# design 1

### src/rtl/u_idu_byp_scoreboard.sv
// u_idu_byp_scoreboard
// Issue-group operand bypass and in-order dispatch stall unit for the IDU.
// It selects each source operand from the youngest valid producer. The order is the bypass
// stages (stage 0 youngest, highest slot wins within a stage), then the load return port,
// then RF read data. A busy-bit scoreboard tracks outstanding variable-latency loads and
// produces a prefix grant mask over the issue slots. A small FSM counts consecutive stall
// cycles and raises a sticky timeout flag.
//
// Ports
//   clk, rst        clock, synchronous active-high reset
//   flush           pipeline flush: clears scoreboard/FSM next cycle, masks grant/stall now
//   src_idx/src_vld per-slot rs1/rs2 index and use flag, packed {slot, rs2, rs1}
//   slot_*          per-slot valid, is-load, rd, rd-valid
//   rf_rdata        RF read data in src_idx order
//   byp_*           non-load results per {stage, slot}
//   ld_ret_*        returning load write-back
//   dispatcher_fire dispatcher accepts the granted slots
//   opnd_data       selected operands in src_idx order
//   slot_grant      in-order dispatch grant mask
//   stall_vld       slot 0 valid but not granted
//   stall_cnt       consecutive stall cycles (saturating)
//   stall_timeout   sticky stall timeout flag
//   ld_outstanding  number of busy registers
module u_idu_byp_scoreboard #(
    parameter int unsigned DATA_WIDTH    = 32,
    parameter int unsigned RF_DEPTH_BIT  = 5,
    parameter int unsigned ISSUE_NUM     = 2,
    parameter int unsigned BYP_STAGES    = 3,
    parameter int unsigned LD_MAX        = 4,
    parameter int unsigned STALL_TIMEOUT = 64
) (
    input  logic                                          clk,
    input  logic                                          rst,
    input  logic                                          flush,
    input  logic [ISSUE_NUM*2*RF_DEPTH_BIT-1:0]           src_idx,
    input  logic [ISSUE_NUM*2-1:0]                        src_vld,
    input  logic [ISSUE_NUM-1:0]                          slot_vld,
    input  logic [ISSUE_NUM-1:0]                          slot_is_load,
    input  logic [ISSUE_NUM*RF_DEPTH_BIT-1:0]             slot_rd,
    input  logic [ISSUE_NUM-1:0]                          slot_rd_vld,
    input  logic [ISSUE_NUM*2*DATA_WIDTH-1:0]             rf_rdata,
    input  logic [BYP_STAGES*ISSUE_NUM-1:0]               byp_vld,
    input  logic [BYP_STAGES*ISSUE_NUM*RF_DEPTH_BIT-1:0]  byp_rd,
    input  logic [BYP_STAGES*ISSUE_NUM*DATA_WIDTH-1:0]    byp_data,
    input  logic                                          ld_ret_vld,
    input  logic [RF_DEPTH_BIT-1:0]                       ld_ret_rd,
    input  logic [DATA_WIDTH-1:0]                         ld_ret_data,
    input  logic                                          dispatcher_fire,
    output logic [ISSUE_NUM*2*DATA_WIDTH-1:0]             opnd_data,
    output logic [ISSUE_NUM-1:0]                          slot_grant,
    output logic                                          stall_vld,
    output logic [$clog2(STALL_TIMEOUT+1)-1:0]            stall_cnt,
    output logic                                          stall_timeout,
    output logic [$clog2(LD_MAX+1)-1:0]                   ld_outstanding
);

    localparam int unsigned NumRegs = 1 << RF_DEPTH_BIT;
    localparam int unsigned NumSrc  = ISSUE_NUM * 2;
    localparam int unsigned NumByp  = BYP_STAGES * ISSUE_NUM;
    localparam int unsigned CntW    = $clog2(STALL_TIMEOUT + 1);
    localparam int unsigned LdW     = $clog2(LD_MAX + 1);

    typedef enum logic [1:0] {StIdle, StStall, StTout} state_e;

    state_e              state_q, state_d;
    logic [NumRegs-1:0]  busy_q, busy_d;
    logic [CntW-1:0]     stall_cnt_q, stall_cnt_d;
    logic                timeout_q, timeout_d;

    logic [RF_DEPTH_BIT-1:0] src_reg [NumSrc];
    logic [NumSrc-1:0]       src_used;
    logic [NumSrc-1:0]       src_haz;
    logic [ISSUE_NUM-1:0]    blocked;
    logic [ISSUE_NUM-1:0]    grant;
    int unsigned             busy_cnt;
    int unsigned             ld_cnt;
    logic                    prev_grant;

    // Operand select and per-source hazard
    for (genvar s = 0; s < NumSrc; s++) begin : g_src
        logic                  ld_hit;
        logic                  byp_hit;
        logic [DATA_WIDTH-1:0] sel;

        assign src_reg[s]  = src_idx[s*RF_DEPTH_BIT +: RF_DEPTH_BIT];
        assign src_used[s] = src_vld[s] && (src_reg[s] != '0);
        assign ld_hit      = ld_ret_vld && (ld_ret_rd == src_reg[s]);

        always_comb begin
            sel     = ld_hit ? ld_ret_data : rf_rdata[s*DATA_WIDTH +: DATA_WIDTH];
            byp_hit = 1'b0;
            // Walk from oldest to youngest producer so the youngest match is written last.
            for (int b = NumByp - 1; b >= 0; b--) begin
                // Reverse slot order inside a stage so the highest slot is visited last.
                int e;
                e = (b / ISSUE_NUM) * ISSUE_NUM + (ISSUE_NUM - 1 - (b % ISSUE_NUM));
                if (byp_vld[e] && (byp_rd[e*RF_DEPTH_BIT +: RF_DEPTH_BIT] == src_reg[s])) begin
                    sel     = byp_data[e*DATA_WIDTH +: DATA_WIDTH];
                    byp_hit = 1'b1;
                end
            end
        end

        assign opnd_data[s*DATA_WIDTH +: DATA_WIDTH] = src_used[s] ? sel : '0;
        // A bypass or load-return match carries the newest value, so busy does not apply.
        assign src_haz[s] = src_used[s] && busy_q[src_reg[s]] && !ld_hit && !byp_hit;
    end

    // Per-slot blocking conditions other than the load-capacity limit
    always_comb begin
        blocked = '0;
        for (int j = 0; j < ISSUE_NUM; j++) begin
            blocked[j] = src_haz[2*j] || src_haz[2*j+1];
            for (int i = 0; i < j; i++) begin
                for (int r = 0; r < 2; r++) begin
                    if (slot_rd_vld[i] && src_used[2*j+r] &&
                        (src_reg[2*j+r] == slot_rd[i*RF_DEPTH_BIT +: RF_DEPTH_BIT])) begin
                        blocked[j] = 1'b1;
                    end
                end
            end
            if (slot_is_load[j] && busy_q[slot_rd[j*RF_DEPTH_BIT +: RF_DEPTH_BIT]]) begin
                blocked[j] = 1'b1;
            end
        end
    end

    always_comb begin
        busy_cnt = 0;
        for (int r = 0; r < NumRegs; r++) begin
            busy_cnt += int'(busy_q[r]);
        end
    end

    // In-order prefix grant; loads granted earlier in the group consume capacity.
    always_comb begin
        grant      = '0;
        ld_cnt     = busy_cnt;
        prev_grant = 1'b1;
        for (int j = 0; j < ISSUE_NUM; j++) begin
            grant[j] = prev_grant && slot_vld[j] && !blocked[j] && !flush &&
                       !(slot_is_load[j] && (ld_cnt >= LD_MAX));
            if (grant[j] && slot_is_load[j]) begin
                ld_cnt = ld_cnt + 1;
            end
            prev_grant = grant[j];
        end
    end

    assign slot_grant     = grant;
    assign stall_vld      = slot_vld[0] && !grant[0] && !flush;
    assign ld_outstanding = LdW'(busy_cnt);
    assign stall_cnt      = stall_cnt_q;
    assign stall_timeout  = timeout_q;

    // Scoreboard: the set is applied after the clear so a same-cycle set wins.
    always_comb begin
        busy_d = busy_q;
        if (ld_ret_vld) begin
            busy_d[ld_ret_rd] = 1'b0;
        end
        if (dispatcher_fire) begin
            for (int j = 0; j < ISSUE_NUM; j++) begin
                if (grant[j] && slot_is_load[j]) begin
                    busy_d[slot_rd[j*RF_DEPTH_BIT +: RF_DEPTH_BIT]] = 1'b1;
                end
            end
        end
        busy_d[0] = 1'b0;
        if (flush) begin
            busy_d = '0;
        end
    end

    // Stall FSM
    always_comb begin
        state_d     = state_q;
        stall_cnt_d = stall_cnt_q;
        timeout_d   = timeout_q;
        case (state_q)
            StIdle: begin
                if (stall_vld) begin
                    state_d     = StStall;
                    stall_cnt_d = CntW'(1);
                end
            end
            StStall, StTout: begin
                if (!stall_vld) begin
                    state_d     = StIdle;
                    stall_cnt_d = '0;
                end else begin
                    if (stall_cnt_q != CntW'(STALL_TIMEOUT)) begin
                        stall_cnt_d = stall_cnt_q + CntW'(1);
                    end
                    if ((state_q == StStall) && (stall_cnt_q == CntW'(STALL_TIMEOUT - 1))) begin
                        state_d   = StTout;
                        timeout_d = 1'b1;
                    end
                end
            end
            default: begin
                state_d     = StIdle;
                stall_cnt_d = '0;
            end
        endcase
        if (flush) begin
            state_d     = StIdle;
            stall_cnt_d = '0;
            timeout_d   = 1'b0;
        end
    end

    always_ff @(posedge clk) begin
        if (rst) begin
            state_q     <= StIdle;
            busy_q      <= '0;
            stall_cnt_q <= '0;
            timeout_q   <= 1'b0;
        end else begin
            state_q     <= state_d;
            busy_q      <= busy_d;
            stall_cnt_q <= stall_cnt_d;
            timeout_q   <= timeout_d;
        end
    end

endmodule

### config.mk
export PLATFORM = sky130hd
export DESIGN_NAME = u_idu_byp_scoreboard
export DESIGN_NICKNAME = d
export VERILOG_FILES = /design/src/rtl/u_idu_byp_scoreboard.sv
export SDC_FILE = /design/constraint.sdc
export NUM_CORES = 1
export LEC_CHECK = 0
export CAP_MARGIN = 20
export CORE_AREA = 4 4 221 223
export CTS_CLUSTER_DIAMETER = 120
export DETAILED_ROUTE_END_ITERATION = 8
export DIE_AREA = 0 0 225 227
export HOLD_SLACK_MARGIN = 0.06
export SYNTH_ARGS = -nofsm -noshare
export SYNTH_HDL_FRONTEND = slang
export SYNTH_SLANG_ARGS = --single-unit
### constraint.sdc
create_clock -name clk -period 11.25 [get_ports clk]
set_input_delay 2.25 -clock clk [delete_from_list [all_inputs] [get_ports clk]]
set_output_delay 2.25 -clock clk [all_outputs]
set_load 0.03 [all_outputs]
# design 2

===== config.mk =====
export PLATFORM = sky130hd
export DESIGN_NAME = hazard_ctrl
export DESIGN_NICKNAME = d
export VERILOG_FILES = /design/src/rtl/hazard_ctrl.sv
export SDC_FILE = /design/constraint.sdc
export NUM_CORES = 1
export LEC_CHECK = 0
export ABC_CLOCK_PERIOD_IN_PS = 4400
export CAP_MARGIN = 5
export CORE_UTILIZATION = 48
export CTS_BUF_LIST = sky130_fd_sc_hd__clkbuf_8
export DETAILED_ROUTE_END_ITERATION = 8
export MAX_ROUTING_LAYER = met4
export PLACE_DENSITY = 0.89
export SLEW_MARGIN = 20
export SYNTH_ARGS = -nofsm -noshare
export SYNTH_HDL_FRONTEND = slang
export SYNTH_SLANG_ARGS = --single-unit
export TNS_END_PERCENT = 1

===== constraint.sdc =====
create_clock -name clk -period 4.4 [get_ports clk]
set_input_delay 0.44 -clock clk [delete_from_list [all_inputs] [get_ports clk]]
set_output_delay 0.44 -clock clk [all_outputs]
set_load 0.005 [all_outputs]

===== src/rtl/hazard_ctrl.sv =====
// hazard_ctrl: forwarding, load-use stall, branch flush and memory-wait freeze control
// for a five-stage pipeline, with saturating stall/flush event counters.
module hazard_ctrl #(
    parameter int REG_W   = 5,
    parameter int MEM_LAT = 0,
    parameter int CNT_W   = 16
) (
    input  logic             clk,
    input  logic             rst,
    input  logic [REG_W-1:0] id_rs,
    input  logic [REG_W-1:0] id_rt,
    input  logic             id_uses_rt,
    input  logic [REG_W-1:0] ex_rs,
    input  logic [REG_W-1:0] ex_rt,
    input  logic [REG_W-1:0] ex_rd,
    input  logic             ex_regwrite,
    input  logic             ex_memread,
    input  logic [REG_W-1:0] mem_rd,
    input  logic             mem_regwrite,
    input  logic             mem_memread,
    input  logic             mem_memwrite,
    input  logic [REG_W-1:0] wb_rd,
    input  logic             wb_regwrite,
    input  logic             branch_taken,
    output logic             pc_write_en,
    output logic             if_id_write_en,
    output logic             id_ex_bubble,
    output logic             if_id_flush,
    output logic             id_ex_flush,
    output logic             mem_stall,
    output logic [1:0]       fwd_a,
    output logic [1:0]       fwd_b,
    output logic [CNT_W-1:0] stall_count,
    output logic [CNT_W-1:0] flush_count
);
    localparam int WW = (MEM_LAT > 0) ? $clog2(MEM_LAT + 1) : 1;

    typedef enum logic {RUN, MEM_WAIT} state_t;

    state_t           state_q, state_d;
    logic [WW-1:0]    wcnt_q, wcnt_d;
    logic [CNT_W-1:0] stall_q, stall_d, flush_q, flush_d;
    logic             mem_acc, lu_hit, stall_i, flush_i, lu_stall;

    function automatic logic [1:0] fwd_sel(input logic [REG_W-1:0] src);
        return (mem_regwrite && mem_rd != '0 && mem_rd == src) ? 2'b10 :
               (wb_regwrite && wb_rd != '0 && wb_rd == src)    ? 2'b01 : 2'b00;
    endfunction

    always_ff @(posedge clk or posedge rst) begin
        if (rst) begin
            state_q <= RUN;
            wcnt_q  <= '0;
            stall_q <= '0;
            flush_q <= '0;
        end else begin
            state_q <= state_d;
            wcnt_q  <= wcnt_d;
            stall_q <= stall_d;
            flush_q <= flush_d;
        end
    end

    // The release cycle (MEM_WAIT, wcnt==0) returns to RUN without re-arming on the same access.
    always_comb begin
        state_d = state_q;
        wcnt_d  = wcnt_q;
        if (state_q == RUN) begin
            if (mem_acc && MEM_LAT > 0) begin
                state_d = MEM_WAIT;
                wcnt_d  = WW'(MEM_LAT - 1);
            end
        end else if (wcnt_q != '0) begin
            wcnt_d = wcnt_q - 1'b1;
        end else begin
            state_d = RUN;
        end
        stall_d = ((stall_i || lu_stall) && stall_q != '1) ? stall_q + 1'b1 : stall_q;
        flush_d = (flush_i && flush_q != '1) ? flush_q + 1'b1 : flush_q;
    end

    // Priority: memory wait, then branch flush, then load-use stall; reset forces idle outputs.
    always_comb begin
        mem_acc        = mem_memread || mem_memwrite;
        lu_hit         = ex_memread && ex_regwrite && ex_rd != '0 &&
                         (ex_rd == id_rs || (id_uses_rt && ex_rd == id_rt));
        stall_i        = (state_q == RUN) ? (mem_acc && MEM_LAT > 0) : (wcnt_q != '0);
        flush_i        = !stall_i && branch_taken;
        lu_stall       = !stall_i && !branch_taken && lu_hit;
        pc_write_en    = rst || !(stall_i || lu_stall);
        if_id_write_en = rst || !(stall_i || lu_stall);
        id_ex_bubble   = !rst && lu_stall;
        if_id_flush    = !rst && flush_i;
        id_ex_flush    = !rst && flush_i;
        mem_stall      = !rst && stall_i;
        fwd_a          = rst ? 2'b00 : fwd_sel(ex_rs);
        fwd_b          = rst ? 2'b00 : fwd_sel(ex_rt);
        stall_count    = stall_q;
        flush_count    = flush_q;
    end
endmodule

# design 3

--- src/rtl/mux_onehot_reg.sv ---
// N-way one-hot data selector with a registered output stage, valid/ready
// handshake and a sticky, saturating counter of illegal selects.
module mux_onehot_reg #(
  parameter int DATA_WIDTH = 32,
  parameter int NUM_INPUTS = 4,
  parameter int SEL_W      = $clog2(NUM_INPUTS),
  parameter int ERR_CNT_W  = 8
) (
  input  logic                             clk,
  input  logic                             rst,
  input  logic [NUM_INPUTS*DATA_WIDTH-1:0] iData,
  input  logic [NUM_INPUTS-1:0]            select,
  input  logic                             iValid,
  output logic                             iReady,
  output logic                             oValid,
  input  logic                             oReady,
  output logic [DATA_WIDTH-1:0]            oData,
  output logic [SEL_W-1:0]                 oSel,
  output logic                             errFlag,
  output logic [ERR_CNT_W-1:0]             errCount,
  input  logic                             errClear
);

  logic                  valid_q,  valid_d;
  logic [DATA_WIDTH-1:0] data_q,   data_d;
  logic [SEL_W-1:0]      sel_q,    sel_d;
  logic                  flag_q,   flag_d;
  logic [ERR_CNT_W-1:0]  cnt_q,    cnt_d;

  logic                  accept;
  logic                  legal;
  logic                  illegal_acc;
  logic [DATA_WIDTH-1:0] sel_data;
  logic [SEL_W-1:0]      sel_idx;

  // Output register is free when empty or being drained this cycle.
  assign iReady = !valid_q || oReady;
  assign accept = iValid && iReady;

  // Exactly one bit set: non-zero and clearing the lowest set bit leaves zero.
  assign legal       = (select != '0) && ((select & (select - NUM_INPUTS'(1))) == '0);
  assign illegal_acc = accept && !legal;

  // AND-OR select tree plus binary encoding; only meaningful when legal.
  always_comb begin
    sel_data = '0;
    sel_idx  = '0;
    for (int unsigned k = 0; k < NUM_INPUTS; k++) begin
      if (select[k]) begin
        sel_data = sel_data | iData[k*DATA_WIDTH +: DATA_WIDTH];
        sel_idx  = sel_idx  | SEL_W'(k);
      end
    end
  end

  // Next state of the output stage: load on legal accept, drain on oReady.
  always_comb begin
    valid_d = valid_q;
    data_d  = data_q;
    sel_d   = sel_q;
    if (accept && legal) begin
      valid_d = 1'b1;
      data_d  = sel_data;
      sel_d   = sel_idx;
    end else if (oReady) begin
      valid_d = 1'b0;
    end
  end

  // Next state of error tracking; an illegal accept outranks a clear.
  always_comb begin
    flag_d = flag_q;
    cnt_d  = cnt_q;
    if (illegal_acc) begin
      flag_d = 1'b1;
      if (errClear) begin
        cnt_d = ERR_CNT_W'(1);
      end else if (cnt_q != '1) begin
        cnt_d = cnt_q + ERR_CNT_W'(1);
      end
    end else if (errClear) begin
      flag_d = 1'b0;
      cnt_d  = '0;
    end
  end

  // State registers with asynchronous reset.
  always_ff @(posedge clk or posedge rst) begin
    if (rst) begin
      valid_q <= 1'b0;
      data_q  <= '0;
      sel_q   <= '0;
      flag_q  <= 1'b0;
      cnt_q   <= '0;
    end else begin
      valid_q <= valid_d;
      data_q  <= data_d;
      sel_q   <= sel_d;
      flag_q  <= flag_d;
      cnt_q   <= cnt_d;
    end
  end

  assign oValid   = valid_q;
  assign oData    = data_q;
  assign oSel     = sel_q;
  assign errFlag  = flag_q;
  assign errCount = cnt_q;

endmodule

--- config.mk ---
export PLATFORM = sky130hd
export DESIGN_NAME = mux_onehot_reg
export DESIGN_NICKNAME = d
export VERILOG_FILES = /design/src/rtl/mux_onehot_reg.sv
export SDC_FILE = /design/constraint.sdc
export NUM_CORES = 1
export LEC_CHECK = 0
export ABC_AREA = 1
export CAP_MARGIN = 10
export CORE_AREA = 2 2 76 115
export DETAILED_ROUTE_END_ITERATION = 8
export DIE_AREA = 0 0 78 117
export PLACE_DENSITY = 0.77
export SLEW_MARGIN = 20
export SYNTH_ARGS = -nofsm -noshare
export SYNTH_HDL_FRONTEND = slang
export SYNTH_SLANG_ARGS = --single-unit
export TNS_END_PERCENT = 1
--- constraint.sdc ---
create_clock -name clk -period 1.2 [get_ports clk]
set_input_delay 0.24 -clock clk [delete_from_list [all_inputs] [get_ports clk]]
set_output_delay 0.24 -clock clk [all_outputs]
set_load 0.05 [all_outputs]
# design 4

$ cat src/rtl/pulse_stretch_q.sv
// pulse_stretch_q: turns single-cycle event strobes into fixed-length high
// windows on level_out. Consecutive windows are separated by a guaranteed
// low gap. Events that arrive while a window or gap is running are held in
// a saturating pending counter. An event that arrives while the counter is
// already full is dropped, and the sticky overflow flag is set.
//
// Optional build macro PULSE_STRETCH_MERGE_EN: when it is defined, a pulse
// during a high window restarts that window instead of being queued.
module pulse_stretch_q #(
    parameter int HOLD_CYCLES = 4,
    parameter int GAP_CYCLES  = 2,
    parameter int QUEUE_DEPTH = 7
) (
    input  logic                             clk,
    input  logic                             rst_n,
    input  logic                             pulse_in,
    input  logic                             clr,
    output logic                             level_out,
    output logic                             busy,
    output logic [$clog2(QUEUE_DEPTH+1)-1:0] pending,
    output logic                             overflow
);

    localparam int CNT_MAX = (HOLD_CYCLES > GAP_CYCLES) ? HOLD_CYCLES : GAP_CYCLES;
    localparam int CNT_W   = (CNT_MAX > 1) ? $clog2(CNT_MAX) : 1;
    localparam int PEND_W  = $clog2(QUEUE_DEPTH + 1);

    localparam logic [CNT_W-1:0]  HOLD_LD = CNT_W'(HOLD_CYCLES - 1);
    localparam logic [CNT_W-1:0]  GAP_LD  = CNT_W'(GAP_CYCLES - 1);
    localparam logic [PEND_W-1:0] Q_MAX   = PEND_W'(QUEUE_DEPTH);

    localparam logic [1:0] ST_IDLE = 2'd0;
    localparam logic [1:0] ST_HIGH = 2'd1;
    localparam logic [1:0] ST_GAP  = 2'd2;

    logic [1:0]        state;
    logic [1:0]        state_nxt;
    logic [CNT_W-1:0]  cnt;
    logic [CNT_W-1:0]  cnt_nxt;
    logic              pend_inc;
    logic              pend_dec;
    logic [PEND_W-1:0] pend_nxt;
    logic              ovf_nxt;

    // Window/gap sequencing: next state, counter reload, and queue requests
    always_comb begin
        state_nxt = state;
        cnt_nxt   = cnt;
        pend_inc  = 1'b0;
        pend_dec  = 1'b0;
        case (state)
            ST_IDLE: begin
                if (pulse_in) begin
                    state_nxt = ST_HIGH;
                    cnt_nxt   = HOLD_LD;
                end
            end
            ST_HIGH: begin
                if (cnt == '0) begin
                    state_nxt = ST_GAP;
                    cnt_nxt   = GAP_LD;
                end else begin
                    cnt_nxt = cnt - CNT_W'(1);
                end
`ifdef PULSE_STRETCH_MERGE_EN
                // A pulse during the window restarts it and is not queued
                if (pulse_in) begin
                    state_nxt = ST_HIGH;
                    cnt_nxt   = HOLD_LD;
                end
`else
                pend_inc = pulse_in;
`endif
            end
            ST_GAP: begin
                if (cnt == '0) begin
                    if (pending != '0) begin
                        // Queued event goes first; a pulse this cycle takes its slot
                        state_nxt = ST_HIGH;
                        cnt_nxt   = HOLD_LD;
                        pend_dec  = 1'b1;
                        pend_inc  = pulse_in;
                    end else if (pulse_in) begin
                        state_nxt = ST_HIGH;
                        cnt_nxt   = HOLD_LD;
                    end else begin
                        state_nxt = ST_IDLE;
                    end
                end else begin
                    cnt_nxt  = cnt - CNT_W'(1);
                    pend_inc = pulse_in;
                end
            end
            default: begin
                state_nxt = ST_IDLE;
                cnt_nxt   = '0;
            end
        endcase
    end

    // Saturating pending counter; a drop on a full queue raises overflow
    always_comb begin
        pend_nxt = pending;
        ovf_nxt  = overflow;
        if (pend_inc && !pend_dec) begin
            if (pending == Q_MAX) begin
                ovf_nxt = 1'b1;
            end else begin
                pend_nxt = pending + PEND_W'(1);
            end
        end else if (pend_dec && !pend_inc) begin
            pend_nxt = pending - PEND_W'(1);
        end
    end

    // State registers; clr wipes everything and ignores the same-cycle pulse
    always_ff @(posedge clk or negedge rst_n) begin
        if (!rst_n) begin
            state     <= ST_IDLE;
            cnt       <= '0;
            pending   <= '0;
            overflow  <= 1'b0;
            level_out <= 1'b0;
        end else if (clr) begin
            state     <= ST_IDLE;
            cnt       <= '0;
            pending   <= '0;
            overflow  <= 1'b0;
            level_out <= 1'b0;
        end else begin
            state     <= state_nxt;
            cnt       <= cnt_nxt;
            pending   <= pend_nxt;
            overflow  <= ovf_nxt;
            level_out <= (state_nxt == ST_HIGH);
        end
    end

    // Busy is derived only from registers, so pulse_in cannot glitch it
    always_comb begin
        busy = (state != ST_IDLE) || (pending != '0);
    end

endmodule

$ cat config.mk
export PLATFORM = sky130hd
export DESIGN_NAME = pulse_stretch_q
export DESIGN_NICKNAME = d
export VERILOG_FILES = /design/src/rtl/pulse_stretch_q.sv
export SDC_FILE = /design/constraint.sdc
export NUM_CORES = 1
export LEC_CHECK = 0
export CAP_MARGIN = 20
export CORE_AREA = 2 2 39 41
export DETAILED_ROUTE_END_ITERATION = 7
export DIE_AREA = 0 0 41 43
export MAX_ROUTING_LAYER = met4
export PLACE_DENSITY = 0.68
export SLEW_MARGIN = 20
export SYNTH_ARGS = -nofsm -noshare
export SYNTH_HDL_FRONTEND = slang
export SYNTH_SLANG_ARGS = --single-unit
export TNS_END_PERCENT = 50
$ cat constraint.sdc
create_clock -name clk -period 7.6 [get_ports clk]
set_clock_uncertainty 0.05 [all_clocks]
set_input_delay 1.52 -clock clk [delete_from_list [all_inputs] [get_ports clk]]
set_output_delay 1.52 -clock clk [all_outputs]
set_load 0.01 [all_outputs]

==> layout pictures side by side <==
Signal wires on met2.
shot_01.png
Bar = 20 µm.
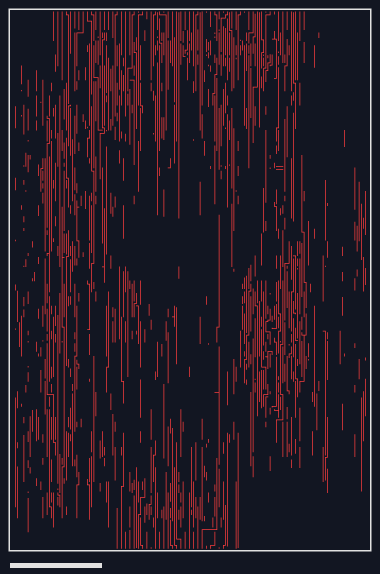
shot_02.png
Bar = 20 µm.
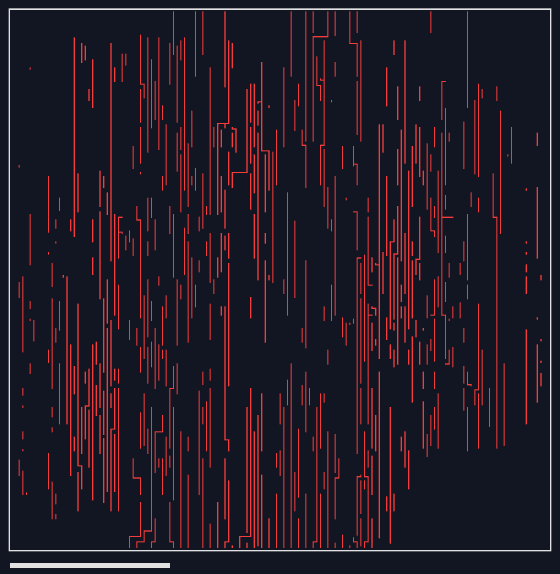
shot_03.png
Bar = 10 µm.
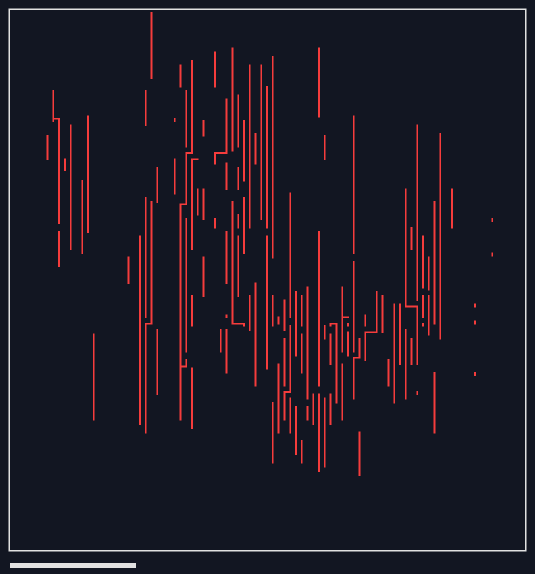
shot_04.png
Bar = 50 µm.
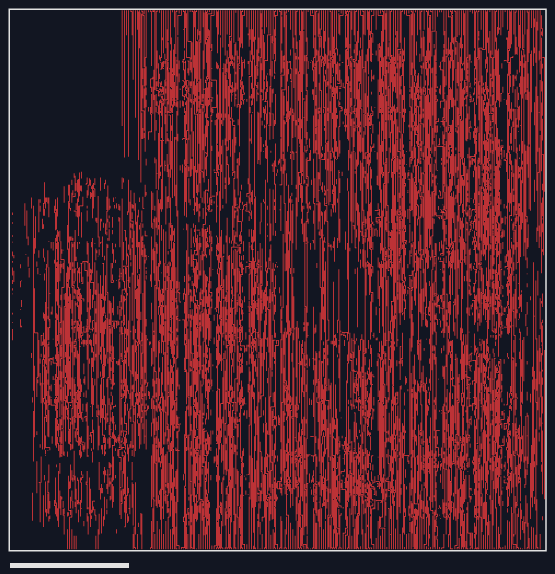
For design 2, see shot_02.png.
For design 3, see shot_01.png.
For design 1, see shot_04.png.
For design 4, see shot_03.png.

Key to shot_01.png:
573 nets have wire on it. The layer carries 5,100 µm of wire. The wires run mostly vertical.

### Signal wires on met3, design 4

Bar = 10 µm.
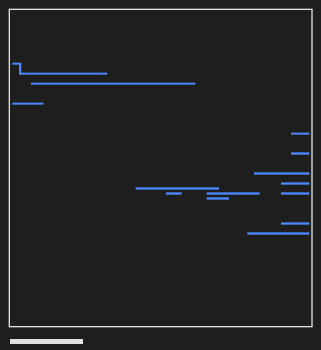
14 nets have wire on it. The layer carries 93.0 µm of wire. The wires run mostly horizontal.

==> ds_physical_params.txt, design 4 <==
Characteristics after synthesis and place and route

Parameter                              Value

Cells and area
  Final cell area excluding filler cells    slightly above 700 µm²
  Combinational gate area    338 µm²
  Final layout net count    approximately 84
  Top flop regs    pending: 3 flops, cnt: 2 flops, state: 2 flops
  Signal buffers share of area    between 10% and 20%

Route
  Post-DR wirelength/cell    roughly 13 µm
  Post-route DRC    0
  Vias per inst    between 5 and 6
  Routed metal-1 wire length    approximately 530 µm

Critical path
  Depth of the worst register-to-register path    9
  Chain of cells forming the critical path    clkdlybuf4s50_1, nand2_1, o21bai_1, nor2_1, fa_1, or3_1, a2111o_1, o311ai_1
  Startpoint class of the critical path    input port

GRT
  GR Util met2    23.4%
  Tot GR Track Use    between 10% and 20%
  Gr busiest metal    met2
  Remaining Overflow, GRT    0

STA
  Worst Slack Setup Final    about 4000 ps
  Highest achievable clock rate    0.273 GHz

Power
  Clock Power    roughly 35 µW

Run status
  Result of the run    finished, final reports clean

Min path
  Endpoint of the worst hold path    overflow

Synth
  Number of flops mapped to enable cells by yosys    0

Clocking
  Clock buffer count from CTS    3
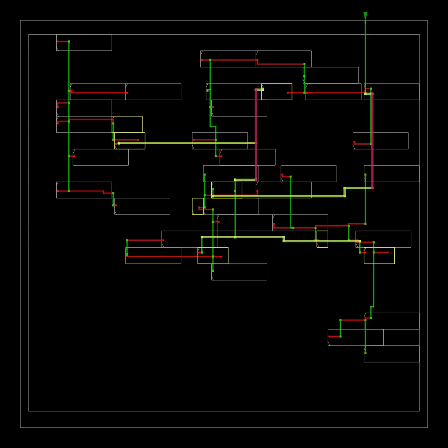
*Clock nets, design 2*
source-to-sink clock delay at the later pin of the worst-skew pair: 280 ps
clock buffer count from CTS: 5

==> ds_physical_params.txt, design 2 <==
Characteristics after synthesis and place and route

Parameter                              Value

Run status
  Result of the run    finished, final reports clean

Route
  Routed metal-1 wire length    about 2.0 mm
  Post-Route WL    ~4.9 mm

Min path
  Hold Startpoint    stall_count[9]

Synth
  Yosys aoi share    under 10%
  Syn Nets    roughly 250
  Multiplexer fraction of the synthesized cell area    about 2.7%

Cells and area
  Final layout net count    337
  Clock tree cell share of total cell area    slightly above 3%
  Area growth from synthesis to layout    46.0%
  Area occupied by registers    between 800 and 900 µm²

Critical path
  Worst Path Class, Setup    input port to output pin
  CP endpoint kind    output pin
  Depth of the worst register-to-register path    5

Place
  # placed instances    around 330

GRT
  GR Util met2    roughly 39%
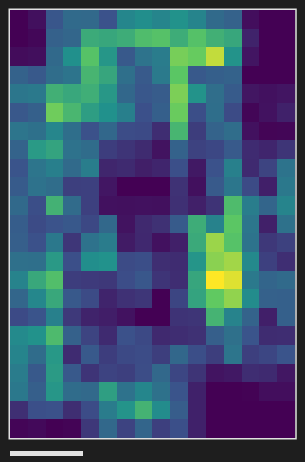
*Signal metal coverage by tile, design 3*
Bar = 20 µm. 16 x 23 tiles, from dark purple (low) to yellow (high), scaled to the fullest tile. Values are wire area over tile area, all layers added.
The fullest tile reaches 0.59. The mean over all tiles is 0.17. 10% of the tiles are nearly empty. 17% of the tiles are over half the peak.
Tot GR Track Use: 20.0%
post-DR wirelength/cell: 14.8 µm
Post-Route WL: 9.58 mm
via count: 3,213

==> ds_physical_params.txt, design 3 <==
Characteristics after synthesis and place and route

Parameter                              Value

Run status
  Result of the run    finished, violations left
  Failing checks    negative setup slack

Synth
  Cell types with the highest counts after synthesis    nand2_1 (171), dfrtp_1 (44), a221oi_1 (32)
  Syn Area/Cell    7.34 µm²
  Cell accounting for the most synthesized area    dfrtp_1
  Post-synthesis adder-cell area fraction    less than 1%
  Post-synth seq share    43.2%

Floorplan
  Starting utilization of the core area    between 30% and 40%
  Ports    roughly 180
  Taps Inserted    around 110

Critical path
  CP endpoint kind    flip-flop
  Depth of the worst register-to-register path    7

Cells and area
  Combinational gate area    around 1300 µm²

Place
  Placed wire-length estimate    between 7 and 8 mm

Power
  Share of power burned in combinational logic    50.9%
  Clock Power    ~1.4 mW
  Switch share    37.3%

Route
  Met3 WL post-DR    about 790 µm
  Initial DRT Pass Iterations    5

STA
  Number of setup violations in the final report    16
  Worst Slack Setup Final    -169 ps

Clocking
  Source-to-sink clock delay at the later pin of the worst-skew pair    about 280 ps
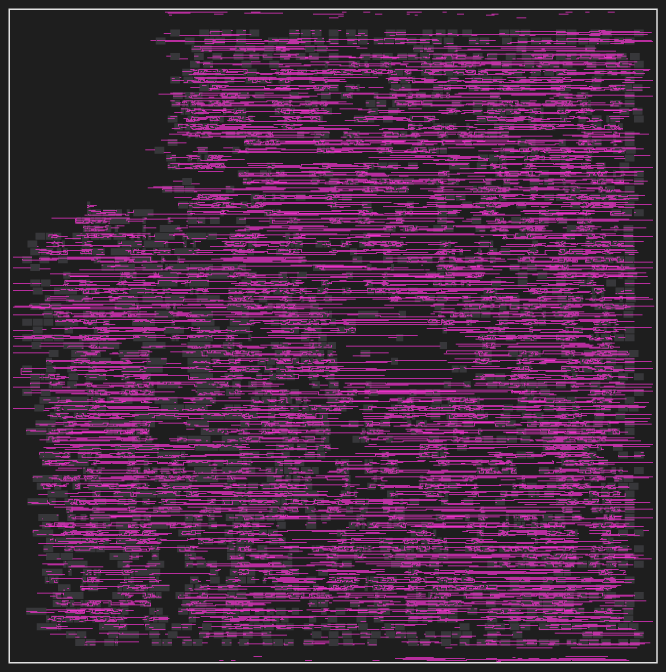
*M1 wires, design 1*
Cells faint in the background.
2,747 nets have wire on it. The layer holds 37% of the routed length. The longest straight run is 87.4 µm.
via count: 20,812
Post-Route WL: 103 mm
GR Layer Usage met1: 47.3%

==> ds_physical_params.txt, design 1 <==
Characteristics after synthesis and place and route

Parameter                              Value

Synth
  Basic Gates by Area    between 20% and 30%
  Cell types with the highest counts after synthesis    nor2_1 (348), a211oi_1 (224), clkbuf_1 (163)
  Synth Cell Area    approximately 15,000 µm²
  Most common cell in the synthesized netlist    nor2_1
  Number of instances in the synthesized netlist    2,088

Place
  # placed instances    slightly above 3,000

STA
  RSZ-0062 raised after global routing    false
  Final Slew Violations    0
  Worst Slack Setup Final    just over 800 ps

Flow run
  Tally of OpenROAD warnings    31

GRT
  Largest net degree at the start of global routing    65

Cells and area
  Ratio of cells with drive above 1 in the final layout    approximately 6.3%
  Finished Layout Cells    3,139
  Combinational gate area    about 13,000 µm²

Run status
  Failing checks    design-rule violations
  Result of the run    finished, violations left

Floorplan
  FP Rows    between 70 and 80
  Taps Inserted    607
  Die Wd    about 230 µm
  Core area    46,600 µm²

Power
  Top power group    combinational cells
  Worst voltage drop across the vdd grid    about 0.09 mV
  Clock Power    154 µW

Route
  Post-route DRC    25

Clocking
  CTS tree    built

# design 5

### Signal wires on met3, design 5

Bar = 100 µm.
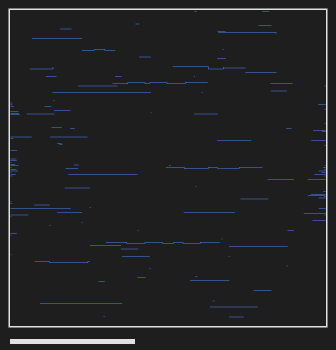

`src/rtl/output_buffer.sv`:
```
// output_buffer: per-column FIFOs that deskew systolic-array results into rows.
// Ports: clk, rst (sync, high), clr (flush), bus (slave: push/row handshake),
//        o_count (complete rows), full (any column full), overflow (sticky drop).
package Config;
    localparam int sys_cols   = 4;
    localparam int P_BITWIDTH = 16;
endpackage

module output_buffer #(
    parameter int SYS_COLS   = Config::sys_cols,
    parameter int P_BITWIDTH = Config::P_BITWIDTH,
    parameter int DEPTH      = 8
) (
    input  logic                     clk,
    input  logic                     rst,
    input  logic                     clr,
    output_buffer_if.slave           bus,
    output logic [$clog2(DEPTH):0]   o_count,
    output logic                     full,
    output logic                     overflow
);
    localparam int AW = $clog2(DEPTH);
    localparam int CW = AW + 1;

    logic [P_BITWIDTH-1:0] r_mem    [SYS_COLS][DEPTH];
    logic [AW-1:0]         r_wr_ptr [SYS_COLS];
    logic [AW-1:0]         r_rd_ptr [SYS_COLS];
    logic [CW-1:0]         r_cnt    [SYS_COLS];
    logic                  r_overflow;

    logic [SYS_COLS-1:0]   w_full;
    logic [SYS_COLS-1:0]   w_nonempty;
    logic [SYS_COLS-1:0]   w_push;
    logic                  w_pop;
    logic                  w_drop;
    logic [CW-1:0]         w_min;

    // A full column may still accept a push when the row pops on the same edge.
    always_comb begin
        w_full     = '0;
        w_nonempty = '0;
        w_push     = '0;
        w_drop     = 1'b0;
        w_min      = r_cnt[0];
        for (int j = 0; j < SYS_COLS; j++) begin
            w_full[j]     = (r_cnt[j] == CW'(DEPTH));
            w_nonempty[j] = (r_cnt[j] != '0);
            if (r_cnt[j] < w_min) w_min = r_cnt[j];
        end
        w_pop = (&w_nonempty) & bus.o_ready;
        for (int j = 0; j < SYS_COLS; j++) begin
            w_push[j] = bus.i_valid[j] & (~w_full[j] | w_pop);
            if (bus.i_valid[j] & w_full[j] & ~w_pop) w_drop = 1'b1;
        end
    end

    always_comb begin
        bus.o_data = '0;
        for (int j = 0; j < SYS_COLS; j++) begin
            bus.o_data[j] = r_mem[j][r_rd_ptr[j]];
        end
    end

    assign bus.o_valid = &w_nonempty;
    assign o_count     = w_min;
    assign full        = |w_full;
    assign overflow    = r_overflow;

    // Storage is never reset; only pointers and counters define validity.
    always_ff @(posedge clk) begin
        for (int j = 0; j < SYS_COLS; j++) begin
            if (w_push[j] && !rst && !clr) begin
                r_mem[j][r_wr_ptr[j]] <= bus.i_data[j];
            end
        end
    end

    always_ff @(posedge clk) begin
        if (rst || clr) begin
            for (int j = 0; j < SYS_COLS; j++) begin
                r_wr_ptr[j] <= '0;
                r_rd_ptr[j] <= '0;
                r_cnt[j]    <= '0;
            end
            r_overflow <= 1'b0;
        end else begin
            for (int j = 0; j < SYS_COLS; j++) begin
                if (w_push[j]) r_wr_ptr[j] <= r_wr_ptr[j] + 1'b1;
                if (w_pop)     r_rd_ptr[j] <= r_rd_ptr[j] + 1'b1;
                r_cnt[j] <= r_cnt[j] + CW'(w_push[j]) - CW'(w_pop);
            end
            if (w_drop) r_overflow <= 1'b1;
        end
    end
endmodule

```
`src/rtl/output_buffer_if.sv`:
```
// output_buffer_if: push side and row-output handshake of the output buffer.
// Ports: i_valid/i_data (per-column push), o_ready (row accept), o_valid/o_data (row out).
interface output_buffer_if #(
    parameter int SYS_COLS   = 4,
    parameter int P_BITWIDTH = 16
);
    logic [SYS_COLS-1:0]                 i_valid;
    logic [SYS_COLS-1:0][P_BITWIDTH-1:0] i_data;
    logic                                o_ready;
    logic                                o_valid;
    logic [SYS_COLS-1:0][P_BITWIDTH-1:0] o_data;

    modport master (
        output i_valid,
        output i_data,
        output o_ready,
        input  o_valid,
        input  o_data
    );

    modport slave (
        input  i_valid,
        input  i_data,
        input  o_ready,
        output o_valid,
        output o_data
    );
endinterface

```
`src/flat_wrapper.sv`:
```
// flat-port wrapper written by rule: the top's interface ports become plain ports
module output_buffer_flat 
#(
    parameter int SYS_COLS   = Config::sys_cols,
    parameter int P_BITWIDTH = Config::P_BITWIDTH,
    parameter int DEPTH      = 8
)
  (clk, rst, clr, o_count, full, overflow, bus_i_valid, bus_i_data, bus_o_ready, bus_o_valid, bus_o_data);
  output_buffer_if #(.SYS_COLS(SYS_COLS), .P_BITWIDTH(P_BITWIDTH)) bus_i ();
  input  logic clk;
  input  logic rst;
  input  logic clr;
  output logic [$clog2(DEPTH):0] o_count;
  output logic full;
  output logic overflow;
  input wire logic [$bits(bus_i.i_valid)-1:0] bus_i_valid;
  input wire logic [$bits(bus_i.i_data)-1:0] bus_i_data;
  input wire logic [$bits(bus_i.o_ready)-1:0] bus_o_ready;
  output wire logic [$bits(bus_i.o_valid)-1:0] bus_o_valid;
  output wire logic [$bits(bus_i.o_data)-1:0] bus_o_data;
  assign bus_i.i_valid = bus_i_valid;
  assign bus_i.i_data = bus_i_data;
  assign bus_i.o_ready = bus_o_ready;
  assign bus_o_valid = bus_i.o_valid;
  assign bus_o_data = bus_i.o_data;
  output_buffer #(.SYS_COLS(SYS_COLS), .P_BITWIDTH(P_BITWIDTH), .DEPTH(DEPTH)) u_core (.clk(clk), .rst(rst), .clr(clr), .bus(bus_i), .o_count(o_count), .full(full), .overflow(overflow));
endmodule
```
`config.mk`:
```
export PLATFORM = sky130hd
export DESIGN_NAME = output_buffer_flat
export DESIGN_NICKNAME = d
export VERILOG_FILES = /design/src/rtl/output_buffer.sv /design/src/rtl/output_buffer_if.sv /design/src/flat_wrapper.sv
export SDC_FILE = /design/constraint.sdc
export NUM_CORES = 1
export LEC_CHECK = 0
export CORE_UTILIZATION = 35
export DETAILED_ROUTE_END_ITERATION = 7
export HOLD_SLACK_MARGIN = 0.05
export SYNTH_ARGS = -nofsm -noshare
export SYNTH_HDL_FRONTEND = slang
export SYNTH_SLANG_ARGS = --single-unit
```
`constraint.sdc`:
```
create_clock -name clk -period 6 [get_ports clk]
set_input_delay 1.2 -clock clk [delete_from_list [all_inputs] [get_ports clk]]
set_output_delay 1.2 -clock clk [all_outputs]
set_load 0.03 [all_outputs]
```
# design 6

## src/rtl/mips_mc_control.sv

```systemverilog
// Multi-cycle MIPS control unit: a Moore FSM that sequences datapath control and counts retired instructions.
// Optional build macro ILLEGAL_TRAP_EN: unsupported instructions lock the FSM in TRAP instead of retiring as a NOP.
module mips_mc_control (
  input  logic        clk,
  input  logic        rst_n,
  input  logic [5:0]  opcode,
  input  logic [5:0]  funct,
  input  logic        zero,
  output logic [3:0]  alu_ctrl,
  output logic        alu_src_a,
  output logic [1:0]  alu_src_b,
  output logic [1:0]  pc_src,
  output logic        pc_write,
  output logic        ir_write,
  output logic        mem_read,
  output logic        mem_write,
  output logic        iord,
  output logic        reg_write,
  output logic        reg_dst,
  output logic        mem_to_reg,
  output logic [3:0]  state,
  output logic        illegal,
  output logic [31:0] instr_retired
);

  typedef enum logic [3:0] {
    S_FETCH     = 4'd0,
    S_DECODE    = 4'd1,
    S_R_EXEC    = 4'd2,
    S_R_WB      = 4'd3,
    S_MEM_ADDR  = 4'd4,
    S_MEM_READ  = 4'd5,
    S_MEM_WB    = 4'd6,
    S_MEM_WRITE = 4'd7,
    S_BRANCH    = 4'd8,
    S_I_EXEC    = 4'd9,
    S_I_WB      = 4'd10,
    S_JUMP      = 4'd11,
    S_TRAP      = 4'd12
  } state_t;

  localparam logic [5:0] OP_RTYPE = 6'b000000;
  localparam logic [5:0] OP_LW    = 6'b100011;
  localparam logic [5:0] OP_SW    = 6'b101011;
  localparam logic [5:0] OP_BEQ   = 6'b000100;
  localparam logic [5:0] OP_ADDI  = 6'b001000;
  localparam logic [5:0] OP_J     = 6'b000010;

  localparam logic [3:0] ALU_AND = 4'b0000;
  localparam logic [3:0] ALU_OR  = 4'b0001;
  localparam logic [3:0] ALU_ADD = 4'b0010;
  localparam logic [3:0] ALU_SUB = 4'b0110;
  localparam logic [3:0] ALU_SLT = 4'b0111;
  localparam logic [3:0] ALU_SLL = 4'b1000;
  localparam logic [3:0] ALU_SRL = 4'b1001;

`ifdef ILLEGAL_TRAP_EN
  localparam state_t S_UNSUP = S_TRAP;
`else
  localparam state_t S_UNSUP = S_FETCH;
`endif

  state_t      state_q, state_d;
  logic [31:0] instr_retired_q, instr_retired_d;
  logic [3:0]  r_alu_ctrl;
  logic        funct_ok;
  logic        retire;
  logic        pc_write_raw, ir_write_raw, mem_read_raw, mem_write_raw, reg_write_raw;

  always_ff @(posedge clk or negedge rst_n) begin
    if (!rst_n) begin
      state_q         <= S_FETCH;
      instr_retired_q <= 32'd0;
    end else begin
      state_q         <= state_d;
      instr_retired_q <= instr_retired_d;
    end
  end

  always_comb begin
    funct_ok   = 1'b1;
    r_alu_ctrl = 4'b0000;
    case (funct)
      6'b100100: r_alu_ctrl = ALU_AND;
      6'b100101: r_alu_ctrl = ALU_OR;
      6'b100000: r_alu_ctrl = ALU_ADD;
      6'b100010: r_alu_ctrl = ALU_SUB;
      6'b101010: r_alu_ctrl = ALU_SLT;
      6'b000000: r_alu_ctrl = ALU_SLL;
      6'b000010: r_alu_ctrl = ALU_SRL;
      default:   funct_ok   = 1'b0;
    endcase
  end

  always_comb begin
    state_d = state_q;
    case (state_q)
      S_FETCH:  state_d = S_DECODE;
      S_DECODE: begin
        case (opcode)
          OP_RTYPE:     state_d = S_R_EXEC;
          OP_LW, OP_SW: state_d = S_MEM_ADDR;
          OP_BEQ:       state_d = S_BRANCH;
          OP_ADDI:      state_d = S_I_EXEC;
          OP_J:         state_d = S_JUMP;
          default:      state_d = S_UNSUP;
        endcase
      end
      S_R_EXEC:    state_d = funct_ok ? S_R_WB : S_UNSUP;
      S_MEM_ADDR: begin
        if (opcode == OP_LW)      state_d = S_MEM_READ;
        else if (opcode == OP_SW) state_d = S_MEM_WRITE;
        else                      state_d = S_UNSUP;
      end
      S_MEM_READ:  state_d = S_MEM_WB;
      S_I_EXEC:    state_d = S_I_WB;
      S_R_WB, S_MEM_WB, S_MEM_WRITE, S_BRANCH, S_I_WB, S_JUMP:
                   state_d = S_FETCH;
      S_TRAP:      state_d = S_UNSUP;
      default:     state_d = S_FETCH;
    endcase
  end

  // Only the final state of a completed instruction retires it; NOP returns to FETCH never do.
  always_comb begin
    retire = 1'b0;
    case (state_q)
      S_R_WB, S_MEM_WB, S_MEM_WRITE, S_BRANCH, S_I_WB, S_JUMP: retire = 1'b1;
      default: retire = 1'b0;
    endcase
    instr_retired_d = retire ? instr_retired_q + 32'd1 : instr_retired_q;
  end

  always_comb begin
    alu_ctrl      = 4'b0000;
    alu_src_a     = 1'b0;
    alu_src_b     = 2'b00;
    pc_src        = 2'b00;
    pc_write_raw  = 1'b0;
    ir_write_raw  = 1'b0;
    mem_read_raw  = 1'b0;
    mem_write_raw = 1'b0;
    reg_write_raw = 1'b0;
    iord          = 1'b0;
    reg_dst       = 1'b0;
    mem_to_reg    = 1'b0;
    case (state_q)
      S_FETCH: begin
        mem_read_raw = 1'b1;
        ir_write_raw = 1'b1;
        alu_src_b    = 2'b01;
        alu_ctrl     = ALU_ADD;
        pc_write_raw = 1'b1;
      end
      S_DECODE: begin
        alu_src_b = 2'b11;
        alu_ctrl  = ALU_ADD;
      end
      S_R_EXEC: begin
        alu_src_a = 1'b1;
        alu_ctrl  = r_alu_ctrl;
      end
      S_R_WB: begin
        reg_write_raw = 1'b1;
        reg_dst       = 1'b1;
      end
      S_MEM_ADDR, S_I_EXEC: begin
        alu_src_a = 1'b1;
        alu_src_b = 2'b10;
        alu_ctrl  = ALU_ADD;
      end
      S_MEM_READ: begin
        mem_read_raw = 1'b1;
        iord         = 1'b1;
      end
      S_MEM_WB: begin
        reg_write_raw = 1'b1;
        mem_to_reg    = 1'b1;
      end
      S_MEM_WRITE: begin
        mem_write_raw = 1'b1;
        iord          = 1'b1;
      end
      S_BRANCH: begin
        alu_src_a    = 1'b1;
        alu_ctrl     = ALU_SUB;
        pc_src       = 2'b01;
        pc_write_raw = zero;
      end
      S_I_WB:  reg_write_raw = 1'b1;
      S_JUMP: begin
        pc_src       = 2'b10;
        pc_write_raw = 1'b1;
      end
      default: ;
    endcase
  end

  // Write strobes are masked directly by rst_n so nothing is written while reset is held.
  assign pc_write      = pc_write_raw  & rst_n;
  assign ir_write      = ir_write_raw  & rst_n;
  assign mem_read      = mem_read_raw  & rst_n;
  assign mem_write     = mem_write_raw & rst_n;
  assign reg_write     = reg_write_raw & rst_n;
  assign state         = state_q;
  assign illegal       = (state_q == S_TRAP);
  assign instr_retired = instr_retired_q;

endmodule
```

## config.mk

```make
export PLATFORM = sky130hd
export DESIGN_NAME = mips_mc_control
export DESIGN_NICKNAME = d
export VERILOG_FILES = /design/src/rtl/mips_mc_control.sv
export SDC_FILE = /design/constraint.sdc
export NUM_CORES = 1
export LEC_CHECK = 0
export CAP_MARGIN = 5
export CELL_PAD_IN_SITES_DETAIL_PLACEMENT = 0
export CELL_PAD_IN_SITES_GLOBAL_PLACEMENT = 1
export CORE_UTILIZATION = 37
export CTS_CLUSTER_SIZE = 14
export DETAILED_ROUTE_END_ITERATION = 16
export GPL_ROUTABILITY_DRIVEN = 0
export HOLD_SLACK_MARGIN = 0.03
export PLACE_DENSITY = 0.83
export SETUP_SLACK_MARGIN = 0.02
export SLEW_MARGIN = 20
export SYNTH_ARGS = -nofsm -noshare
export SYNTH_HDL_FRONTEND = slang
export SYNTH_SLANG_ARGS = --single-unit
```

## constraint.sdc

```tcl
create_clock -name clk -period 3.8 [get_ports clk]
set_input_delay 0.57 -clock clk [delete_from_list [all_inputs] [get_ports clk]]
set_output_delay 0.57 -clock clk [all_outputs]
set_load 0.005 [all_outputs]
```

# design 7

**src/rtl/multicycle_ctrl.sv**
```systemverilog
// Multi-cycle control FSM for the RV32I-subset datapath.
// Sequences fetch/decode/execute/memory/writeback over one shared memory port with a ready handshake.
module multicycle_ctrl #(
    parameter int WIDTH = 32,
    parameter int ALU_W = 3
) (
    input  logic             clk,
    input  logic             rst,
    input  logic [WIDTH-1:0] instr,
    input  logic             EQ,
    input  logic             mem_ready,
    output logic             mem_req,
    output logic             mem_we,
    output logic             IRWrite,
    output logic             PCWrite,
    output logic             PCsrc,
    output logic             RegWrite,
    output logic             ResultSrc,
    output logic             ALUsrc,
    output logic [ALU_W-1:0] ALUctrl,
    output logic [1:0]       ImmSrc,
    output logic [2:0]       state,
    output logic             illegal
);

    typedef enum logic [2:0] {
        FETCH  = 3'd0,
        DECODE = 3'd1,
        EXEC   = 3'd2,
        MEM    = 3'd3,
        WB     = 3'd4,
        HALT   = 3'd7
    } stateT;

    localparam logic [ALU_W-1:0] ALU_ADD = '0;
    localparam logic [ALU_W-1:0] ALU_SUB = ALU_W'(1);

    stateT stateReg, stateNext;
    logic  illegalReg, illegalNext;

    logic [6:0] opcode;
    logic [2:0] funct3;
    logic [6:0] funct7;
    logic       isAddi, isAdd, isSub, isLw, isSw, isBeq, isBne, isBranch, isLegal;
    logic       unusedBits;

    assign opcode = instr[6:0];
    assign funct3 = instr[14:12];
    assign funct7 = instr[31:25];
    // rd/rs fields are consumed by the datapath, not by the controller
    assign unusedBits = ^{instr[24:15], instr[11:7]};

    assign isAddi   = (opcode == 7'b0010011) && (funct3 == 3'b000);
    assign isAdd    = (opcode == 7'b0110011) && (funct3 == 3'b000) && (funct7 == 7'b0000000);
    assign isSub    = (opcode == 7'b0110011) && (funct3 == 3'b000) && (funct7 == 7'b0100000);
    assign isLw     = (opcode == 7'b0000011) && (funct3 == 3'b010);
    assign isSw     = (opcode == 7'b0100011) && (funct3 == 3'b010);
    assign isBeq    = (opcode == 7'b1100011) && (funct3 == 3'b000);
    assign isBne    = (opcode == 7'b1100011) && (funct3 == 3'b001);
    assign isBranch = isBeq | isBne;
    assign isLegal  = isAddi | isAdd | isSub | isLw | isSw | isBranch;

    always_ff @(posedge clk) begin
        if (rst) begin
            stateReg   <= FETCH;
            illegalReg <= 1'b0;
        end else begin
            stateReg   <= stateNext;
            illegalReg <= illegalNext;
        end
    end

    always_comb begin
        stateNext   = stateReg;
        illegalNext = illegalReg;
        mem_req     = 1'b0;
        mem_we      = 1'b0;
        IRWrite     = 1'b0;
        PCWrite     = 1'b0;
        PCsrc       = 1'b0;
        RegWrite    = 1'b0;
        ResultSrc   = 1'b0;
        ALUsrc      = 1'b0;
        ALUctrl     = ALU_ADD;
        ImmSrc      = 2'b00;
        state       = stateReg;
        illegal     = illegalReg;

        // ALU/immediate controls are held steady from EXEC through MEM and WB
        if (stateReg == EXEC || stateReg == MEM || stateReg == WB) begin
            ALUsrc  = isAddi | isLw | isSw;
            ALUctrl = (isSub | isBranch) ? ALU_SUB : ALU_ADD;
            if (isSw) begin
                ImmSrc = 2'b01;
            end else if (isBranch) begin
                ImmSrc = 2'b10;
            end
        end

        case (stateReg)
            FETCH: begin
                mem_req = 1'b1;
                if (mem_ready) begin
                    IRWrite   = 1'b1;
                    stateNext = DECODE;
                end
            end
            DECODE: begin
                if (isLegal) begin
                    stateNext = EXEC;
                end else begin
                    illegalNext = 1'b1;
                    stateNext   = HALT;
                end
            end
            EXEC: begin
                if (isBranch) begin
                    PCWrite   = 1'b1;
                    PCsrc     = isBeq ? EQ : ~EQ;
                    stateNext = FETCH;
                end else if (isLw || isSw) begin
                    stateNext = MEM;
                end else begin
                    stateNext = WB;
                end
            end
            MEM: begin
                mem_req = 1'b1;
                mem_we  = isSw;
                if (mem_ready) begin
                    if (isSw) begin
                        PCWrite   = 1'b1;
                        stateNext = FETCH;
                    end else begin
                        stateNext = WB;
                    end
                end
            end
            WB: begin
                RegWrite  = 1'b1;
                ResultSrc = isLw;
                PCWrite   = 1'b1;
                stateNext = FETCH;
            end
            HALT: begin
                stateNext = HALT;
            end
            default: begin
                stateNext = FETCH;
            end
        endcase

        // Reset masks every output combinationally, abandoning any in-flight access
        if (rst) begin
            mem_req   = 1'b0;
            mem_we    = 1'b0;
            IRWrite   = 1'b0;
            PCWrite   = 1'b0;
            PCsrc     = 1'b0;
            RegWrite  = 1'b0;
            ResultSrc = 1'b0;
            ALUsrc    = 1'b0;
            ALUctrl   = ALU_ADD;
            ImmSrc    = 2'b00;
            state     = 3'd0;
            illegal   = 1'b0;
        end
    end

endmodule

```
**config.mk**
```make
export PLATFORM = sky130hd
export DESIGN_NAME = multicycle_ctrl
export DESIGN_NICKNAME = d
export VERILOG_FILES = /design/src/rtl/multicycle_ctrl.sv
export SDC_FILE = /design/constraint.sdc
export NUM_CORES = 1
export LEC_CHECK = 0
export CAP_MARGIN = 25
export CORE_UTILIZATION = 30
export DETAILED_ROUTE_END_ITERATION = 8
export PLACE_DENSITY = 0.9
export SYNTH_ARGS = -nofsm -noshare
export SYNTH_HDL_FRONTEND = slang
export SYNTH_SLANG_ARGS = --single-unit
```
**constraint.sdc**
```tcl
create_clock -name clk -period 1.55 [get_ports clk]
set_input_delay 0.155 -clock clk [delete_from_list [all_inputs] [get_ports clk]]
set_output_delay 0.155 -clock clk [all_outputs]
set_load 0.005 [all_outputs]
```
# design 8

[config.mk]
export PLATFORM = sky130hd
export DESIGN_NAME = mem_access_ctrl
export DESIGN_NICKNAME = d
export VERILOG_FILES = /design/src/rtl/mem_access_ctrl.sv
export SDC_FILE = /design/constraint.sdc
export NUM_CORES = 1
export LEC_CHECK = 0
export CAP_MARGIN = 20
export CORE_AREA = 4 4 107 109
export CTS_CLUSTER_DIAMETER = 30
export DETAILED_ROUTE_END_ITERATION = 12
export DIE_AREA = 0 0 111 113
export PLACE_DENSITY_LB_ADDON = 0.2
export SLEW_MARGIN = 20
export SYNTH_ARGS = -nofsm -noshare
export SYNTH_HDL_FRONTEND = slang
export SYNTH_SLANG_ARGS = --single-unit
export TNS_END_PERCENT = 100
[constraint.sdc]
create_clock -name clk_i -period 1.6 [get_ports clk_i]
set_input_delay 0.48 -clock clk_i [delete_from_list [all_inputs] [get_ports clk_i]]
set_output_delay 0.48 -clock clk_i [all_outputs]
set_load 0.02 [all_outputs]
[src/rtl/mem_access_ctrl.sv]
// mem_access_ctrl: MEM-stage data memory access controller.
// Registers a load/store request toward data memory, stalls the pipeline
// until the memory acknowledges, and registers the load result for MEM/WB.
// Optional feature: define MEM_TIMEOUT_EN to abandon an access after
// ACK_TIMEOUT unacknowledged BUSY cycles and raise the sticky error_o flag.
module mem_access_ctrl #(
    parameter int unsigned ACK_TIMEOUT = 15
) (
    input  logic        clk_i,
    input  logic        rst_i,
    input  logic        start_i,
    input  logic        MemRead_i,
    input  logic        MemWrite_i,
    input  logic [31:0] addr_i,
    input  logic [31:0] writeData_i,
    input  logic        mem_ack_i,
    input  logic [31:0] mem_data_i,
    output logic        mem_req_o,
    output logic        mem_we_o,
    output logic [31:0] mem_addr_o,
    output logic [31:0] mem_data_o,
    output logic        stall_o,
    output logic [31:0] readData_o,
    output logic        readValid_o,
    output logic        error_o
);

    typedef enum logic [1:0] {
        IDLE,
        BUSY,
        DONE
    } state_t;

    state_t state_q;
    state_t state_d;
    logic   access_req;
    logic   timeout_hit;

    if (ACK_TIMEOUT < 1 || ACK_TIMEOUT > 255) begin : g_bad_timeout
        $error("mem_access_ctrl: ACK_TIMEOUT must be in 1..255");
    end

    // A new access is only taken while the pipeline runs.
    assign access_req = start_i & (MemRead_i | MemWrite_i);

`ifdef MEM_TIMEOUT_EN
    logic [7:0] wait_cnt;

    // Abandon the access on the last permitted unacknowledged BUSY cycle.
    assign timeout_hit = (state_q == BUSY) && !mem_ack_i &&
                         (wait_cnt == 8'(ACK_TIMEOUT - 1));

    // Count unacknowledged BUSY cycles; restart from zero for every access.
    always_ff @(posedge clk_i) begin
        if (rst_i) begin
            wait_cnt <= 8'd0;
        end else if (state_q == BUSY && !mem_ack_i && !timeout_hit) begin
            wait_cnt <= wait_cnt + 8'd1;
        end else begin
            wait_cnt <= 8'd0;
        end
    end

    // Sticky error flag, cleared only by reset.
    always_ff @(posedge clk_i) begin
        if (rst_i) begin
            error_o <= 1'b0;
        end else if (timeout_hit) begin
            error_o <= 1'b1;
        end
    end
`else
    assign timeout_hit = 1'b0;
    assign error_o     = 1'b0;
`endif

    // State register.
    always_ff @(posedge clk_i) begin
        // NOTE: sequential state uses non-blocking assignments so every
        // register samples the pre-edge values, independent of block order.
        if (rst_i) begin
            state_q <= IDLE;
        end else begin
            state_q <= state_d;
        end
    end

    // Next-state and stall decode.
    always_comb begin
        // NOTE: defaults first so no path leaves a signal unassigned,
        // which would otherwise infer a latch.
        state_d = state_q;
        stall_o = 1'b0;
        case (state_q)
            IDLE: begin
                if (access_req) begin
                    state_d = BUSY;
                    stall_o = 1'b1;
                end
            end
            BUSY: begin
                stall_o = 1'b1;
                if (mem_ack_i) begin
                    state_d = DONE;
                end else if (timeout_hit) begin
                    state_d = IDLE;
                end
            end
            DONE: begin
                state_d = IDLE;
            end
            default: begin
                state_d = IDLE;
            end
        endcase
    end

    // Memory request registers and load-result capture.
    always_ff @(posedge clk_i) begin
        if (rst_i) begin
            mem_req_o   <= 1'b0;
            mem_we_o    <= 1'b0;
            mem_addr_o  <= 32'h0;
            mem_data_o  <= 32'h0;
            readData_o  <= 32'h0;
            readValid_o <= 1'b0;
        end else begin
            readValid_o <= 1'b0;
            case (state_q)
                IDLE: begin
                    if (access_req) begin
                        mem_req_o  <= 1'b1;
                        mem_we_o   <= MemWrite_i;
                        mem_addr_o <= addr_i;
                        mem_data_o <= writeData_i;
                    end
                end
                BUSY: begin
                    if (mem_ack_i) begin
                        mem_req_o <= 1'b0;
                        if (!mem_we_o) begin
                            readData_o  <= mem_data_i;
                            readValid_o <= 1'b1;
                        end
                    end else if (timeout_hit) begin
                        mem_req_o <= 1'b0;
                    end
                end
                default: begin
                end
            endcase
        end
    end

endmodule

### Met4 routing, design 5

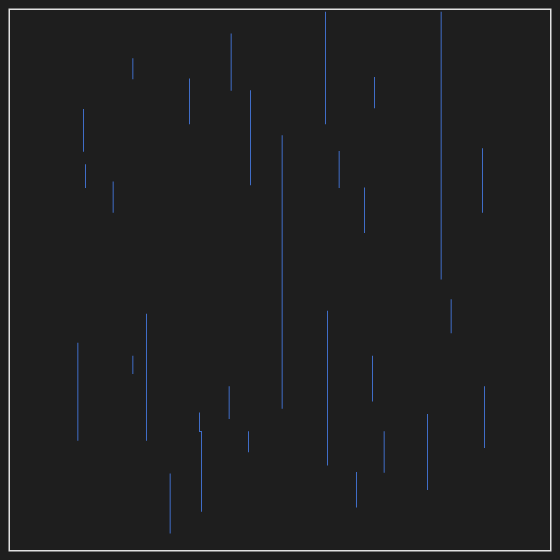
The longest straight run is 128 µm. The wires run mostly vertical. The layer carries 954 µm of wire.

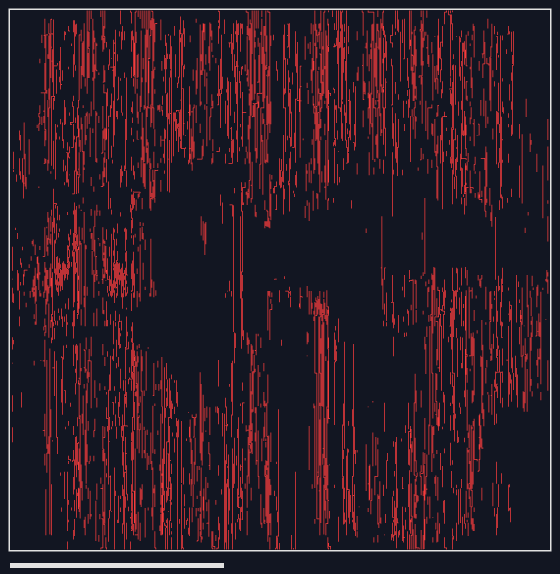
*Signal wires on met2, design 5*
Bar = 100 µm.
The wires run mostly vertical. The layer carries 21.9 mm of wire. The longest straight run is 87.0 µm.
via count: 10,337
Post-Route WL: 44.3 mm
GR Util met2: 23.8%

Notes on 'Signal wires on met3' of design 5 above:
The longest straight run is 78.6 µm. The layer holds 3.7% of the routed length.
global routing usage on met3: 2.54%

==> ds_physical_params.txt, design 5 <==
Characteristics after synthesis and place and route

Parameter                              Value

Run status
  Result of the run    finished, final reports clean

Cells and area
  Clock tree cell share of total cell area    7.03%
  Finished Layout Cells    around 2,100

STA
  Worst Slack Setup Final    between 150 and 200 ps
  Final Hold Viols    0

Critical path
  Longest individual stage delay on the worst path    a little under 400 ps
  CP endpoint kind    output pin
  Crit path DRT    roughly 4800 ps
  Capture instance of the worst register-to-register path    u_core.r_mem[2][124]
  Worst-path cell with the longest stage delay    dfxtp_2

Synth
  Syn Area/Cell    ~21 µm²
  Number of flops mapped to enable cells by yosys    roughly 540
  Xor-xnor portion of the synthesized cell area    less than 1%
  Number of instances in the synthesized netlist    1,058
  Post-synth seq share    74.6%

Power
  Total power    between 8 and 9 mW
  PwrDens    about 310 nW/µm²
  Sequential share of power    ~52%
  Clock Power    around 3.6 mW
  Clock Power Share    between 40% and 50%

Route
  Post-DR wirelength/cell    ~21 µm
  Initial DRT Pass Iterations    4
  Post-route DRC    0
  Vias per inst    between 4 and 5

Place
  Count of port buffers added during placement    approximately 140

GRT
  Global-route wire length before repair    between 60 and 70 mm

Min path
  Endpoint of the worst hold path    u_core.overflow

Floorplan
  FP Rows    between 90 and 100

Clocking
  Root buffer selected by CTS    clkbuf_16
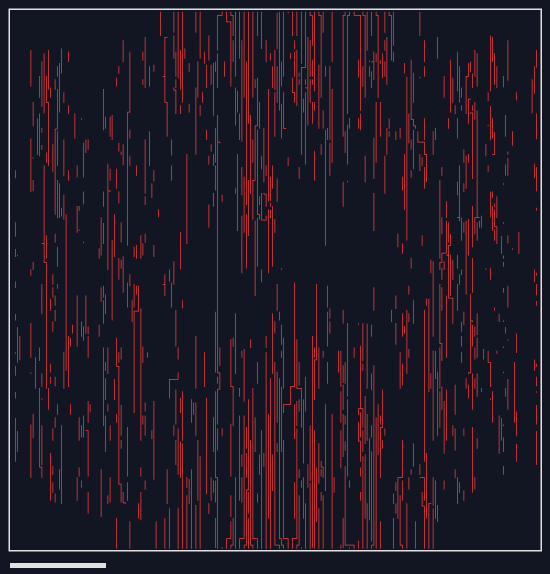
*Signal wires on met2, design 8*
Bar = 20 µm.
The longest straight run is 53.9 µm. The layer carries 5,410 µm of wire. 629 nets have wire on it. The wires run mostly vertical. The layer holds 48% of the routed length.

==> ds_physical_params.txt, design 8 <==
Characteristics after synthesis and place and route

Parameter                              Value

Run status
  Result of the run    finished, final reports clean

Cells and area
  Signal buffers share of area    between 30% and 40%
  Area growth from synthesis to layout    56.4%
  Area occupied by registers    2020 µm²
  Buffers excl. clock    about 220

Clocking
  Source-to-sink clock delay at the later pin of the worst-skew pair    350 ps

Power
  Top power group    sequential cells

GRT
  Tot GR Track Use    approximately 18%
  GR Layer Usage met1    around 20%

STA
  Period Utilization, post-route    97.8%

Synth
  Register bit total from synthesis    101
  Synth warnings    0

Min path
  Hold WC Path Type    flip-flop to flip-flop

Critical path
  Startpoint class of the critical path    input port
  Startpoint of the worst setup timing path    MemWrite_i
  Number of buffer and inverter stages on the critical path    2
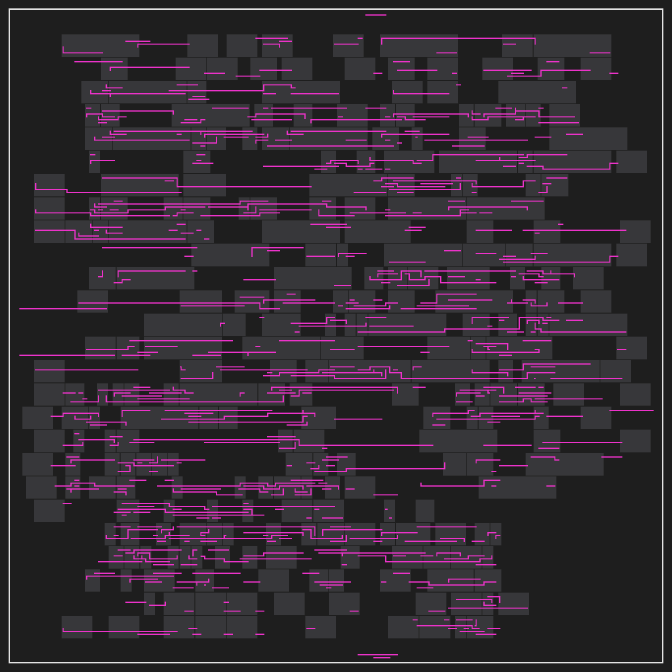
*M1 wires, design 6*
Cells faint in the background.
The longest straight run is 21.2 µm. The wires run mostly horizontal. 246 nets have wire on it. The layer holds 48% of the routed length.
GR Layer Usage met1: 23.4%
via count: 1,759
Post-Route WL: 4.59 mm

==> ds_physical_params.txt, design 6 <==
Characteristics after synthesis and place and route

Parameter                              Value

Synth
  Number of flops mapped to enable cells by yosys    0
  Synth Cell Area    just over 2000 µm²
  Number of instances in the synthesized netlist    207
  Multiplexer fraction of the synthesized cell area    less than 1%
  Syn Nets    roughly 220

Clocking
  Clock Path Buffers    2
  Post CTS Setup Buffer Count    0

Place
  Placed inst area    2780 µm²

Run status
  Result of the run    finished, final reports clean

Power
  Total power    1.06 mW

Critical path
  Longest individual stage delay on the worst path    about 580 ps

STA
  Final sum of negative setup slack    0 ps

Route
  Post-route DRC    0

Cells and area
  Layout clock buffer count    7
  Final cell area excluding filler cells    just under 3000 µm²
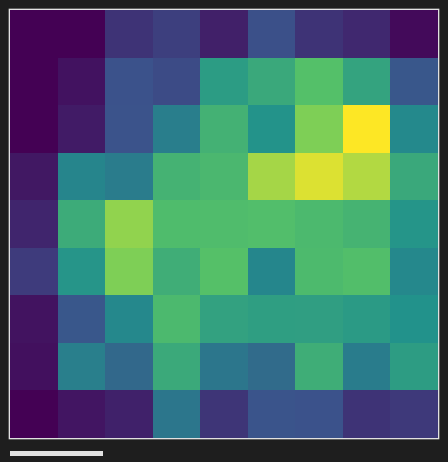
*Signal metal coverage by tile, design 7*
Bar = 10 µm. 9 x 9 tiles, from dark purple (low) to yellow (high), scaled to the fullest tile. Values are wire area over tile area, all layers added.
46% of the tiles are over half the peak. The mean over all tiles is 0.21. The fullest tile reaches 0.49. 6.2% of the tiles are nearly empty. The emptiest ninth of the die: top left.

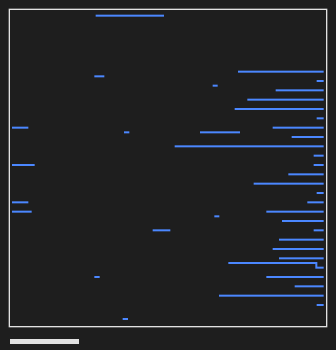
*Signal wires on met3, design 7*
Bar = 10 µm.
The longest straight run is 21.4 µm. The wires run mostly horizontal.

==> ds_physical_params.txt, design 7 <==
Characteristics after synthesis and place and route

Parameter                              Value

GRT
  Largest net degree at the start of global routing    10

Power
  Share of power burned in combinational logic    74.8%
  Total power    roughly 1.4 mW

Synth
  Synth warnings    0
  Multiplexer fraction of the synthesized cell area    0%
  Number of instances in the synthesized netlist    81
  Synth Cell Area    582 µm²

Min path
  Endpoint of the worst hold path    illegalReg
  Hold Startpoint    illegalReg

Cells and area
  Area occupied by registers    a little under 90 µm²
  Top register by number of flip-flops    stateReg

Run status
  Result of the run    finished, violations left
  Failing checks    negative setup slack

STA
  Worst Slack Setup Final    -26.0 ps
  Final Slew Violations    0
  Number of setup violations in the final report    3
  Period Utilization, post-route    102%

Clocking
  Post CTS Setup Buffer Count    4
  Root buffer selected by CTS    clkbuf_4

Route
  Uppermost metal layer occupied by signal nets    met4
  Routed metal-1 wire length    roughly 960 µm
  Met2 Routed Length    about 1.4 mm
  Post-route DRC    0

Flow run
  Tally of OpenROAD warnings    around 43

Floorplan
  Taps Inserted    25

Place
  Placed inst area    between 1000 and 1500 µm²


==> layout pictures side by side <==
Signal metal coverage by tile.
(a)
Bar = 10 µm. 8 x 9 tiles, from dark purple (low) to yellow (high), scaled to the fullest tile. Values are wire area over tile area, all layers added.
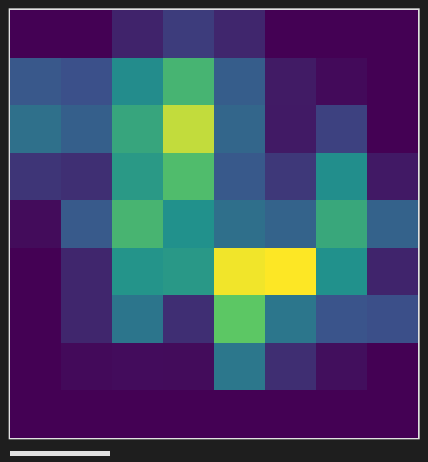
(b)
Bar = 20 µm. 15 x 15 tiles, from dark purple (low) to yellow (high), scaled to the fullest tile. Values are wire area over tile area, all layers added.
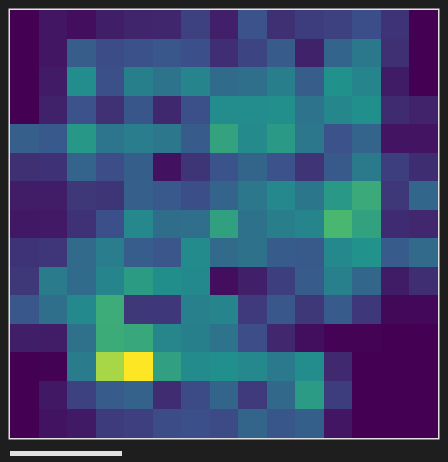
(c)
Bar = 20 µm. 14 x 14 tiles, from dark purple (low) to yellow (high), scaled to the fullest tile. Values are wire area over tile area, all layers added.
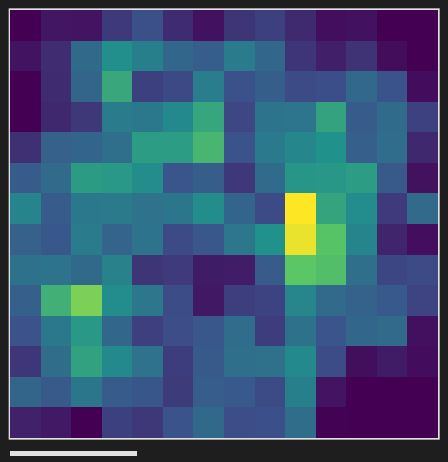
(b) -> design 6
(a) -> design 4
(c) -> design 2


==> screenshots <==
M1 wires.
Cells faint in the background.
Plate I
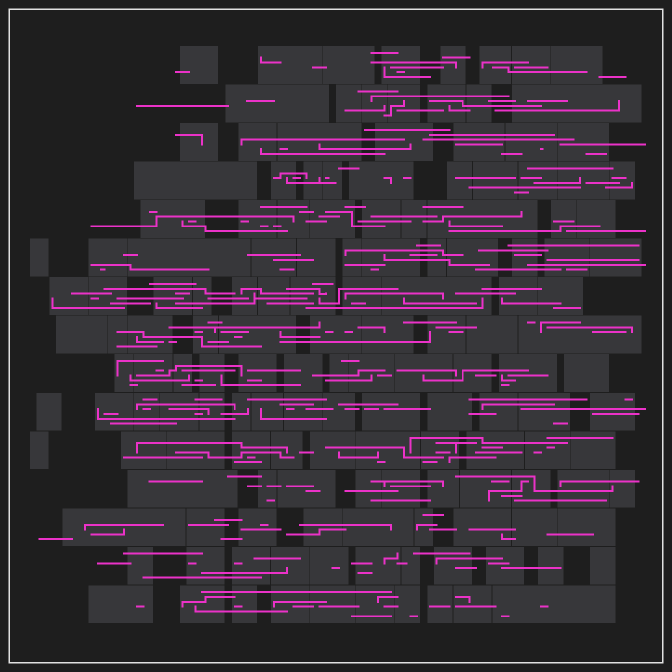
Plate II
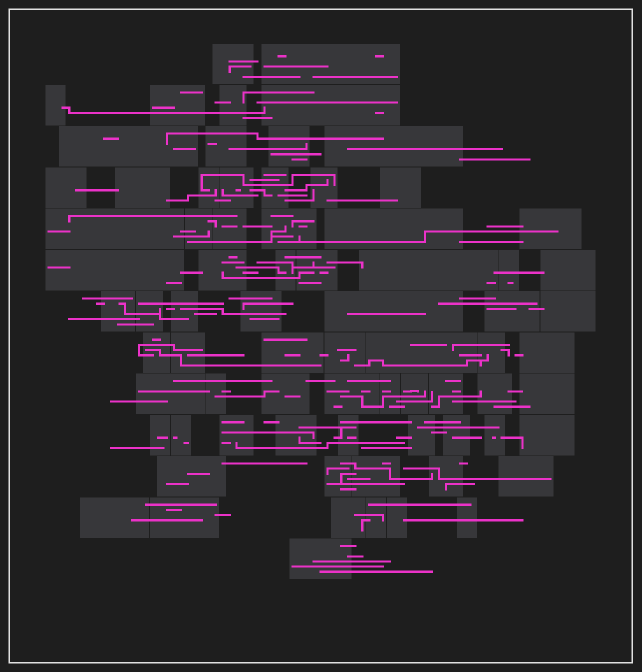
Plate III
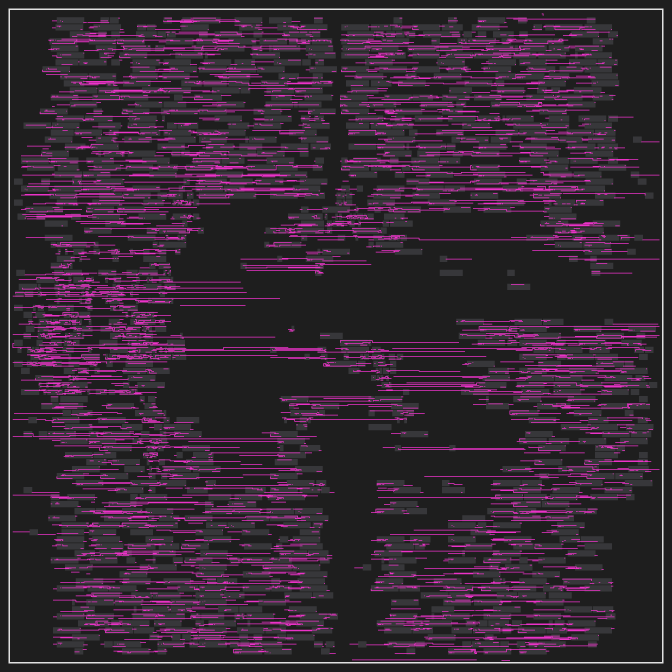
Plate IV
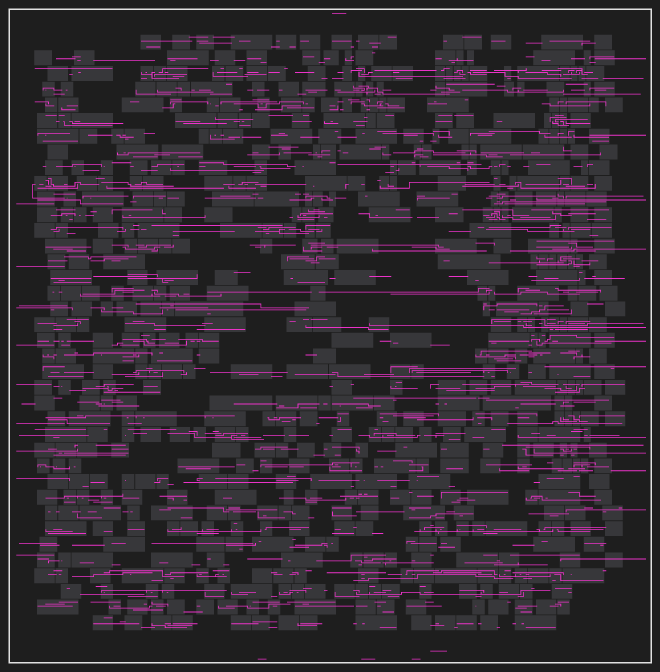
Plate V
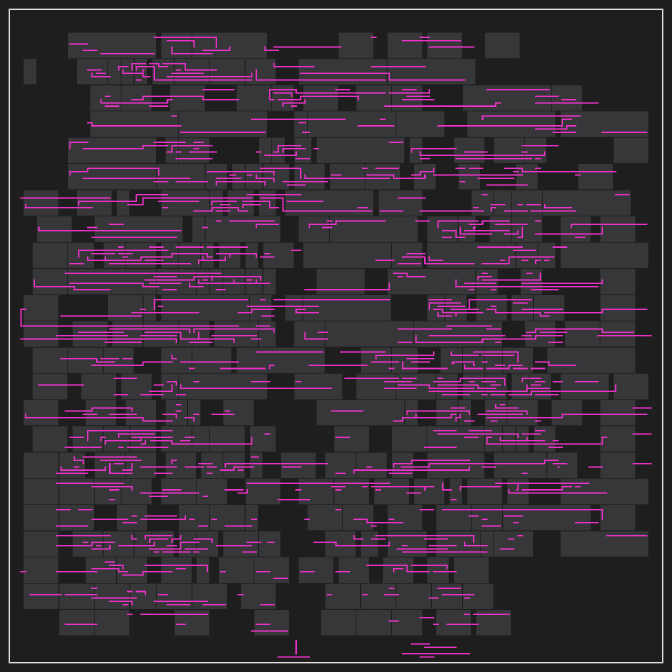
Plate VI
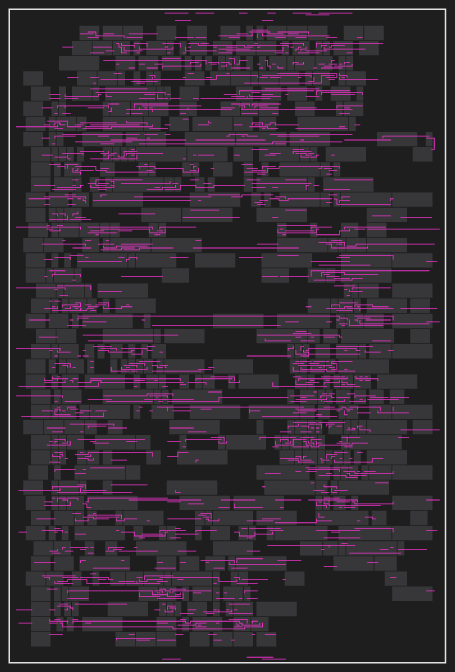
For design 7, see Plate I.
For design 2, see Plate V.
For design 8, see Plate IV.
For design 4, see Plate II.
For design 5, see Plate III.
For design 3, see Plate VI.

No activity file was given, so power comes from the tool's default toggle rates.
